# ---- design 1 ----
design_1/layer_met3.png
The bar under the picture is 20 um long.
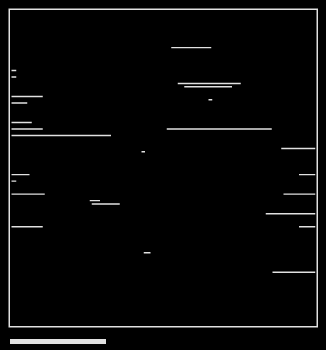

$ cat config.mk
export PLATFORM = sky130hd
export DESIGN_NAME = change_dispenser
export DESIGN_NICKNAME = d
export VERILOG_FILES = /design/src/rtl/change_dispenser.sv
export SDC_FILE = /design/constraint.sdc
export NUM_CORES = 1
export LEC_CHECK = 0
export CAP_MARGIN = 15
export CORE_AREA = 3 3 61 63
export DETAILED_ROUTE_END_ITERATION = 12
export DIE_AREA = 0 0 64 66
export PLACE_DENSITY_LB_ADDON = 0.25
export SETUP_SLACK_MARGIN = 0.15
export SLEW_MARGIN = 10
export SYNTH_ARGS = -nofsm -noshare
export SYNTH_HDL_FRONTEND = slang
export SYNTH_SLANG_ARGS = --single-unit
$ cat constraint.sdc
create_clock -name clk -period 2.7 [get_ports clk]
set_input_delay 0.54 -clock clk [delete_from_list [all_inputs] [get_ports clk]]
set_output_delay 0.54 -clock clk [all_outputs]
set_load 0.05 [all_outputs]
$ cat src/rtl/change_dispenser.sv
// Change-return stage: pays a cent amount out one coin at a time (greedy 25/10/5),
// holding each coin request until the hopper acks it or the wait times out.
module change_dispenser #(
  parameter int AMT_W   = 8,
  parameter int TIMEOUT = 15
) (
  input  logic             clk,
  input  logic             rst,
  input  logic             req,
  input  logic [AMT_W-1:0] amount,
  input  logic             q_empty,
  input  logic             d_empty,
  input  logic             n_empty,
  input  logic             coin_ack,
  output logic             quarter,
  output logic             dime,
  output logic             nickel,
  output logic             busy,
  output logic             done,
  output logic             err,
  output logic [AMT_W-1:0] remaining
);

  localparam logic [AMT_W-1:0] V25    = AMT_W'(25);
  localparam logic [AMT_W-1:0] V10    = AMT_W'(10);
  localparam logic [AMT_W-1:0] V5     = AMT_W'(5);
  localparam logic [7:0]       T_LAST = 8'(TIMEOUT - 1);

  typedef enum logic [2:0] {IDLE, SELECT, WAIT_ACK, DONE, ERR} state_t;

  state_t           state;
  logic [AMT_W-1:0] rem;
  logic [7:0]       timer;
  logic [AMT_W-1:0] coin_val;

  // The coin being requested is identified by whichever output is held high.
  always_comb begin
    coin_val = V5;
    if (quarter)   coin_val = V25;
    else if (dime) coin_val = V10;
  end

  assign remaining = rem;

  always_ff @(posedge clk or negedge rst) begin
    if (!rst) begin
      state   <= IDLE;
      rem     <= '0;
      timer   <= '0;
      quarter <= 1'b0;
      dime    <= 1'b0;
      nickel  <= 1'b0;
      busy    <= 1'b0;
      done    <= 1'b0;
      err     <= 1'b0;
    end else begin
      unique case (state)
        IDLE: begin
          if (req) begin
            rem   <= amount;
            busy  <= 1'b1;
            state <= SELECT;
          end
        end
        SELECT: begin
          timer <= '0;
          if (rem == '0) begin
            done  <= 1'b1;
            state <= DONE;
          end else if (!q_empty && rem >= V25) begin
            quarter <= 1'b1;
            state   <= WAIT_ACK;
          end else if (!d_empty && rem >= V10) begin
            dime  <= 1'b1;
            state <= WAIT_ACK;
          end else if (!n_empty && rem >= V5) begin
            nickel <= 1'b1;
            state  <= WAIT_ACK;
          end else begin
            err   <= 1'b1;
            state <= ERR;
          end
        end
        WAIT_ACK: begin
          // Ack is checked first so it wins over a simultaneous timeout.
          if (coin_ack) begin
            rem     <= rem - coin_val;
            quarter <= 1'b0;
            dime    <= 1'b0;
            nickel  <= 1'b0;
            state   <= SELECT;
          end else if (timer == T_LAST) begin
            quarter <= 1'b0;
            dime    <= 1'b0;
            nickel  <= 1'b0;
            err     <= 1'b1;
            state   <= ERR;
          end else begin
            timer <= timer + 8'd1;
          end
        end
        DONE: begin
          done  <= 1'b0;
          busy  <= 1'b0;
          state <= IDLE;
        end
        ERR: begin
          err   <= 1'b0;
          busy  <= 1'b0;
          state <= IDLE;
        end
        default: state <= IDLE;
      endcase
    end
  end

endmodule

# ---- design 2 ----
**src/rtl/rr_burst_sched_pkg.sv**
```systemverilog
// ----------------------------------------------------------------------------
// rr_burst_sched_pkg
//   Shared types, defaults and helpers for the round-robin burst scheduler.
//   - state_e        : scheduler FSM states (IDLE, BURST)
//   - DEF_MAX_BEATS  : default beat limit per grant
//   - DEF_TIMEOUT    : default stall limit (GRANT_TIMEOUT_EN builds only)
//   - MAX_N          : widest one-hot vector onehot_to_idx accepts
//   - onehot_to_idx  : one-hot vector -> bit index
// ----------------------------------------------------------------------------
package rr_burst_sched_pkg;

   localparam int DEF_MAX_BEATS = 16;
   localparam int DEF_TIMEOUT   = 64;
   localparam int MAX_N         = 64;

   typedef enum logic [0:0] {
      IDLE  = 1'b0,
      BURST = 1'b1
   } state_e;

   // OR together the indices of all set bits; for a one-hot input this is
   // exactly the index of the single set bit, and it maps to a shallow
   // OR tree rather than a priority chain.
   function automatic int onehot_to_idx(input logic [MAX_N-1:0] oh);
      int idx;
      idx = 0;
      for (int i = 0; i < MAX_N; i++) begin
         if (oh[i]) begin
            idx = idx | i;
         end
      end
      return idx;
   endfunction

endpackage

```
**src/rtl/rr_burst_scheduler_pick.sv**
```systemverilog
// ----------------------------------------------------------------------------
// rr_pick
//   Purely combinational rotating-priority picker. Searches req upward
//   starting at index ptr, wrapping from N-1 to 0; the first set bit wins.
//   Ports:
//     req    in  [N-1:0]          request vector
//     ptr    in  [$clog2(N)-1:0]  highest-priority index (must be < N)
//     win_oh out [N-1:0]          one-hot winner (zero when nothing requests)
//     found  out                  at least one request is set
// ----------------------------------------------------------------------------
module rr_pick #(
   parameter int N = 8
) (
   input  logic [N-1:0]         req,
   input  logic [$clog2(N)-1:0] ptr,
   output logic [N-1:0]         win_oh,
   output logic                 found
);

   localparam int ID_W  = $clog2(N);
   localparam int SUM_W = ID_W + 1;
   localparam logic [SUM_W-1:0] N_SUM = SUM_W'(N);

   // One extra bit so ptr + k (< 2N) never overflows before the wrap.
   logic [SUM_W-1:0] sum;
   logic [ID_W-1:0]  idx;

   always_comb begin
      win_oh = '0;
      found  = 1'b0;
      sum    = '0;
      idx    = '0;
      for (int k = 0; k < N; k++) begin
         sum = {1'b0, ptr} + SUM_W'(k);
         if (sum >= N_SUM) begin
            sum = sum - N_SUM;
         end
         idx = sum[ID_W-1:0];
         if (!found && req[idx]) begin
            win_oh[idx] = 1'b1;
            found       = 1'b1;
         end
      end
   end

endmodule

```
**src/rtl/rr_burst_scheduler.sv**
```systemverilog
// ----------------------------------------------------------------------------
// rr_burst_scheduler
//   Round-robin arbiter that holds each grant for a whole burst. A burst ends
//   on the granted requester's last beat or after MAX_BEATS accepted beats.
//   After a release there is always one idle bubble cycle before the next
//   grant. gnt_id is meant to drive the shared resource's input mux select.
//
//   Optional feature (macro GRANT_TIMEOUT_EN): a grant that sees TIMEOUT
//   consecutive BURST cycles without an accepted beat is released and abort
//   pulses for one cycle. Without the macro abort is tied low and a stalled
//   grant is held indefinitely.
//
//   Ports:
//     clk        in   clock, rising edge
//     reset_b    in   asynchronous active-low reset
//     req        in   [N-1:0] requester i has beat(s) pending
//     req_last   in   [N-1:0] requester i's current beat is its last
//     res_ready  in   shared resource accepts a beat this cycle
//     gnt        out  [N-1:0] one-hot grant, registered
//     gnt_id     out  [$clog2(N)-1:0] index of granted requester, registered
//     gnt_valid  out  a grant is active (|gnt)
//     beat_fire  out  combinational: beat accepted this cycle
//     beat_cnt   out  [$clog2(MAX_BEATS+1)-1:0] beats accepted this grant
//     abort      out  one-cycle pulse on timeout release
//
//   N must not exceed rr_burst_sched_pkg::MAX_N.
// ----------------------------------------------------------------------------
module rr_burst_scheduler
   import rr_burst_sched_pkg::*;
#(
   parameter int N         = 8,
   parameter int MAX_BEATS = DEF_MAX_BEATS,
   parameter int TIMEOUT   = DEF_TIMEOUT
) (
   input  logic                             clk,
   input  logic                             reset_b,
   input  logic [N-1:0]                     req,
   input  logic [N-1:0]                     req_last,
   input  logic                             res_ready,
   output logic [N-1:0]                     gnt,
   output logic [$clog2(N)-1:0]             gnt_id,
   output logic                             gnt_valid,
   output logic                             beat_fire,
   output logic [$clog2(MAX_BEATS+1)-1:0]   beat_cnt,
   output logic                             abort
);

   localparam int ID_W  = $clog2(N);
   localparam int CNT_W = $clog2(MAX_BEATS + 1);
   localparam logic [CNT_W-1:0] LAST_CNT = CNT_W'(MAX_BEATS - 1);
   localparam logic [CNT_W-1:0] MAX_CNT  = CNT_W'(MAX_BEATS);
   localparam logic [ID_W-1:0]  TOP_ID   = ID_W'(N - 1);

   state_e            state_q, state_d;
   logic [N-1:0]      gnt_q, gnt_d;
   logic [ID_W-1:0]   gnt_id_q, gnt_id_d;
   logic [CNT_W-1:0]  beat_cnt_q, beat_cnt_d;
   logic [ID_W-1:0]   ptr_q, ptr_d;

   logic [N-1:0]      pick_oh;
   logic              pick_found;
   logic              release_now;
   logic              timeout_hit;

   rr_pick #(.N(N)) u_pick (
      .req    (req),
      .ptr    (ptr_q),
      .win_oh (pick_oh),
      .found  (pick_found)
   );

   assign gnt_valid = |gnt_q;
   // Gating on req keeps a granted requester that has gone quiet from
   // producing phantom beats at the resource.
   assign beat_fire = gnt_valid & req[gnt_id_q] & res_ready;

`ifdef GRANT_TIMEOUT_EN
   localparam int TO_W = $clog2(TIMEOUT + 1);
   localparam logic [TO_W-1:0] TO_VAL = TO_W'(TIMEOUT);

   logic [TO_W-1:0] idle_cnt_q, idle_cnt_d;
   logic            abort_q, abort_d;

   // A beat in the same cycle the limit is reached wins over the timeout.
   assign timeout_hit = (state_q == BURST) & ~beat_fire & (idle_cnt_q == TO_VAL);

   always_comb begin
      idle_cnt_d = idle_cnt_q;
      abort_d    = timeout_hit;
      if (state_q != BURST || beat_fire || release_now) begin
         idle_cnt_d = '0;
      end else if (idle_cnt_q != TO_VAL) begin
         idle_cnt_d = idle_cnt_q + 1'b1;
      end
   end

   always_ff @(posedge clk or negedge reset_b) begin
      if (!reset_b) begin
         idle_cnt_q <= '0;
         abort_q    <= 1'b0;
      end else begin
         idle_cnt_q <= idle_cnt_d;
         abort_q    <= abort_d;
      end
   end

   assign abort = abort_q;
`else
   assign timeout_hit = 1'b0;
   assign abort       = 1'b0;
`endif

   always_comb begin
      state_d     = state_q;
      gnt_d       = gnt_q;
      gnt_id_d    = gnt_id_q;
      beat_cnt_d  = beat_cnt_q;
      ptr_d       = ptr_q;
      release_now = 1'b0;

      case (state_q)
         IDLE: begin
            if (pick_found) begin
               gnt_d      = pick_oh;
               gnt_id_d   = ID_W'(onehot_to_idx(MAX_N'(pick_oh)));
               beat_cnt_d = '0;
               state_d    = BURST;
            end
         end

         BURST: begin
            if (beat_fire && beat_cnt_q != MAX_CNT) begin
               beat_cnt_d = beat_cnt_q + 1'b1;
            end
            // The beat that brings the count to MAX_BEATS is the last one.
            release_now = (beat_fire & (req_last[gnt_id_q] | (beat_cnt_q == LAST_CNT)))
                          | timeout_hit;
            if (release_now) begin
               gnt_d      = '0;
               beat_cnt_d = '0;
               ptr_d      = (gnt_id_q == TOP_ID) ? '0 : gnt_id_q + 1'b1;
               state_d    = IDLE;
            end
         end

         default: begin
            state_d = IDLE;
            gnt_d   = '0;
         end
      endcase
   end

   always_ff @(posedge clk or negedge reset_b) begin
      if (!reset_b) begin
         state_q    <= IDLE;
         gnt_q      <= '0;
         gnt_id_q   <= '0;
         beat_cnt_q <= '0;
         ptr_q      <= '0;
      end else begin
         state_q    <= state_d;
         gnt_q      <= gnt_d;
         gnt_id_q   <= gnt_id_d;
         beat_cnt_q <= beat_cnt_d;
         ptr_q      <= ptr_d;
      end
   end

   assign gnt      = gnt_q;
   assign gnt_id   = gnt_id_q;
   assign beat_cnt = beat_cnt_q;

endmodule

```
**config.mk**
```make
export PLATFORM = sky130hd
export DESIGN_NAME = rr_burst_scheduler
export DESIGN_NICKNAME = d
export VERILOG_FILES = /design/src/rtl/rr_burst_sched_pkg.sv /design/src/rtl/rr_burst_scheduler_pick.sv /design/src/rtl/rr_burst_scheduler.sv
export SDC_FILE = /design/constraint.sdc
export NUM_CORES = 1
export LEC_CHECK = 0
export CORE_MARGIN = 1
export CORE_UTILIZATION = 48
export CTS_CLUSTER_SIZE = 28
export DETAILED_ROUTE_END_ITERATION = 6
export GPL_ROUTABILITY_DRIVEN = 0
export PLACE_DENSITY = 0.77
export SLEW_MARGIN = 30
export SYNTH_ARGS = -nofsm -noshare
export SYNTH_HDL_FRONTEND = slang
export SYNTH_SLANG_ARGS = --single-unit
```
**constraint.sdc**
```tcl
create_clock -name clk -period 4.3 [get_ports clk]
set_clock_uncertainty 0.1 [all_clocks]
set_input_delay 0.645 -clock clk [delete_from_list [all_inputs] [get_ports clk]]
set_output_delay 0.645 -clock clk [all_outputs]
set_load 0.005 [all_outputs]
```
# ---- design 3 ----
### config.mk
export PLATFORM = sky130hd
export DESIGN_NAME = spi_slave_if
export DESIGN_NICKNAME = d
export VERILOG_FILES = /design/src/rtl/spi_slave_if.sv
export SDC_FILE = /design/constraint.sdc
export NUM_CORES = 1
export LEC_CHECK = 0
export ABC_AREA = 1
export CORE_UTILIZATION = 35
export DETAILED_ROUTE_END_ITERATION = 6
export PLACE_DENSITY_LB_ADDON = 0.05
export SLEW_MARGIN = 40
export SYNTH_ARGS = -nofsm -noshare
export SYNTH_HDL_FRONTEND = slang
export SYNTH_SLANG_ARGS = --single-unit
### constraint.sdc
create_clock -name clk -period 1.55 [get_ports clk]
set_clock_uncertainty 0.2 [all_clocks]
set_input_delay 0.3875 -clock clk [delete_from_list [all_inputs] [get_ports clk]]
set_output_delay 0.3875 -clock clk [all_outputs]
set_load 0.03 [all_outputs]
### src/rtl/spi_slave_if.sv
`default_nettype none
// ============================================================================
//  Module      : spi_slave_if
//  Description : SPI slave front end. Deserialises MOSI frames into command
//                words for the RAM and serialises read data back on MISO.
//  Revision    : 1.0 - initial release
// ============================================================================
module spi_slave_if #(
    parameter int DATA_W = 8
) (
    input  logic              clk,
    input  logic              rst_n,
    input  logic              SS_n,
    input  logic              MOSI,
    output logic              MISO,
    output logic [DATA_W+1:0] rx_data,
    output logic              rx_valid,
    input  logic [DATA_W-1:0] tx_data,
    input  logic              tx_valid
);

    localparam int c_FRAME_W = DATA_W + 2;
    localparam int c_RXCNT_W = $clog2(c_FRAME_W);
    localparam int c_TXCNT_W = $clog2(DATA_W);

    localparam logic [c_RXCNT_W-1:0] c_RX_LAST = c_RXCNT_W'(c_FRAME_W - 1);
    localparam logic [c_TXCNT_W-1:0] c_TX_LAST = c_TXCNT_W'(DATA_W - 1);

    localparam logic [2:0] c_IDLE      = 3'd0;
    localparam logic [2:0] c_CHK_CMD   = 3'd1;
    localparam logic [2:0] c_WRITE     = 3'd2;
    localparam logic [2:0] c_READ_ADD  = 3'd3;
    localparam logic [2:0] c_READ_DATA = 3'd4;

    logic [2:0]            r_state;
    logic [2:0]            w_next_state;

    logic [c_RXCNT_W-1:0]  r_bit_cnt;
    logic                  r_frame_done;
    logic [c_FRAME_W-2:0]  r_shift;
    logic [c_FRAME_W-1:0]  r_rx_data;
    logic                  r_rx_valid;
    logic                  r_rd_addr_seen;

    logic [DATA_W-1:0]     r_tx_reg;
    logic [c_TXCNT_W-1:0]  r_tx_cnt;
    logic                  r_tx_armed;
    logic                  r_miso;

    logic                  w_in_frame;
    logic                  w_abort;
    logic                  w_shift_en;
    logic                  w_frame_end;
    logic                  w_set_seen;
    logic                  w_clr_seen;
    logic                  w_tx_arm;
    logic                  w_tx_load;
    logic [c_FRAME_W-1:0]  w_word;

    // ------------------------------------------------------------------------
    // FSM: state register
    // ------------------------------------------------------------------------
    always_ff @(posedge clk or negedge rst_n) begin
        if (!rst_n) begin
            r_state <= c_IDLE;
        end else begin
            r_state <= w_next_state;
        end
    end

    // ------------------------------------------------------------------------
    // FSM: next-state logic
    // ------------------------------------------------------------------------
    always_comb begin
        w_next_state = r_state;
        case (r_state)
            c_IDLE: begin
                if (!SS_n) begin
                    w_next_state = c_CHK_CMD;
                end
            end
            c_CHK_CMD: begin
                if (SS_n) begin
                    w_next_state = c_IDLE;
                end else if (!MOSI) begin
                    w_next_state = c_WRITE;
                end else if (r_rd_addr_seen) begin
                    w_next_state = c_READ_DATA;
                end else begin
                    w_next_state = c_READ_ADD;
                end
            end
            c_WRITE, c_READ_ADD, c_READ_DATA: begin
                if (SS_n) begin
                    w_next_state = c_IDLE;
                end
            end
            default: begin
                w_next_state = c_IDLE;
            end
        endcase
    end

    // ------------------------------------------------------------------------
    // FSM: output decode
    // ------------------------------------------------------------------------
    always_comb begin
        w_in_frame  = (r_state == c_WRITE) || (r_state == c_READ_ADD) ||
                      (r_state == c_READ_DATA);
        // Deselect wins over every other action, including the 10th bit.
        w_abort     = (r_state != c_IDLE) && SS_n;
        w_shift_en  = w_in_frame && !SS_n && !r_frame_done;
        w_frame_end = w_shift_en && (r_bit_cnt == c_RX_LAST);
        w_set_seen  = w_frame_end && (r_state == c_READ_ADD);
        w_clr_seen  = w_frame_end && (r_state == c_READ_DATA);
        w_tx_arm    = w_frame_end && (r_state == c_READ_DATA);
        w_tx_load   = (r_state == c_READ_DATA) && !SS_n && r_tx_armed && tx_valid;
        w_word      = {r_shift, MOSI};
    end

    // ------------------------------------------------------------------------
    // Receive path
    // ------------------------------------------------------------------------
    always_ff @(posedge clk or negedge rst_n) begin
        if (!rst_n) begin
            r_bit_cnt    <= '0;
            r_frame_done <= 1'b0;
            r_shift      <= '0;
        end else if (w_abort) begin
            r_bit_cnt    <= '0;
            r_frame_done <= 1'b0;
            r_shift      <= '0;
        end else if (w_shift_en) begin
            r_shift <= w_word[c_FRAME_W-2:0];
            if (w_frame_end) begin
                r_bit_cnt    <= '0;
                r_frame_done <= 1'b1;
            end else begin
                r_bit_cnt <= r_bit_cnt + 1'b1;
            end
        end
    end

    always_ff @(posedge clk or negedge rst_n) begin
        if (!rst_n) begin
            r_rx_data  <= '0;
            r_rx_valid <= 1'b0;
        end else begin
            r_rx_valid <= w_frame_end;
            if (w_frame_end) begin
                r_rx_data <= w_word;
            end
        end
    end

    // Survives deselect so a read-address frame pairs with the next read frame.
    always_ff @(posedge clk or negedge rst_n) begin
        if (!rst_n) begin
            r_rd_addr_seen <= 1'b0;
        end else if (w_set_seen) begin
            r_rd_addr_seen <= 1'b1;
        end else if (w_clr_seen) begin
            r_rd_addr_seen <= 1'b0;
        end
    end

    // ------------------------------------------------------------------------
    // Transmit path: MSB goes out on the capture edge itself
    // ------------------------------------------------------------------------
    always_ff @(posedge clk or negedge rst_n) begin
        if (!rst_n) begin
            r_tx_reg   <= '0;
            r_tx_cnt   <= '0;
            r_tx_armed <= 1'b0;
            r_miso     <= 1'b0;
        end else if (w_abort) begin
            r_tx_reg   <= '0;
            r_tx_cnt   <= '0;
            r_tx_armed <= 1'b0;
            r_miso     <= 1'b0;
        end else if (w_tx_load) begin
            r_miso     <= tx_data[DATA_W-1];
            r_tx_reg   <= {tx_data[DATA_W-2:0], 1'b0};
            r_tx_cnt   <= c_TX_LAST;
            r_tx_armed <= 1'b0;
        end else begin
            if (w_tx_arm) begin
                r_tx_armed <= 1'b1;
            end
            if (r_tx_cnt != '0) begin
                r_miso   <= r_tx_reg[DATA_W-1];
                r_tx_reg <= {r_tx_reg[DATA_W-2:0], 1'b0};
                r_tx_cnt <= r_tx_cnt - 1'b1;
            end else begin
                r_miso <= 1'b0;
            end
        end
    end

    assign MISO     = r_miso;
    assign rx_data  = r_rx_data;
    assign rx_valid = r_rx_valid;

endmodule
`default_nettype wire

# ---- design 4 ----
**config.mk**
```make
export PLATFORM = sky130hd
export DESIGN_NAME = serial_tc_negator
export DESIGN_NICKNAME = d
export VERILOG_FILES = /design/src/rtl/serial_tc_pkg.sv /design/src/rtl/serial_tc_lane.sv /design/src/rtl/serial_tc_negator.sv
export SDC_FILE = /design/constraint.sdc
export NUM_CORES = 1
export LEC_CHECK = 0
export CAP_MARGIN = 20
export CORE_UTILIZATION = 25
export CTS_CLUSTER_SIZE = 16
export DETAILED_ROUTE_END_ITERATION = 6
export GPL_ROUTABILITY_DRIVEN = 0
export PLACE_DENSITY = 0.5
export REMOVE_ABC_BUFFERS = 1
export SLEW_MARGIN = 30
export SYNTH_ARGS = -nofsm -noshare
export SYNTH_HDL_FRONTEND = slang
export SYNTH_HIERARCHICAL = 1
export SYNTH_SLANG_ARGS = --single-unit
```
**constraint.sdc**
```tcl
create_clock -name clk -period 5.2 [get_ports clk]
set_input_delay 1.04 -clock clk [delete_from_list [all_inputs] [get_ports clk]]
set_output_delay 1.04 -clock clk [all_outputs]
set_load 0.02 [all_outputs]
```
**src/rtl/serial_tc_pkg.sv**
```systemverilog
// Shared types and helpers for the multi-lane serial two's-complement negator.
// Lane FSM encoding, mode encodings and the bit-index width helper live here.
package serial_tc_pkg;

  typedef enum logic {
    SEEK   = 1'b0,
    INVERT = 1'b1
  } lane_state_e;

  localparam logic MODE_PASS = 1'b0;
  localparam logic MODE_NEG  = 1'b1;

  // Width of the bit index counter; never narrower than one bit.
  function automatic int idx_w(input int w);
    return (w < 2) ? 1 : $clog2(w);
  endfunction

endpackage

```
**src/rtl/serial_tc_lane.sv**
```systemverilog
// One serial lane: copy-until-first-one then invert, plus most-negative detect.
// Output bit and overflow are registered so the lane adds exactly one cycle.
module serial_tc_lane
  import serial_tc_pkg::*;
(
  input  logic clk,
  input  logic reset,
  input  logic i_clear,
  input  logic i_accept,
  input  logic i_first,
  input  logic i_last,
  input  logic i_mode,
  input  logic i_bit,
  output logic o_bit,
  output logic o_ovf
);

  lane_state_e r_state;
  lane_state_e w_cur;
  logic        r_bit;
  logic        r_ovf;
  logic        w_seek;
  logic        w_neg;

  // A new word always starts looking for its first one, whatever came before.
  always_comb begin
    w_cur  = i_first ? SEEK : r_state;
    w_seek = (w_cur == SEEK);
    w_neg  = (i_mode == MODE_NEG);
  end

  always_ff @(posedge clk or negedge reset) begin
    if (!reset) begin
      r_state <= SEEK;
      r_bit   <= 1'b0;
      r_ovf   <= 1'b0;
    end else if (i_clear) begin
      r_state <= SEEK;
      r_ovf   <= 1'b0;
    end else if (i_accept) begin
      r_bit   <= (w_neg && !w_seek) ? ~i_bit : i_bit;
      r_state <= (w_seek && i_bit) ? INVERT : w_cur;
      // MSB set with no earlier one means 100..0, which has no positive twin.
      r_ovf   <= i_last & w_neg & w_seek & i_bit;
    end else begin
      r_ovf   <= 1'b0;
    end
  end

  assign o_bit = r_bit;
  assign o_ovf = r_ovf;

endmodule

```
**src/rtl/serial_tc_negator.sv**
```systemverilog
// CH lockstep LSB-first serial lanes, W-bit words, negate or pass per word.
// Owns the shared bit index, per-word mode latch and the valid/word_last stage.
module serial_tc_negator
  import serial_tc_pkg::*;
#(
  parameter int W  = 8,
  parameter int CH = 2
) (
  input  logic                 clk,
  input  logic                 reset,
  input  logic                 abort,
  input  logic                 in_valid,
  input  logic [CH-1:0]        in_bit,
  input  logic                 mode,
  output logic                 out_valid,
  output logic [CH-1:0]        out_bit,
  output logic                 word_last,
  output logic [CH-1:0]        ovf,
  output logic [idx_w(W)-1:0]  bit_idx
);

  localparam int            IW       = idx_w(W);
  localparam logic [IW-1:0] LAST_IDX = IW'(W - 1);

  logic [IW-1:0] r_idx;
  logic          r_mode;
  logic          r_out_valid;
  logic          r_word_last;
  logic          w_accept;
  logic          w_first;
  logic          w_last;
  logic          w_mode;

  // Mode is taken live on bit 0 and from the latch for the rest of the word.
  always_comb begin
    w_accept = in_valid & ~abort;
    w_first  = (r_idx == '0);
    w_last   = (r_idx == LAST_IDX);
    w_mode   = w_first ? mode : r_mode;
  end

  always_ff @(posedge clk or negedge reset) begin
    if (!reset) begin
      r_idx       <= '0;
      r_mode      <= MODE_PASS;
      r_out_valid <= 1'b0;
      r_word_last <= 1'b0;
    end else if (abort) begin
      r_idx       <= '0;
      r_out_valid <= 1'b0;
      r_word_last <= 1'b0;
    end else begin
      r_out_valid <= in_valid;
      r_word_last <= in_valid & w_last;
      if (in_valid) begin
        r_idx <= w_last ? '0 : r_idx + 1'b1;
        if (w_first) r_mode <= mode;
      end
    end
  end

  for (genvar g = 0; g < CH; g++) begin : g_lane
    serial_tc_lane u_lane (
      .clk      (clk),
      .reset    (reset),
      .i_clear  (abort),
      .i_accept (w_accept),
      .i_first  (w_first),
      .i_last   (w_last),
      .i_mode   (w_mode),
      .i_bit    (in_bit[g]),
      .o_bit    (out_bit[g]),
      .o_ovf    (ovf[g])
    );
  end

  assign out_valid = r_out_valid;
  assign word_last = r_word_last;
  assign bit_idx   = r_idx;

endmodule

```
design_4/layer_met1.png
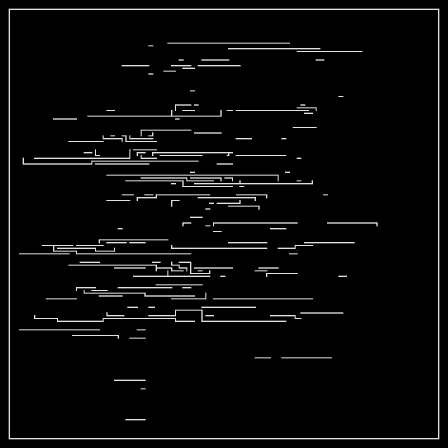
- longest straight run: 20.7 um
- wire length on this layer: 602 um
- nets with wire on the layer: 72
met1 Usage GRT: 14.9%
wirelength, routed: 1.20 mm
via count: 436

==> results.txt, design 4 <==
final period utilization: 45.7%
Fillers: 229
CP Max Fanout: 5
Iter 0 DRT Violations: 1
Slew Limit Headroom: 63.5%
seq pwr: 0.000105 W
run status: finished, final reports clean
ys async rst share: 100%
fin crit period: 2.37 ns
Die Y: 51.8 um
synth-to-layout area growth: 35.8%
Ports: 16
tool warnings: 26
synthesized area: 619 um^2
DIE WIDTH: 51.8 um
#FFs+latches synth: 12
Clock-cell share: 4.32%
==> design 4: worst paths after layout <==
kind / end / slack [ns] / cells past startpoint
min in group asynchronous: g_lane[1].u_lane/r_state$_DFFE_PN0P_ / 1.11 / 1
hold / removal: g_lane[1].u_lane/o_bit$_DFFE_PN0P_ / 0.49 / 2
setup / recovery: bit_idx[0] / 2.83 / 1
hold reg to reg: g_lane[1].u_lane/o_bit$_DFFE_PN0P_ / 0.49 / 2
setup reg to reg: g_lane[0].u_lane/o_bit$_DFFE_PN0P_ / 3.21 / 7
max in group asynchronous: bit_idx[0]$_DFFE_PN0P_ / 3.73 / 1
==> design 4: cell usage after synthesis, types with 2 or more instances <==
library cell | n | area, um^2
o21ai_1 | 2 | 10.0
xor2_1 | 2 | 17.5
a21oi_1 | 2 | 10.0
nand3b_4 | 2 | 40.0
mux2i_1 | 2 | 20.0
nand2b_1 | 3 | 18.8
inv_1 | 2 | 7.51
nor4_2 | 2 | 25.0
nor2_1 | 2 | 7.51
ha_1 | 3 | 37.5
nand2_1 | 10 | 37.5
dfrtp_1 | 12 | 300
nor2b_1 | 4 | 25.0
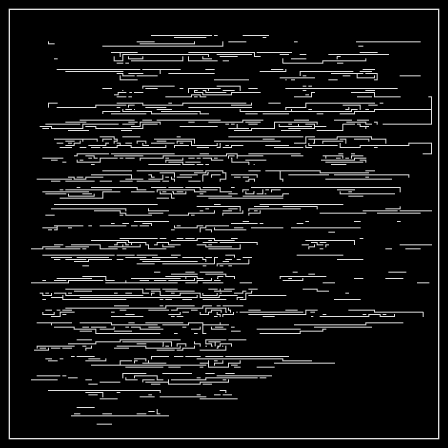
design_2/layer_met1.png
- longest straight run: 23.9 um
- main direction: horizontal
- wire length on this layer: 2530 um
- share of all routed wire: 42%
wirelength, routed: 6.02 mm
met1 Usage GRT: 38.0%

==> results.txt, design 2 <==
run status: finished, final reports clean
storage element area: 500 um^2
Sw Pwr: 0.00109 W
Comb pwr share: 76.0%
number of cell rows: 23
Syn Nets: 273
ys async rst share: 100%
Avg Vias per Cell: 6.62
tool warnings: 31
maximum VDD drop: 0.530 mV
cell repeated most along the worst path: mux4_2
Mapped Cells: 243
Achievable Freq: 0.260 GHz
seq pwr: 0.000387 W
Die Area: 4740 um^2
pwr dens: 841 nW/um^2
proportion of power drawn by the clock network: 6.5%
CTS buffer count: 3
clk slew on worst S/H paths: 0.08 ns
initial antenna violation count: 0
Crit path max-delay family: multiplexers
most common logic cell in the routed design: nand2_1
top sig layer: met4
gr ovfl total: 0
Pint: 0.00113 W
Post-synth seq share: 23.3%
yosys stat area: 2150 um^2
routed wire length per instance: 18.2 um
Yosys top cell area share: 23.3%
post-CTS setup buffers: 0
==> design 2: metrics by stage <==
stage	instance area [um^2]	worst slack (ns)	total power (W)	cells	hold slack [ns]
global placement	2590	0.393	0.00203	327	0.411
finish	2640	0.447	0.00222	331	0.220
global route	2640	0.319	0.00240	331	0.252
floorplan	2150	0.0274	0.00151	243	0.249
detailed placement	2590	0.292	0.00204	327	0.416
CTS	2650	0.503	0.00219	331	0.435
==> design 2: area by class of cell <==
| cell class | count | area share (%) |
|---|---|---|
| well taps | 50 | 2.37 |
| repair buffers | 45 | 16.0 |
| multi-input cells | 202 | 59.1 |
| flip-flops and latches | 20 | 19.0 |
| inverters | 10 | 1.42 |
| clock buffers | 4 | 2.09 |
==> design 2: synthesized netlist by cell type, types with 3 or more instances <==
master,n
nand2_1,36
dfrtp_1,20
nor2_1,19
mux4_2,16
o21ai_0,13
ha_1,11
o21ai_1,9
clkbuf_1,8
inv_1,8
nand4_1,8
mux2_2,7
and3_1,6
mux2i_1,6
nand3_1,6
a21oi_1,5
a31oi_1,5
a22o_1,4
nor3_1,4
or2_1,4
mux2_1,3
nand2b_1,3
or4_1,3
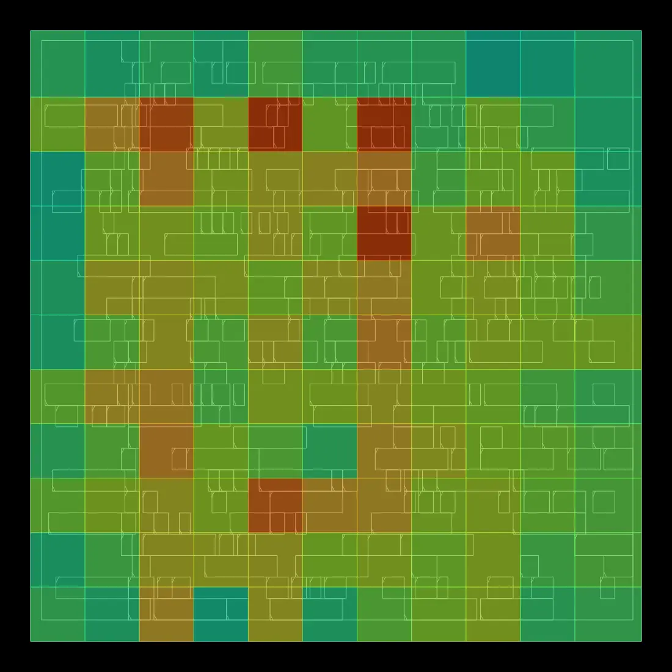
design_3/congestion.png
grt peak-use layer: met1
met1 Usage GRT: 23.2%

==> results.txt, design 3 <==
fp_density: 36.2%
# diodes: 0
setup slack after layout: -0.0236 ns
fin crit period: 1.57 ns
DP HPWL: 2.71 mm
Ys Warns: 0
final-layout clock buffer total: 6
maximum VDD drop: 0.395 mV
CTS tree: done
Final Setup Violations: 1
run status: finished, violations left
H-tree level count: 2
failing checks: negative setup slack
Clock-cell share: 3.50%
DR WL met2: 1.73 mm
Die Area: 6000 um^2
[design 3: Yosys cell counts]
library cell,number
nand2_1,74
nor2_1,4
o21ai_0,9
clkbuf_8,1
a21oi_1,3
nand4_1,6
dfrtp_1,41
inv_1,27
nor2_4,3
nand3_4,1
nand2_4,4
o21a_1,1
nor2_2,1
nand4_4,1
o21ai_2,6
or2_2,1
nand2_2,4
nor3_1,1
xor2_1,1
nand3_1,16
ha_1,4
buf_6,2
o21ai_1,8
a21oi_4,1
buf_4,1
inv_2,4
[design 3: metrics by stage]
step	instances	utilization, %	hold slack (ns)	TNS (ns)
2_1_floorplan	225	-	-0.108	0
3_3_place_gp	337	44.4	0.186	-11.47
3_5_place_dp	337	44.4	0.185	-11.77
4_1_cts	352	48.1	0.279	-0.0148
5_1_grt	356	50.0	0.315	-1.53
6_report	356	50.0	0.274	-0.0236
[design 3: timing repair]
| item | in CTS | in global routing |
|---|---|---|
| gates resized | 12 | 22 |
| pin swaps | 7 | 13 |
| gates cloned | 2 | 2 |
| endpoints found under the hold margin | 41 | 0 |
| hold buffers | 1 | 0 |
| buffers inserted | 5 | 2 |
| endpoints found under the setup margin | 16 | 37 |
design_1/layer_met1.png
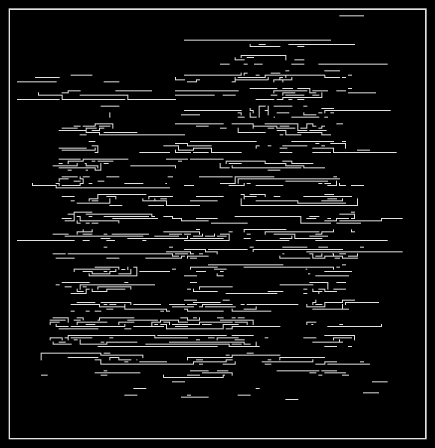
- longest straight run: 22.5 um
- share of all routed wire: 46%
- main direction: horizontal
met1 Usage GRT: 23.6%
wirelength, routed: 3.86 mm
via count: 1460

Notes on design_1/layer_met3.png above:
- wire length on this layer: 157 um
- main direction: horizontal
- share of all routed wire: 4.1%
- longest straight run: 21.6 um
met3 Use GR: 3.06%

==> results.txt, design 1 <==
Clock Sinks: 25
largest net degree at the start of global routing: 26
vias in the first global route: 1502
Min Hold Slack: 0.498 ns
nets: 232
Ys Warns: 0
GR Util met2: 35.0%
setup_tns: 0 ns
final instance area: 1960 um^2
Clock Tree Buf Depth: 2
run status: finished, final reports clean
synth-to-layout area growth: 22.8%
post-CTS setup buffers: 0
yosys cell count: 178
number of non-clock buffers: 31
Clock Skew: 0.00810 ns
Worst Setup End Kind: primary output
Leading cell kind: multi-input combinational cells
TAP cells: 46
Slew Viols, Final: 0
placed cell area: 1930 um^2
top cells, area: dfrtp_1 (39%), ha_1 (5.5%), o21ai_0 (5.3%)
final period utilization: 84.4%
Final Setup Violations: 0
## design 1: worst min-delay path by stage
stage | to | cells after the start | slack (ns) | from
finish | err$_DFFE_PN0P_ | 1 | 0.50 | err$_DFFE_PN0P_
global placement | err$_DFFE_PN0P_ | 1 | 0.46 | err$_DFFE_PN0P_
detailed placement | err$_DFFE_PN0P_ | 1 | 0.47 | err$_DFFE_PN0P_
global route | err$_DFFE_PN0P_ | 1 | 0.53 | err$_DFFE_PN0P_
floorplan | busy$_DFFE_PN0P_ | 0 | 0.24 | rst
CTS | err$_DFFE_PN0P_ | 1 | 0.50 | err$_DFFE_PN0P_
## design 1: kinds of logic (layout without fill, tap and decap cells)
family	Yosys count	in the layout	synth area share (%)
AND/OR/NAND/NOR	71	71	24.3
AND-OR/OR-AND	57	57	24.2
flip-flops	25	25	39.3
buffers and inverters	14	44	3.85
adder cells (fa/ha/maj)	8	8	6.76
XOR/XNOR	3	3	1.65
## design 1: where the power goes
part / internal (W) / switching (W) / total [W] / leakage [nW]
logic: 0.000575 / 0.000933 / 0.00151 / 0.489
registers: 0.000505 / 0.000205 / 0.000711 / 0.318
clock network: 0.0000568 / 0.000123 / 0.000180 / 0.0139

## Gallery

Metal 3.
The bar under the picture is 20 um long.
(a)
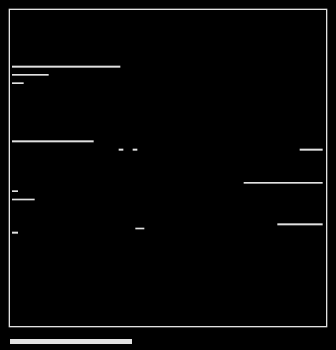
(b)
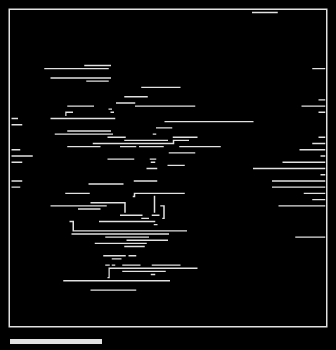
(c)
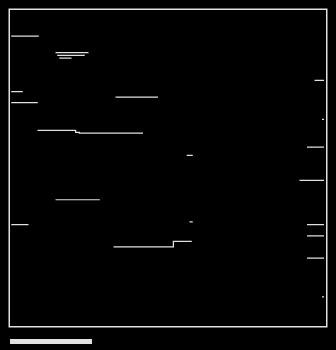
| picture | from |
|---|---|
| (a) | design 4 |
| (c) | design 3 |
| (b) | design 2 |
The one with the smallest die is (a).

Key to (c):
- share of all routed wire: 3.0%
- nets with wire on the layer: 17
- main direction: horizontal
- wire length on this layer: 129 um


# ---- design 5 ----
design_5/layer_met1.png
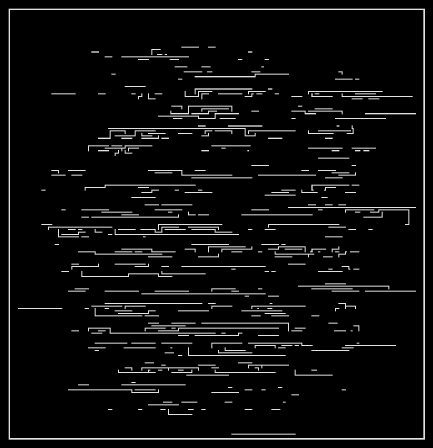

`src/rtl/jk_drv_pkg.sv`:
```
// Shared types and helpers for the JK flip-flop excitation driver.
// Holds the controller state encoding and the single-bit JK excitation rule.
package jk_drv_pkg;

  typedef enum logic [1:0] {
    IDLE,
    DRIVE,
    SETTLE,
    CHECK
  } state_t;

  // Returns {J, K}. Moves q toward t and never asserts both.
  function automatic logic [1:0] jk_bit(input logic q, input logic t);
    return {~q & t, q & ~t};
  endfunction

endpackage

```
`src/rtl/jk_excite.sv`:
```
// WIDTH-wide combinational JK excitation.
// Produces the J/K values that move q_fb toward target.
module jk_excite #(
  parameter int unsigned WIDTH = 8
) (
  input  logic [WIDTH-1:0] target,
  input  logic [WIDTH-1:0] q_fb,
  output logic [WIDTH-1:0] J,
  output logic [WIDTH-1:0] K
);
  import jk_drv_pkg::*;

  always_comb begin
    J = '0;
    K = '0;
    for (int unsigned i = 0; i < WIDTH; i++) begin
      {J[i], K[i]} = jk_bit(q_fb[i], target[i]);
    end
  end

endmodule

```
`src/rtl/jk_excite_driver.sv`:
```
// Drives a bank of J-priority JK flip-flops toward a captured target.
// Each attempt is DRIVE/SETTLE/CHECK, with bounded retries on mismatch.
module jk_excite_driver #(
  parameter int unsigned WIDTH     = 8,
  parameter int unsigned MAX_RETRY = 2
) (
  input  logic             CLK,
  input  logic             RST,
  input  logic             req,
  input  logic [WIDTH-1:0] target,
  input  logic [WIDTH-1:0] q_fb,
  output logic             ack,
  output logic [WIDTH-1:0] J,
  output logic [WIDTH-1:0] K,
  output logic             busy,
  output logic             done,
  output logic             err
);
  import jk_drv_pkg::*;

  localparam int unsigned CNT_W = (MAX_RETRY > 0) ? $clog2(MAX_RETRY + 1) : 1;
  localparam logic [CNT_W-1:0] RETRY_LAST = CNT_W'(MAX_RETRY);

  state_t           state;
  state_t           state_nx;
  logic [WIDTH-1:0] target_r;
  logic [CNT_W-1:0] retry_cnt;
  logic             done_r;
  logic             err_r;
  logic             match;
  logic             retry_left;
  logic [WIDTH-1:0] j_drv;
  logic [WIDTH-1:0] k_drv;

  assign match      = (q_fb == target_r);
  assign retry_left = (retry_cnt != RETRY_LAST);

  jk_excite #(.WIDTH(WIDTH)) u_excite (
    .target (target_r),
    .q_fb   (q_fb),
    .J      (j_drv),
    .K      (k_drv)
  );

  always_ff @(posedge CLK or posedge RST) begin
    if (RST) begin
      state     <= IDLE;
      target_r  <= '0;
      retry_cnt <= '0;
      done_r    <= 1'b0;
      err_r     <= 1'b0;
    end else begin
      state  <= state_nx;
      done_r <= (state == CHECK) && match;
      err_r  <= (state == CHECK) && !match && !retry_left;
      if ((state == IDLE) && req) begin
        target_r  <= target;
        retry_cnt <= '0;
      end else if ((state == CHECK) && !match && retry_left) begin
        retry_cnt <= retry_cnt + CNT_W'(1);
      end
    end
  end

  always_comb begin
    state_nx = state;
    case (state)
      IDLE:    if (req) state_nx = DRIVE;
      DRIVE:   state_nx = SETTLE;
      SETTLE:  state_nx = CHECK;
      CHECK: begin
        if (match || !retry_left) state_nx = IDLE;
        else                      state_nx = DRIVE;
      end
      default: state_nx = IDLE;
    endcase
  end

  // ack keys off the retry count so retry DRIVE cycles stay silent.
  always_comb begin
    J    = '0;
    K    = '0;
    ack  = 1'b0;
    busy = (state != IDLE);
    done = done_r;
    err  = err_r;
    if (state == DRIVE) begin
      J   = j_drv;
      K   = k_drv;
      ack = (retry_cnt == '0);
    end
  end

endmodule

```
`config.mk`:
```
export PLATFORM = sky130hd
export DESIGN_NAME = jk_excite_driver
export DESIGN_NICKNAME = d
export VERILOG_FILES = /design/src/rtl/jk_drv_pkg.sv /design/src/rtl/jk_excite.sv /design/src/rtl/jk_excite_driver.sv
export SDC_FILE = /design/constraint.sdc
export NUM_CORES = 1
export LEC_CHECK = 0
export ABC_AREA = 1
export CAP_MARGIN = 20
export CORE_AREA = 2 2 55 57
export DETAILED_ROUTE_END_ITERATION = 7
export DIE_AREA = 0 0 57 59
export HOLD_SLACK_MARGIN = 0.05
export PLACE_DENSITY = 0.74
export RECOVER_POWER = 100
export REMOVE_ABC_BUFFERS = 1
export SLEW_MARGIN = 5
export SYNTH_ARGS = -nofsm -noshare
export SYNTH_HDL_FRONTEND = slang
export SYNTH_SLANG_ARGS = --single-unit
```
`constraint.sdc`:
```
create_clock -name CLK -period 1.2 [get_ports CLK]
set_input_delay 0.24 -clock CLK [delete_from_list [all_inputs] [get_ports CLK]]
set_output_delay 0.24 -clock CLK [all_outputs]
set_load 0.005 [all_outputs]
```
# ---- design 6 ----
<file path="src/rtl/nv_dw_lsd_norm_pipe_if.sv">
// Handshake bundle for the leading-sign/leading-zero normaliser pipe.
// The master side drives operands and out_prdy; the slave side is the pipe.
interface nv_dw_lsd_norm_pipe_if #(
    parameter int A_WIDTH   = 16,
    parameter int ENC_WIDTH = $clog2(A_WIDTH + 1)
);
    logic                 in_pvld;
    logic                 in_prdy;
    logic [A_WIDTH-1:0]   in_data;
    logic                 in_mode;
    logic [ENC_WIDTH-1:0] in_max_shift;
    logic                 out_pvld;
    logic                 out_prdy;
    logic [ENC_WIDTH-1:0] out_enc;
    logic [A_WIDTH-1:0]   out_data;
    logic                 out_all_same;

    modport master (
        output in_pvld, in_data, in_mode, in_max_shift, out_prdy,
        input  in_prdy, out_pvld, out_enc, out_data, out_all_same
    );

    modport slave (
        input  in_pvld, in_data, in_mode, in_max_shift, out_prdy,
        output in_prdy, out_pvld, out_enc, out_data, out_all_same
    );
endinterface

</file>
<file path="src/rtl/nv_dw_lsd_norm_pipe.sv">
// Two-stage leading-sign/leading-zero counter with clamped normalising shift.
// Define NV_DW_LSD_NORM_SHIFT_EN to build the S2 barrel shifter.
module nv_dw_lsd_norm_pipe #(
    parameter int A_WIDTH   = 16,
    parameter int ENC_WIDTH = $clog2(A_WIDTH + 1)
) (
    input logic                   nvdla_core_clk,
    input logic                   nvdla_core_rstn,
    nv_dw_lsd_norm_pipe_if.slave  bus
);
    logic                 s1_vld_q, s1_vld_d;
    logic [A_WIDTH-1:0]   s1_data_q, s1_data_d;
    logic [ENC_WIDTH-1:0] s1_enc_q, s1_enc_d;
    logic                 s1_same_q, s1_same_d;
    logic                 s2_vld_q, s2_vld_d;
    logic [A_WIDTH-1:0]   s2_data_q, s2_data_d;
    logic [ENC_WIDTH-1:0] s2_enc_q, s2_enc_d;
    logic                 s2_same_q, s2_same_d;
    logic                 s1_adv, s2_adv;
    logic [A_WIDTH-1:0]   det_vec;
    logic [ENC_WIDTH-1:0] lz;
    logic [A_WIDTH-1:0]   norm_data;
`ifdef NV_DW_LSD_NORM_SHIFT_EN
    logic [ENC_WIDTH-1:0] s1_max_q, s1_max_d;
    logic [ENC_WIDTH-1:0] shift;
`endif

    function automatic logic [ENC_WIDTH-1:0] lzc(input logic [A_WIDTH-1:0] v);
        lzc = ENC_WIDTH'(A_WIDTH);
        for (int i = 0; i < A_WIDTH; i++) begin
            if (v[i]) lzc = ENC_WIDTH'(A_WIDTH - 1 - i);
        end
    endfunction

    assign s2_adv      = !s2_vld_q || bus.out_prdy;
    assign s1_adv      = !s1_vld_q || (s2_adv && s1_vld_q);
    assign bus.in_prdy = s1_adv;

    // Sign mode folds the MSB away so both modes become a leading-zero count.
    assign det_vec = bus.in_mode ? bus.in_data
                   : bus.in_data ^ {A_WIDTH{bus.in_data[A_WIDTH-1]}};
    assign lz      = lzc(det_vec);

`ifdef NV_DW_LSD_NORM_SHIFT_EN
    assign shift     = (s1_enc_q < s1_max_q) ? s1_enc_q : s1_max_q;
    assign norm_data = s1_data_q << shift;
`else
    assign norm_data = s1_data_q;
`endif

    always_comb begin
        s1_vld_d  = s1_vld_q;
        s1_data_d = s1_data_q;
        s1_enc_d  = s1_enc_q;
        s1_same_d = s1_same_q;
`ifdef NV_DW_LSD_NORM_SHIFT_EN
        s1_max_d  = s1_max_q;
`endif
        s2_vld_d  = s2_vld_q;
        s2_data_d = s2_data_q;
        s2_enc_d  = s2_enc_q;
        s2_same_d = s2_same_q;
        if (s1_adv) begin
            s1_vld_d = bus.in_pvld;
            if (bus.in_pvld) begin
                s1_data_d = bus.in_data;
                s1_enc_d  = bus.in_mode ? lz : lz - 1'b1;
                s1_same_d = ~|det_vec;
`ifdef NV_DW_LSD_NORM_SHIFT_EN
                s1_max_d  = bus.in_max_shift;
`endif
            end
        end
        if (s2_adv) begin
            s2_vld_d = s1_vld_q;
            if (s1_vld_q) begin
                s2_data_d = norm_data;
                s2_enc_d  = s1_enc_q;
                s2_same_d = s1_same_q;
            end
        end
    end

    always_ff @(posedge nvdla_core_clk or negedge nvdla_core_rstn) begin
        if (!nvdla_core_rstn) begin
            s1_vld_q  <= 1'b0;
            s1_data_q <= '0;
            s1_enc_q  <= '0;
            s1_same_q <= 1'b0;
`ifdef NV_DW_LSD_NORM_SHIFT_EN
            s1_max_q  <= '0;
`endif
            s2_vld_q  <= 1'b0;
            s2_data_q <= '0;
            s2_enc_q  <= '0;
            s2_same_q <= 1'b0;
        end else begin
            s1_vld_q  <= s1_vld_d;
            s1_data_q <= s1_data_d;
            s1_enc_q  <= s1_enc_d;
            s1_same_q <= s1_same_d;
`ifdef NV_DW_LSD_NORM_SHIFT_EN
            s1_max_q  <= s1_max_d;
`endif
            s2_vld_q  <= s2_vld_d;
            s2_data_q <= s2_data_d;
            s2_enc_q  <= s2_enc_d;
            s2_same_q <= s2_same_d;
        end
    end

    assign bus.out_pvld     = s2_vld_q;
    assign bus.out_data     = s2_data_q;
    assign bus.out_enc      = s2_enc_q;
    assign bus.out_all_same = s2_same_q;
endmodule

</file>
<file path="src/flat_wrapper.sv">
// flat-port wrapper written by rule: the top's interface ports become plain ports
module nv_dw_lsd_norm_pipe_flat 
#(
    parameter int A_WIDTH   = 16,
    parameter int ENC_WIDTH = $clog2(A_WIDTH + 1)
)
  (nvdla_core_clk, nvdla_core_rstn, bus_in_pvld, bus_in_data, bus_in_mode, bus_in_max_shift, bus_out_prdy, bus_in_prdy, bus_out_pvld, bus_out_enc, bus_out_data, bus_out_all_same);
  nv_dw_lsd_norm_pipe_if #(.A_WIDTH(A_WIDTH), .ENC_WIDTH(ENC_WIDTH)) bus_i ();
  input logic nvdla_core_clk;
  input logic nvdla_core_rstn;
  input wire logic [$bits(bus_i.in_pvld)-1:0] bus_in_pvld;
  input wire logic [$bits(bus_i.in_data)-1:0] bus_in_data;
  input wire logic [$bits(bus_i.in_mode)-1:0] bus_in_mode;
  input wire logic [$bits(bus_i.in_max_shift)-1:0] bus_in_max_shift;
  input wire logic [$bits(bus_i.out_prdy)-1:0] bus_out_prdy;
  output wire logic [$bits(bus_i.in_prdy)-1:0] bus_in_prdy;
  output wire logic [$bits(bus_i.out_pvld)-1:0] bus_out_pvld;
  output wire logic [$bits(bus_i.out_enc)-1:0] bus_out_enc;
  output wire logic [$bits(bus_i.out_data)-1:0] bus_out_data;
  output wire logic [$bits(bus_i.out_all_same)-1:0] bus_out_all_same;
  assign bus_i.in_pvld = bus_in_pvld;
  assign bus_i.in_data = bus_in_data;
  assign bus_i.in_mode = bus_in_mode;
  assign bus_i.in_max_shift = bus_in_max_shift;
  assign bus_i.out_prdy = bus_out_prdy;
  assign bus_in_prdy = bus_i.in_prdy;
  assign bus_out_pvld = bus_i.out_pvld;
  assign bus_out_enc = bus_i.out_enc;
  assign bus_out_data = bus_i.out_data;
  assign bus_out_all_same = bus_i.out_all_same;
  nv_dw_lsd_norm_pipe #(.A_WIDTH(A_WIDTH), .ENC_WIDTH(ENC_WIDTH)) u_core (.nvdla_core_clk(nvdla_core_clk), .nvdla_core_rstn(nvdla_core_rstn), .bus(bus_i));
endmodule
</file>
<file path="config.mk">
export PLATFORM = sky130hd
export DESIGN_NAME = nv_dw_lsd_norm_pipe_flat
export DESIGN_NICKNAME = d
export VERILOG_FILES = /design/src/rtl/nv_dw_lsd_norm_pipe_if.sv /design/src/rtl/nv_dw_lsd_norm_pipe.sv /design/src/flat_wrapper.sv
export SDC_FILE = /design/constraint.sdc
export NUM_CORES = 1
export LEC_CHECK = 0
export CAP_MARGIN = 0
export CORE_MARGIN = 2
export CORE_UTILIZATION = 40
export DETAILED_ROUTE_END_ITERATION = 10
export PLACE_DENSITY = 0.77
export SLEW_MARGIN = 15
export SYNTH_ARGS = -nofsm -noshare
export SYNTH_HDL_FRONTEND = slang
export SYNTH_SLANG_ARGS = --single-unit
export TNS_END_PERCENT = 100
</file>
<file path="constraint.sdc">
create_clock -name nvdla_core_clk -period 2 [get_ports nvdla_core_clk]
set_clock_uncertainty 0.15 [all_clocks]
set_input_delay 0.4 -clock nvdla_core_clk [delete_from_list [all_inputs] [get_ports nvdla_core_clk]]
set_output_delay 0.4 -clock nvdla_core_clk [all_outputs]
set_load 0.005 [all_outputs]
</file>
# ---- design 7 ----
===== src/rtl/unified_mem_arbiter.sv =====
`default_nettype none
// ============================================================================
// Module      : unified_mem_arbiter
// Description : Shares one single-port synchronous SRAM between the fetch
//               stage (read-only) and the memory stage (read/write). One
//               access is outstanding at a time. Fetch starvation is bounded
//               by a data-grant streak counter, and fetch responses are
//               discarded on a branch flush.
// Options     : UNIFIED_MEM_ARBITER_PERF_EN enables grant and stall counters.
// Revision    : 1.0 - initial release
// ============================================================================
module unified_mem_arbiter #(
    parameter int ADDR_WIDTH      = 32,
    parameter int DATA_WIDTH      = 32,
    parameter int MAX_DATA_STREAK = 4
) (
    input  logic                    clk,
    input  logic                    rst,
    input  logic                    fetch_req_valid,
    output logic                    fetch_req_ready,
    input  logic [ADDR_WIDTH-1:0]   fetch_req_addr,
    output logic                    fetch_resp_valid,
    input  logic                    fetch_resp_ready,
    output logic [DATA_WIDTH-1:0]   fetch_resp_rdata,
    input  logic                    fetch_flush,
    input  logic                    data_req_valid,
    output logic                    data_req_ready,
    input  logic                    data_req_we,
    input  logic [ADDR_WIDTH-1:0]   data_req_addr,
    input  logic [DATA_WIDTH-1:0]   data_req_wdata,
    input  logic [DATA_WIDTH/8-1:0] data_req_wstrb,
    output logic                    data_resp_valid,
    input  logic                    data_resp_ready,
    output logic [DATA_WIDTH-1:0]   data_resp_rdata,
    output logic                    sram_en,
    output logic [DATA_WIDTH/8-1:0] sram_we,
    output logic [ADDR_WIDTH-1:0]   sram_addr,
    output logic [DATA_WIDTH-1:0]   sram_wdata,
    input  logic [DATA_WIDTH-1:0]   sram_rdata,
    output logic [31:0]             perf_fetch_grants,
    output logic [31:0]             perf_data_grants,
    output logic [31:0]             perf_stall_cycles
);

    localparam logic [3:0] STREAK_MAX = 4'(MAX_DATA_STREAK);

    typedef enum logic [1:0] {
        S_IDLE = 2'd0,
        S_RESP = 2'd1,
        S_HOLD = 2'd2
    } state_t;

    typedef enum logic [1:0] {
        OWN_NONE  = 2'd0,
        OWN_FETCH = 2'd1,
        OWN_DATA  = 2'd2
    } owner_t;

    state_t                state;
    owner_t                owner;
    logic [3:0]            streak;
    logic [DATA_WIDTH-1:0] rdata_q;

    logic                  idle;
    logic                  fetch_grant;
    logic                  data_grant;
    logic                  resp_active;
    logic                  resp_accept;
    logic                  resp_kill;
    logic [DATA_WIDTH-1:0] resp_data;

    // Arbitration, SRAM port drive and response routing; every output is
    // gated by rst so that asserting reset silences the block immediately.
    always_comb begin
        idle        = rst && (state == S_IDLE);
        // Data wins by default; fetch wins when alone or when its wait has
        // hit the streak limit. A flush blocks any fetch grant this cycle.
        fetch_grant = idle && fetch_req_valid && !fetch_flush &&
                      ((streak == STREAK_MAX) || !data_req_valid);
        data_grant  = idle && data_req_valid && !fetch_grant;

        resp_active = rst && ((state == S_RESP) || (state == S_HOLD));
        resp_data   = (state == S_HOLD) ? rdata_q : sram_rdata;
        resp_kill   = (owner == OWN_FETCH) && fetch_flush;
        resp_accept = (owner == OWN_FETCH) ? fetch_resp_ready : data_resp_ready;

        fetch_req_ready  = fetch_grant;
        data_req_ready   = data_grant;

        fetch_resp_valid = resp_active && (owner == OWN_FETCH) && !fetch_flush;
        data_resp_valid  = resp_active && (owner == OWN_DATA);
        fetch_resp_rdata = fetch_resp_valid ? resp_data : '0;
        data_resp_rdata  = data_resp_valid  ? resp_data : '0;

        sram_en    = fetch_grant || data_grant;
        sram_we    = (data_grant && data_req_we) ? data_req_wstrb : '0;
        sram_wdata = (data_grant && data_req_we) ? data_req_wdata : '0;
        if (data_grant) begin
            sram_addr = data_req_addr;
        end else if (fetch_grant) begin
            sram_addr = fetch_req_addr;
        end else begin
            sram_addr = '0;
        end
    end

    // Access sequencer: IDLE issues a grant, RESP presents SRAM data, HOLD
    // replays the captured data until the owner accepts it.
    always_ff @(posedge clk or negedge rst) begin
        if (!rst) begin
            state   <= S_IDLE;
            owner   <= OWN_NONE;
            rdata_q <= '0;
        end else begin
            case (state)
                S_IDLE: begin
                    if (fetch_grant) begin
                        owner <= OWN_FETCH;
                        state <= S_RESP;
                    end else if (data_grant && !data_req_we) begin
                        owner <= OWN_DATA;
                        state <= S_RESP;
                    end
                end
                S_RESP: begin
                    if (resp_kill || resp_accept) begin
                        owner <= OWN_NONE;
                        state <= S_IDLE;
                    end else begin
                        rdata_q <= sram_rdata;
                        state   <= S_HOLD;
                    end
                end
                S_HOLD: begin
                    if (resp_kill || resp_accept) begin
                        owner <= OWN_NONE;
                        state <= S_IDLE;
                    end
                end
                default: begin
                    owner <= OWN_NONE;
                    state <= S_IDLE;
                end
            endcase
        end
    end

    // Streak of data grants made while a fetch was waiting; only IDLE cycles
    // update it so a fetch waiting across RESP/HOLD keeps its history.
    always_ff @(posedge clk or negedge rst) begin
        if (!rst) begin
            streak <= 4'd0;
        end else if (state == S_IDLE) begin
            if (fetch_grant || !fetch_req_valid) begin
                streak <= 4'd0;
            end else if (data_grant && (streak != STREAK_MAX)) begin
                streak <= streak + 4'd1;
            end
        end
    end

`ifdef UNIFIED_MEM_ARBITER_PERF_EN
    // Free-running grant and stall counters, wrapping at 2^32.
    always_ff @(posedge clk or negedge rst) begin
        if (!rst) begin
            perf_fetch_grants <= 32'd0;
            perf_data_grants  <= 32'd0;
            perf_stall_cycles <= 32'd0;
        end else begin
            if (fetch_grant) begin
                perf_fetch_grants <= perf_fetch_grants + 32'd1;
            end
            if (data_grant) begin
                perf_data_grants <= perf_data_grants + 32'd1;
            end
            if ((fetch_req_valid || data_req_valid) && !(fetch_grant || data_grant)) begin
                perf_stall_cycles <= perf_stall_cycles + 32'd1;
            end
        end
    end
`else
    assign perf_fetch_grants = 32'd0;
    assign perf_data_grants  = 32'd0;
    assign perf_stall_cycles = 32'd0;
`endif

endmodule
`default_nettype wire

===== config.mk =====
export PLATFORM = sky130hd
export DESIGN_NAME = unified_mem_arbiter
export DESIGN_NICKNAME = d
export VERILOG_FILES = /design/src/rtl/unified_mem_arbiter.sv
export SDC_FILE = /design/constraint.sdc
export NUM_CORES = 1
export LEC_CHECK = 0
export ABC_AREA = 1
export CAP_MARGIN = 25
export CORE_AREA = 2 2 145 147
export CTS_BUF_LIST = sky130_fd_sc_hd__clkbuf_2
export CTS_CLUSTER_DIAMETER = 60
export DETAILED_ROUTE_END_ITERATION = 6
export DIE_AREA = 0 0 147 149
export GPL_TIMING_DRIVEN = 0
export PLACE_DENSITY = 0.68
export SLEW_MARGIN = 20
export SYNTH_ARGS = -nofsm -noshare
export SYNTH_HDL_FRONTEND = slang
export SYNTH_SLANG_ARGS = --single-unit

===== constraint.sdc =====
create_clock -name clk -period 3.5 [get_ports clk]
set_input_delay 0.7 -clock clk [delete_from_list [all_inputs] [get_ports clk]]
set_output_delay 0.7 -clock clk [all_outputs]
set_load 0.01 [all_outputs]

# ---- design 8 ----
==> config.mk <==
export PLATFORM = sky130hd
export DESIGN_NAME = bpred_pht_ctrl
export DESIGN_NICKNAME = d
export VERILOG_FILES = /design/src/rtl/config_pkg.sv /design/src/rtl/phtupdq.sv /design/src/rtl/bpred_pht_ctrl.sv
export SDC_FILE = /design/constraint.sdc
export NUM_CORES = 1
export LEC_CHECK = 0
export ABC_AREA = 0
export CAP_MARGIN = 20
export CORE_UTILIZATION = 52
export CTS_CLUSTER_SIZE = 40
export DETAILED_ROUTE_END_ITERATION = 8
export PLACE_DENSITY = 0.8
export SETUP_SLACK_MARGIN = 0.05
export SLEW_MARGIN = 20
export SYNTH_ARGS = -nofsm -noshare
export SYNTH_HDL_FRONTEND = slang
export SYNTH_HIERARCHICAL = 1
export SYNTH_SLANG_ARGS = --single-unit
==> constraint.sdc <==
create_clock -name clk -period 3.2 [get_ports clk]
set_input_delay 0.64 -clock clk [delete_from_list [all_inputs] [get_ports clk]]
set_output_delay 0.64 -clock clk [all_outputs]
set_load 0.1 [all_outputs]
==> src/rtl/config_pkg.sv <==
// Shared types and constants for the PHT write-port controller.
package config_pkg;

  typedef enum logic {
    SWEEP = 1'b0,
    IDLE  = 1'b1
  } pht_state_e;

  localparam int unsigned PhtCtrWidth = 2;

endpackage

==> src/rtl/phtupdq.sv <==
// Small circular FIFO of pending PHT updates {index, data}; the newest entry's
// data can be overwritten in place (coalesce) without changing occupancy.
module phtupdq #(
  parameter int unsigned K     = 10,
  parameter int unsigned DEPTH = 2
) (
  input  logic         clk,
  input  logic         reset,
  input  logic         flush_i,
  input  logic         push_i,
  input  logic         pop_i,
  input  logic         coal_i,
  input  logic [K-1:0] idx_i,
  input  logic [1:0]   data_i,
  output logic [K-1:0] head_idx_o,
  output logic [1:0]   head_data_o,
  output logic [K-1:0] tail_idx_o,
  output logic         single_o,
  output logic         full_o,
  output logic         empty_o
);

  localparam int unsigned PW = (DEPTH > 1) ? $clog2(DEPTH) : 1;
  localparam int unsigned CW = $clog2(DEPTH + 1);

  logic [K-1:0]  idx_q  [DEPTH];
  logic [1:0]    data_q [DEPTH];
  logic [PW-1:0] rd_q, rd_d, wr_q, wr_d, tail_ptr;
  logic [CW-1:0] cnt_q, cnt_d;

  function automatic logic [PW-1:0] ptr_inc(input logic [PW-1:0] p);
    return (p == PW'(DEPTH - 1)) ? '0 : p + PW'(1);
  endfunction

  function automatic logic [PW-1:0] ptr_dec(input logic [PW-1:0] p);
    return (p == '0) ? PW'(DEPTH - 1) : p - PW'(1);
  endfunction

  assign tail_ptr    = ptr_dec(wr_q);
  assign head_idx_o  = idx_q[rd_q];
  assign head_data_o = data_q[rd_q];
  assign tail_idx_o  = idx_q[tail_ptr];
  assign single_o    = (cnt_q == CW'(1));
  assign full_o      = (cnt_q == CW'(DEPTH));
  assign empty_o     = (cnt_q == '0);

  always_comb begin
    rd_d  = rd_q;
    wr_d  = wr_q;
    cnt_d = cnt_q;
    if (pop_i)  rd_d = ptr_inc(rd_q);
    if (push_i) wr_d = ptr_inc(wr_q);
    if (push_i && !pop_i)      cnt_d = cnt_q + CW'(1);
    else if (!push_i && pop_i) cnt_d = cnt_q - CW'(1);
  end

  always_ff @(posedge clk) begin
    if (reset || flush_i) begin
      rd_q  <= '0;
      wr_q  <= '0;
      cnt_q <= '0;
    end else begin
      rd_q  <= rd_d;
      wr_q  <= wr_d;
      cnt_q <= cnt_d;
    end
  end

  // Entry storage needs no reset: occupancy alone says what is valid.
  always_ff @(posedge clk) begin
    if (push_i) begin
      idx_q[wr_q]  <= idx_i;
      data_q[wr_q] <= data_i;
    end else if (coal_i) begin
      data_q[tail_ptr] <= data_i;
    end
  end

endmodule

==> src/rtl/bpred_pht_ctrl.sv <==
// Single PHT write-port arbiter: clear sweep, debug writes, and branch updates
// (bypassed when possible, otherwise buffered in a small coalescing queue).
module bpred_pht_ctrl
  import config_pkg::*;
#(
  parameter int unsigned K       = 10,
  parameter logic [1:0]  INITVAL = 2'b01,
  parameter int unsigned QDEPTH  = 2
) (
  input  logic         clk,
  input  logic         reset,
  input  logic         ClearReq,
  input  logic         UpdValid,
  input  logic [K-1:0] UpdIndex,
  input  logic [1:0]   UpdData,
  input  logic         DbgWrValid,
  input  logic [K-1:0] DbgWrIndex,
  input  logic [1:0]   DbgWrData,
  output logic         DbgWrReady,
  output logic         PHTWe,
  output logic [K-1:0] PHTWa,
  output logic [1:0]   PHTWd,
  output logic         Busy,
  output logic         UpdDrop
);

  pht_state_e   state_q, state_d;
  logic [K-1:0] ctr_q, ctr_d;

  logic         q_push, q_pop, q_coal, q_flush;
  logic [K-1:0] q_head_idx, q_tail_idx;
  logic [1:0]   q_head_data;
  logic         q_single, q_full, q_empty;
  logic         we, rdy, drop;
  logic [K-1:0] wa;
  logic [1:0]   wd;

  phtupdq #(.K(K), .DEPTH(QDEPTH)) u_updq (
    .clk         (clk),
    .reset       (reset),
    .flush_i     (q_flush),
    .push_i      (q_push),
    .pop_i       (q_pop),
    .coal_i      (q_coal),
    .idx_i       (UpdIndex),
    .data_i      (UpdData),
    .head_idx_o  (q_head_idx),
    .head_data_o (q_head_data),
    .tail_idx_o  (q_tail_idx),
    .single_o    (q_single),
    .full_o      (q_full),
    .empty_o     (q_empty)
  );

  always_comb begin
    state_d = state_q;
    ctr_d   = ctr_q;
    we      = 1'b0;
    wa      = '0;
    wd      = '0;
    rdy     = 1'b0;
    drop    = 1'b0;
    q_push  = 1'b0;
    q_pop   = 1'b0;
    q_coal  = 1'b0;
    q_flush = 1'b0;
    if (reset) begin
      // Everything held quiet; registers are reset in the sequential block.
    end else if (ClearReq) begin
      if (state_q == SWEEP) begin
        we = 1'b1;
        wa = ctr_q;
        wd = INITVAL;
      end
      state_d = SWEEP;
      ctr_d   = '0;
      q_flush = 1'b1;
    end else if (state_q == SWEEP) begin
      we    = 1'b1;
      wa    = ctr_q;
      wd    = INITVAL;
      ctr_d = ctr_q + K'(1);
      if (ctr_q == '1) state_d = IDLE;
    end else begin
      rdy = 1'b1;
      if (DbgWrValid) begin
        we = 1'b1;
        wa = DbgWrIndex;
        wd = DbgWrData;
      end else if (!q_empty) begin
        we    = 1'b1;
        wa    = q_head_idx;
        wd    = q_head_data;
        q_pop = 1'b1;
      end else if (UpdValid) begin
        we = 1'b1;
        wa = UpdIndex;
        wd = UpdData;
      end
      // Update not bypassed: coalesce onto the newest entry unless it is leaving now.
      if (UpdValid && !(q_empty && !DbgWrValid)) begin
        if (!q_empty && UpdIndex == q_tail_idx && !(q_pop && q_single)) q_coal = 1'b1;
        else if (q_full && !q_pop)                                      drop   = 1'b1;
        else                                                            q_push = 1'b1;
      end
    end
  end

  always_ff @(posedge clk) begin
    if (reset) begin
      state_q <= SWEEP;
      ctr_q   <= '0;
    end else begin
      state_q <= state_d;
      ctr_q   <= ctr_d;
    end
  end

  assign PHTWe      = we;
  assign PHTWa      = wa;
  assign PHTWd      = wd;
  assign DbgWrReady = rdy;
  assign UpdDrop    = drop;
  assign Busy       = reset || (state_q == SWEEP);

endmodule

design_5/layer_met2.png
The bar under the picture is 20 um long. Cells faint in the background.
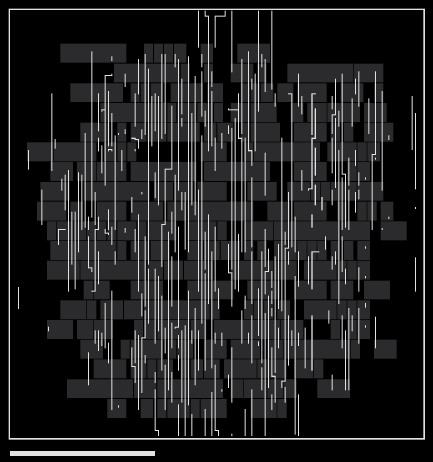
- share of all routed wire: 54%
- main direction: vertical
via count: 1096
wirelength, routed: 3.04 mm
GR Util met2: 32.7%

design_5/congestion.png
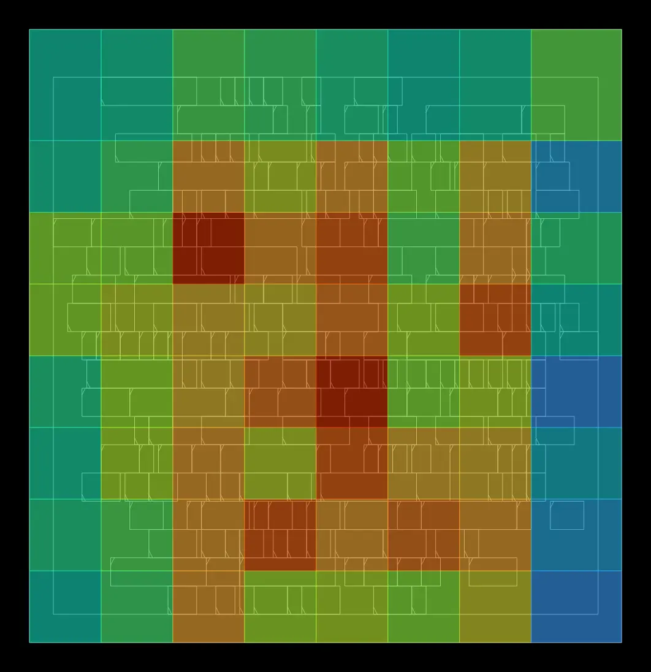
fin util: 67.6%
routed wire length per instance: 12.7 um
GRT Util Overall: 15.8%
met1 Usage GRT: 16.0%

Notes on design_5/layer_met1.png above:
- main direction: horizontal
- wire length on this layer: 1110 um
- share of all routed wire: 37%

==> results.txt, design 5 <==
run status: finished, violations left
failing checks: negative setup slack
Placer Congestion: 0.752
critical path type: reg2out
setup slack after layout: -0.371 ns
DIE WIDTH: 57 um
end point of the critical path: K[3]
#FFs+latches synth: 14
pwr dens: 2050 nW/um^2
Latency at later pin: 0.28 ns
Final Setup Violations: 32
final instance area: 1830 um^2
Min Hold Slack: 0.500 ns
top cells, area: dfrtp_1 (33%), ha_1 (26%), inv_1 (14%)
global-route wire length before repair: 4.12 mm
yosys cell count: 144
LEAKAGE: 1.14 nW
worst-case reg-to-reg path depth: 8
reg2reg start: state[0]$_DFFE_PP0P_
yosys stat area: 1070 um^2
Synth cell types: 15
Clock Skew: 0.00357 ns
IO buf count: 38
-- design 5: through the flow --
step | power [W] | utilization [%]
after global placement | 0.00252 | 58.7
after detailed placement | 0.00261 | 58.7
final | 0.00375 | 67.6
after floorplan | 0.00170 | -
after global routing | 0.00411 | 67.6
after CTS | 0.00323 | 61.3
-- design 5: cells in the mapped netlist --
cell,n
nand3_2,1
inv_1,41
dfrtp_1,14
nand2_2,1
inv_4,1
nor2_1,7
inv_2,1
o21ai_0,8
nand3_1,2
ha_1,22
o21ai_1,2
or2_4,1
nand2_1,40
buf_6,1
buf_2,2
-- design 5: report_power, final --
part / total (W) / internal [W] / switching (W) / leakage (nW)
Sequential: 0.000812 / 0.000682 / 0.000130 / 0.175
Clock: 0.000275 / 0.000116 / 0.000159 / 0.0138
Combinational: 0.00267 / 0.00133 / 0.00134 / 0.951
-- design 5: layout make-up --
type                    instances  area share, %
clock buffers                   3           1.23
multi-input cells              84           38.5
repair inverters                3           2.12
flip-flops and latches         14           19.1
repair buffers                 62           27.3
inverters                      43           9.63
well taps                      31           2.12
-- design 5: flip-flops by register name, summed over array words and instances, names as in the netlist --
register and count:
target_r 8, retry_cnt 2, state 2, done 1
err 1
design_8/congestion.png
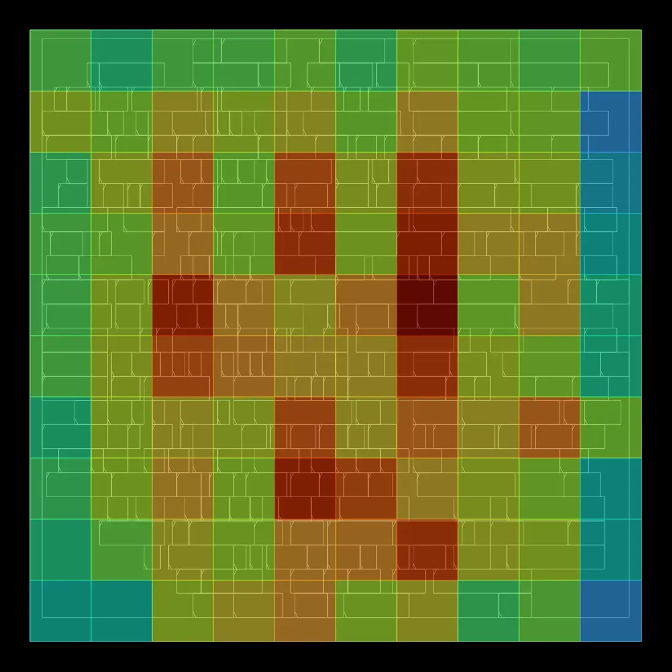
GR Util met2: 39.3%
met1 Usage GRT: 33.0%

design_8/layer_met2.png
The bar under the picture is 20 um long. Cells faint in the background.
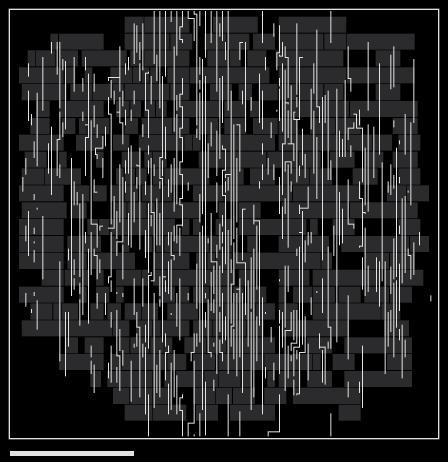
- main direction: vertical
- share of all routed wire: 48%
- nets with wire on the layer: 257
- wire length on this layer: 2670 um
- longest straight run: 40.8 um
wirelength, routed: 5.55 mm
via count: 1844

==> results.txt, design 8 <==
worst-case reg-to-reg path depth: 8
cell type with the largest total area: edfxtp_1
met3 wire len: 291 um
worst min-delay path endpoint: u_updq/cnt_q[1]$_SDFFE_PP0P_
Worst R2R Setup Slack: 0.39 ns
Post-synth mux share: 14.0%
Avg Vias per Cell: 5.62
cell count of the worst hold path: 2
Basic Gates by Area: 17.1%
Detailed Routing Iterations Pass 1: 4
Synth top cells by count: edfxtp_1 (24), mux2_2 (22), nor2_1 (19), dfxtp_1 (16), nand2_1 (15)
Total Power: 0.00108 W
run status: finished, final reports clean
gr ovfl total: 0
yosys stat area: 2330 um^2
-- design 8: sequential cells by signal, summed over array words and instances (netlist names), named ones only --
name	count
u_updq/idx_q	20
ctr_q	10
u_updq/data_q	4
u_updq/cnt_q	2
state_q	1
u_updq/rd_q	1
u_updq/wr_q	1
-- design 8: timing repair --
action,CTS,global route
gates resized,1,1
buffers inserted,0,0
endpoints found under the setup margin,1,2
-- design 8: critical path, cell delays in order --
cell and delay, ns:
clkdlybuf4s50_1 0.52, buf_4 0.23, nor3b_1 0.10, nor2_1 0.29, o211ai_1 0.20, a21oi_2 0.21
buf_12 0.19
-- design 8: final cells by class --
type                       count  area (um^2)
clock inverter                 2         35.0
clock buffer                   6         72.6
timing repair buffer          54          676
tap                           52         65.1
fill                         302         1120
multi-input combinational    168         1280
inverter                       6         25.0
sequential                    40         1040
-- design 8: metrics by stage --
step	utilization [%]	instance area, um^2	TNS [ns]	setup WS (ns)	hold WS (ns)
finish	74.0	3200	0	0.176	0.509
global route	74.0	3200	0	0.0582	0.551
CTS	74.0	3200	0	0.120	0.509
detailed placement	71.4	3090	0	0.105	0.501
global placement	71.4	3090	0	0.161	0.478
floorplan	-	2400	-0.0842	-0.0842	0.462
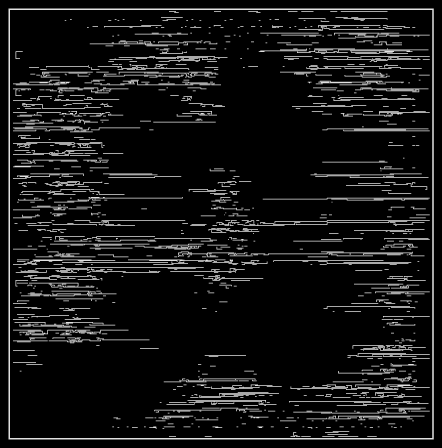
design_7/layer_met1.png
- longest straight run: 40.5 um
- main direction: horizontal
- wire length on this layer: 7040 um
wirelength, routed: 16.8 mm
via count: 4737
met1 Usage GRT: 17.6%

==> results.txt, design 7 <==
run status: finished, final reports clean
met3 Use GR: 3.52%
maximum VDD drop: 0.145 mV
DRC: 0
final period utilization: 96.3%
initial antenna violation count: 1
worst-case reg-to-reg path depth: 8
nets: 1168
registers with the most flip-flops: rdata_q (32), streak (4)
Top reg by flops: rdata_q
gr ovfl total: 0
Die Y: 149 um
CTS buffer count: 5
#FFs+latches synth: 40
reg2reg start: owner[1]$_DFFE_PN0P_
ys async rst share: 100%
yosys cell count: 640
cell type with the largest total area: dfrtp_1
CP max stage delay: 0.55 ns
==> design 7: cell families after synthesis <==
kind of cell	after synthesis	share of synthesized area [%]
and+or+nand+nor	315	33.5
buffers and inverters	211	31.0
AOI/OAI and AO/OA	65	8.13
DFF	40	25.0
adders and majority gates	6	1.88
xor gates and xnor gates	2	0.438
other	1	0.0937
==> design 7: area by class of cell <==
type	instances	area, um^2	area share (%)
diodes	1	2.50	0.0325
flip-flops and latches	40	1000	13.0
clock inverters	3	46.3	0.601
inverters	86	328	4.26
multi-input cells	484	2150	27.9
clock buffers	5	25.0	0.325
plain buffers	125	922	12.0
repair buffers	280	2880	37.5
well taps	275	344	4.47
==> design 7: cell usage in the layout, fill, tap and decap left out, types with 25 or more instances in the layout <==
| cell | netlist | final |
|---|---|---|
| clkdlybuf4s50_1 | 0 | 239 |
| dlymetal6s2s_1 | 0 | 25 |
| dfrtp_1 | 40 | 40 |
| nand2_1 | 162 | 162 |
| nor2_2 | 31 | 30 |
| inv_1 | 84 | 81 |
| buf_4 | 99 | 101 |
| o21ai_0 | 32 | 32 |
| a21oi_1 | 33 | 33 |
| conb_1 | 1 | 96 |
| nor2_1 | 104 | 104 |
design_6/layer_met1.png
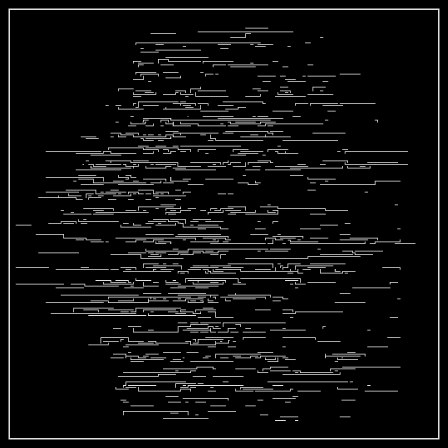
- longest straight run: 23.0 um
- main direction: horizontal
- share of all routed wire: 44%
wirelength, routed: 5.60 mm
via count: 2012

==> results.txt, design 6 <==
DIE WIDTH: 79.0 um
RR Endpoint: u_core.s1_enc_q[3]$_DFFE_PN0P_
run status: finished, violations left
CP max stage delay: 0.50 ns
final instance area: 3320 um^2
CTS tree: done
failing checks: negative setup slack
LEAKAGE: 1.53 nW
P_clk: 0.000575 W
Final Setup Violations: 5
Mapped Cells: 220
sw frac: 26.8%
Post-synth mux share: 12.4%
combinational power: 0.000715 W
Synth Area in Adders: 0.556%
cell count of the worst hold path: 3
worst-case reg-to-reg path depth: 4
setup slack after layout: -0.381 ns
global-route wire length before repair: 8.67 mm
Syn Nets: 247
-- design 6: sequential cells by signal, indices dropped and copies added, names as in the netlist --
register	count
u_core.bus.out_all_same	1
u_core.bus.out_data	16
u_core.s1_enc_q	5
u_core.bus.out_pvld	1
u_core.norm_data	16
u_core.s1_vld_q	1
u_core.bus.out_enc	5
u_core.s1_same_q	1
-- design 6: per-stage QoR --
| step | util (%) | cells | hold slack, ns | power (W) | worst slack (ns) |
|---|---|---|---|---|---|
| 5_1_grt | 60.7 | 381 | 0.245 | 0.00258 | -0.417 |
| 2_1_floorplan | - | 220 | -0.0456 | 0.00146 | -0.469 |
| 6_report | 60.7 | 381 | 0.227 | 0.00247 | -0.381 |
| 3_3_place_gp | 55.7 | 366 | 0.246 | 0.00185 | -0.934 |
| 4_1_cts | 58.5 | 379 | 0.227 | 0.00244 | -0.346 |
| 3_5_place_dp | 55.7 | 366 | 0.246 | 0.00188 | -1.01 |
-- design 6: cell type report --
cell class	count	area [um^2]	area share, %
clock inverters	1	5.00	0.151
multi-input cells	159	1190	35.9
well taps	72	90.1	2.71
clock buffers	7	86.3	2.60
flip-flops and latches	46	1150	34.6
inverters	6	22.5	0.678
repair buffers	90	774	23.3

==> notes/layouts.md <==
Pictures saved along the way, in no particular order.

Layout detail.
picture 1
The bar under the picture is 5 um long. Region (10, 49) to (30, 69) um. Cells in gray, sequential cells in the stronger gray; small squares are vias.
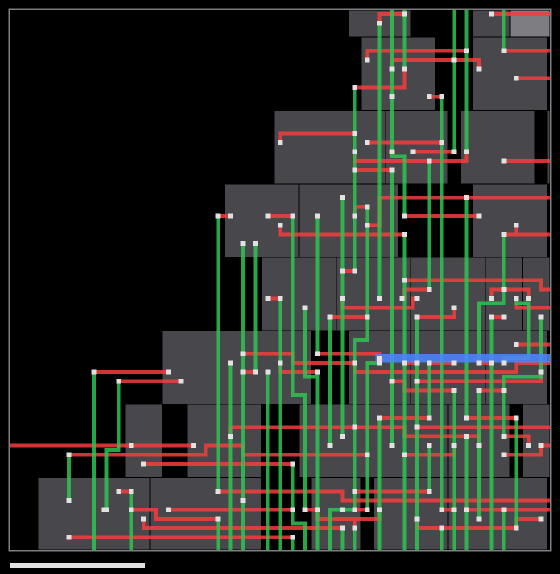
picture 2
The bar under the picture is 5 um long. Region (4, 34) to (24, 54) um. Cells in gray, sequential cells in the stronger gray; small squares are vias.
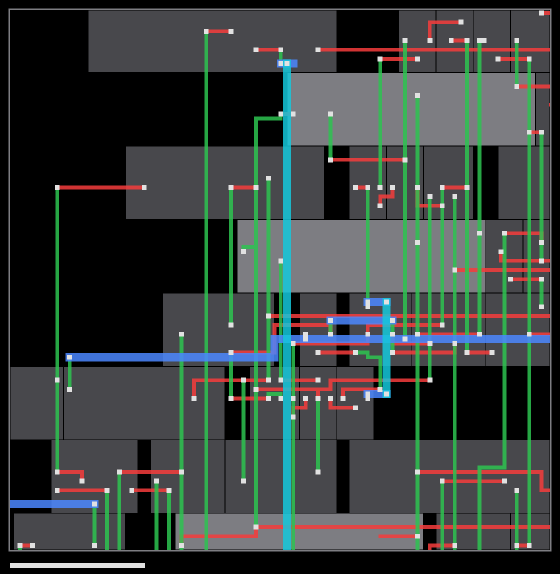
picture 3
The bar under the picture is 5 um long. Region (7, 42) to (27, 62) um. Cells in gray, sequential cells in the stronger gray; small squares are vias.
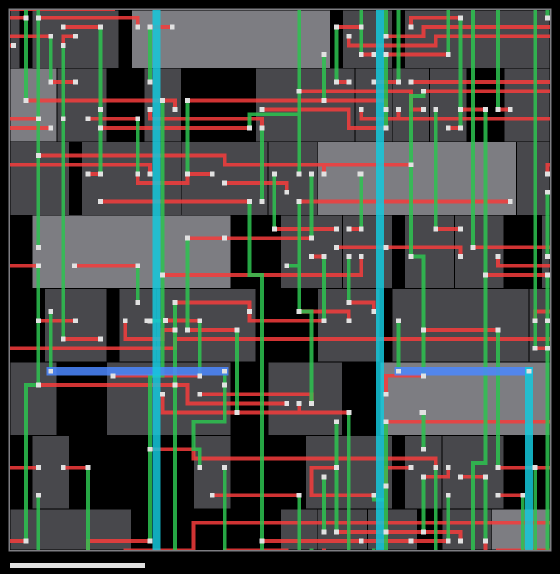
picture 4
The bar under the picture is 5 um long. Region (27, 102) to (47, 122) um. Cells in gray, sequential cells in the stronger gray; small squares are vias.
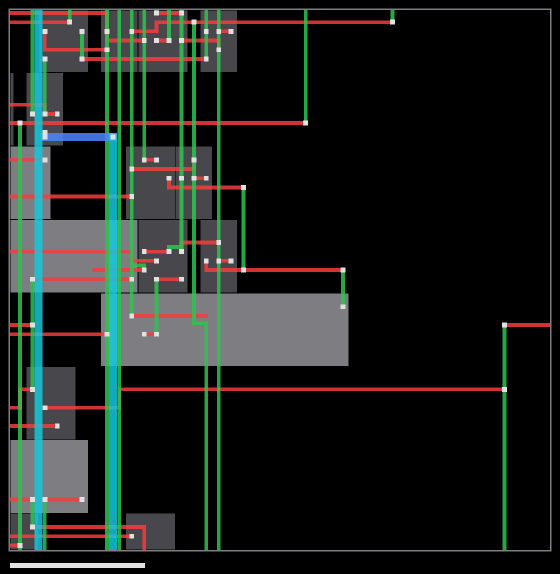
The one with the smallest die is picture 2.
design 5 -> picture 2
design 8 -> picture 3
design 7 -> picture 4
design 6 -> picture 1

Key to picture 2:
- red: metal 1
- green: metal 2
- blue: metal 3
- cyan: metal 4
- most frequent: nand2_1 (4)
- netlist names of flops here include: `retry_cnt` (2), `state` (1)
- cells with their middle in the window: 30
- sequential cells in the window: 3



==> notes/layouts.md <==
Pictures saved along the way, in no particular order.

Metal 3.
image #1
The bar under the picture is 20 um long.
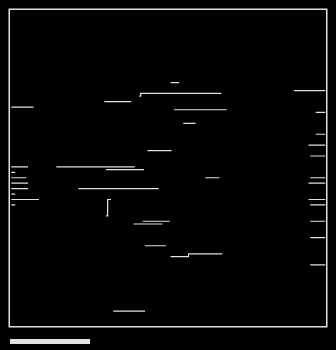
image #2
The bar under the picture is 50 um long.
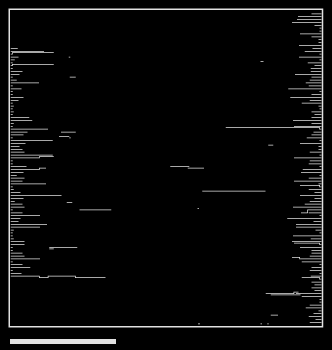
image #3
The bar under the picture is 20 um long.
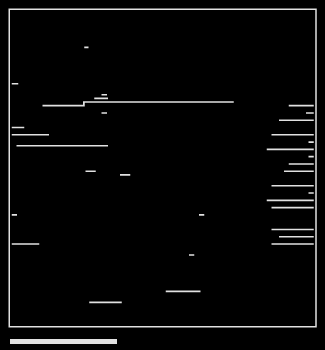
image #4
The bar under the picture is 20 um long.
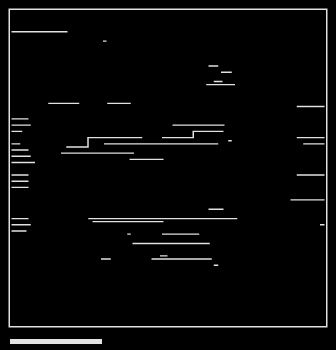
Of these, smallest die: image #3
Image #1 is design 6.
Image #4 is design 8.
Image #2 is design 7.
Image #3 is design 5.

Key to image #4:
- wire length on this layer: 292 um
- longest straight run: 32.2 um
- nets with wire on the layer: 35


==> screenshots <==
Layout detail.
shot_01.png
The bar under the picture is 5 um long. Region (9, 48) to (29, 68) um. Cells in gray, sequential cells in the stronger gray; small squares are vias.
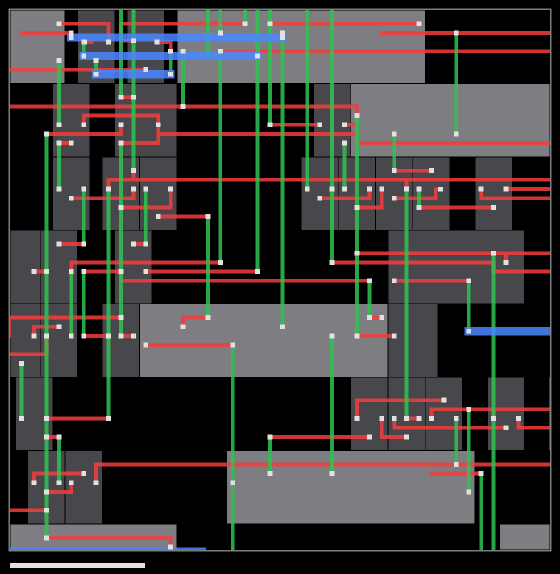
shot_02.png
The bar under the picture is 5 um long. Region (3, 29) to (23, 49) um. Cells in gray, sequential cells in the stronger gray; small squares are vias.
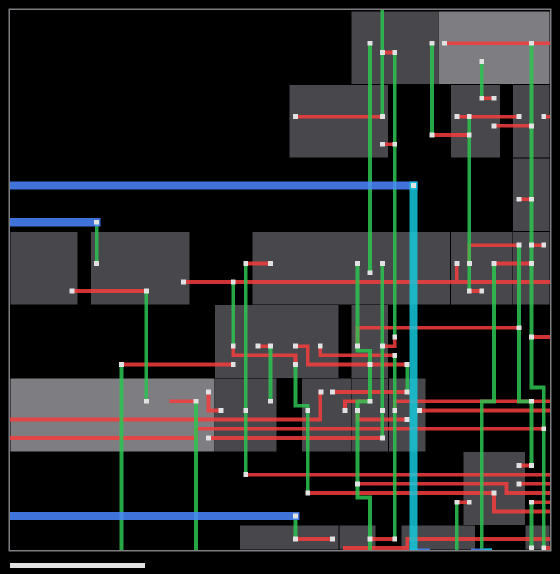
shot_03.png
The bar under the picture is 5 um long. Region (6, 40) to (26, 60) um. Cells in gray, sequential cells in the stronger gray; small squares are vias.
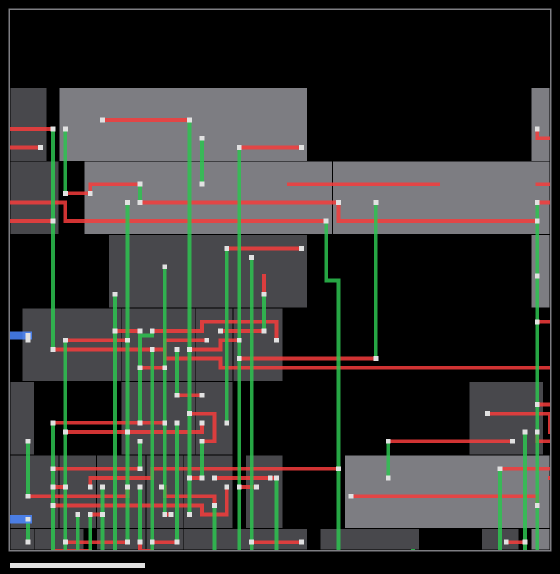
The one with the smallest die is shot_02.png.
Design 4 is shot_02.png.
Design 1 is shot_03.png.
Design 3 is shot_01.png.

Key to shot_03.png:
- blue: metal 3
- green: metal 2
- red: metal 1
- cells with their middle in the window: 17
- sequential cells in the window: 4
- most frequent: dfrtp_1 (4), inv_1 (3), a21oi_1 (3)
- netlist names of flops here include: `remaining` (3), `quarter` (1)

Power figures rest on the tool's default switching activity, not on a simulated workload.
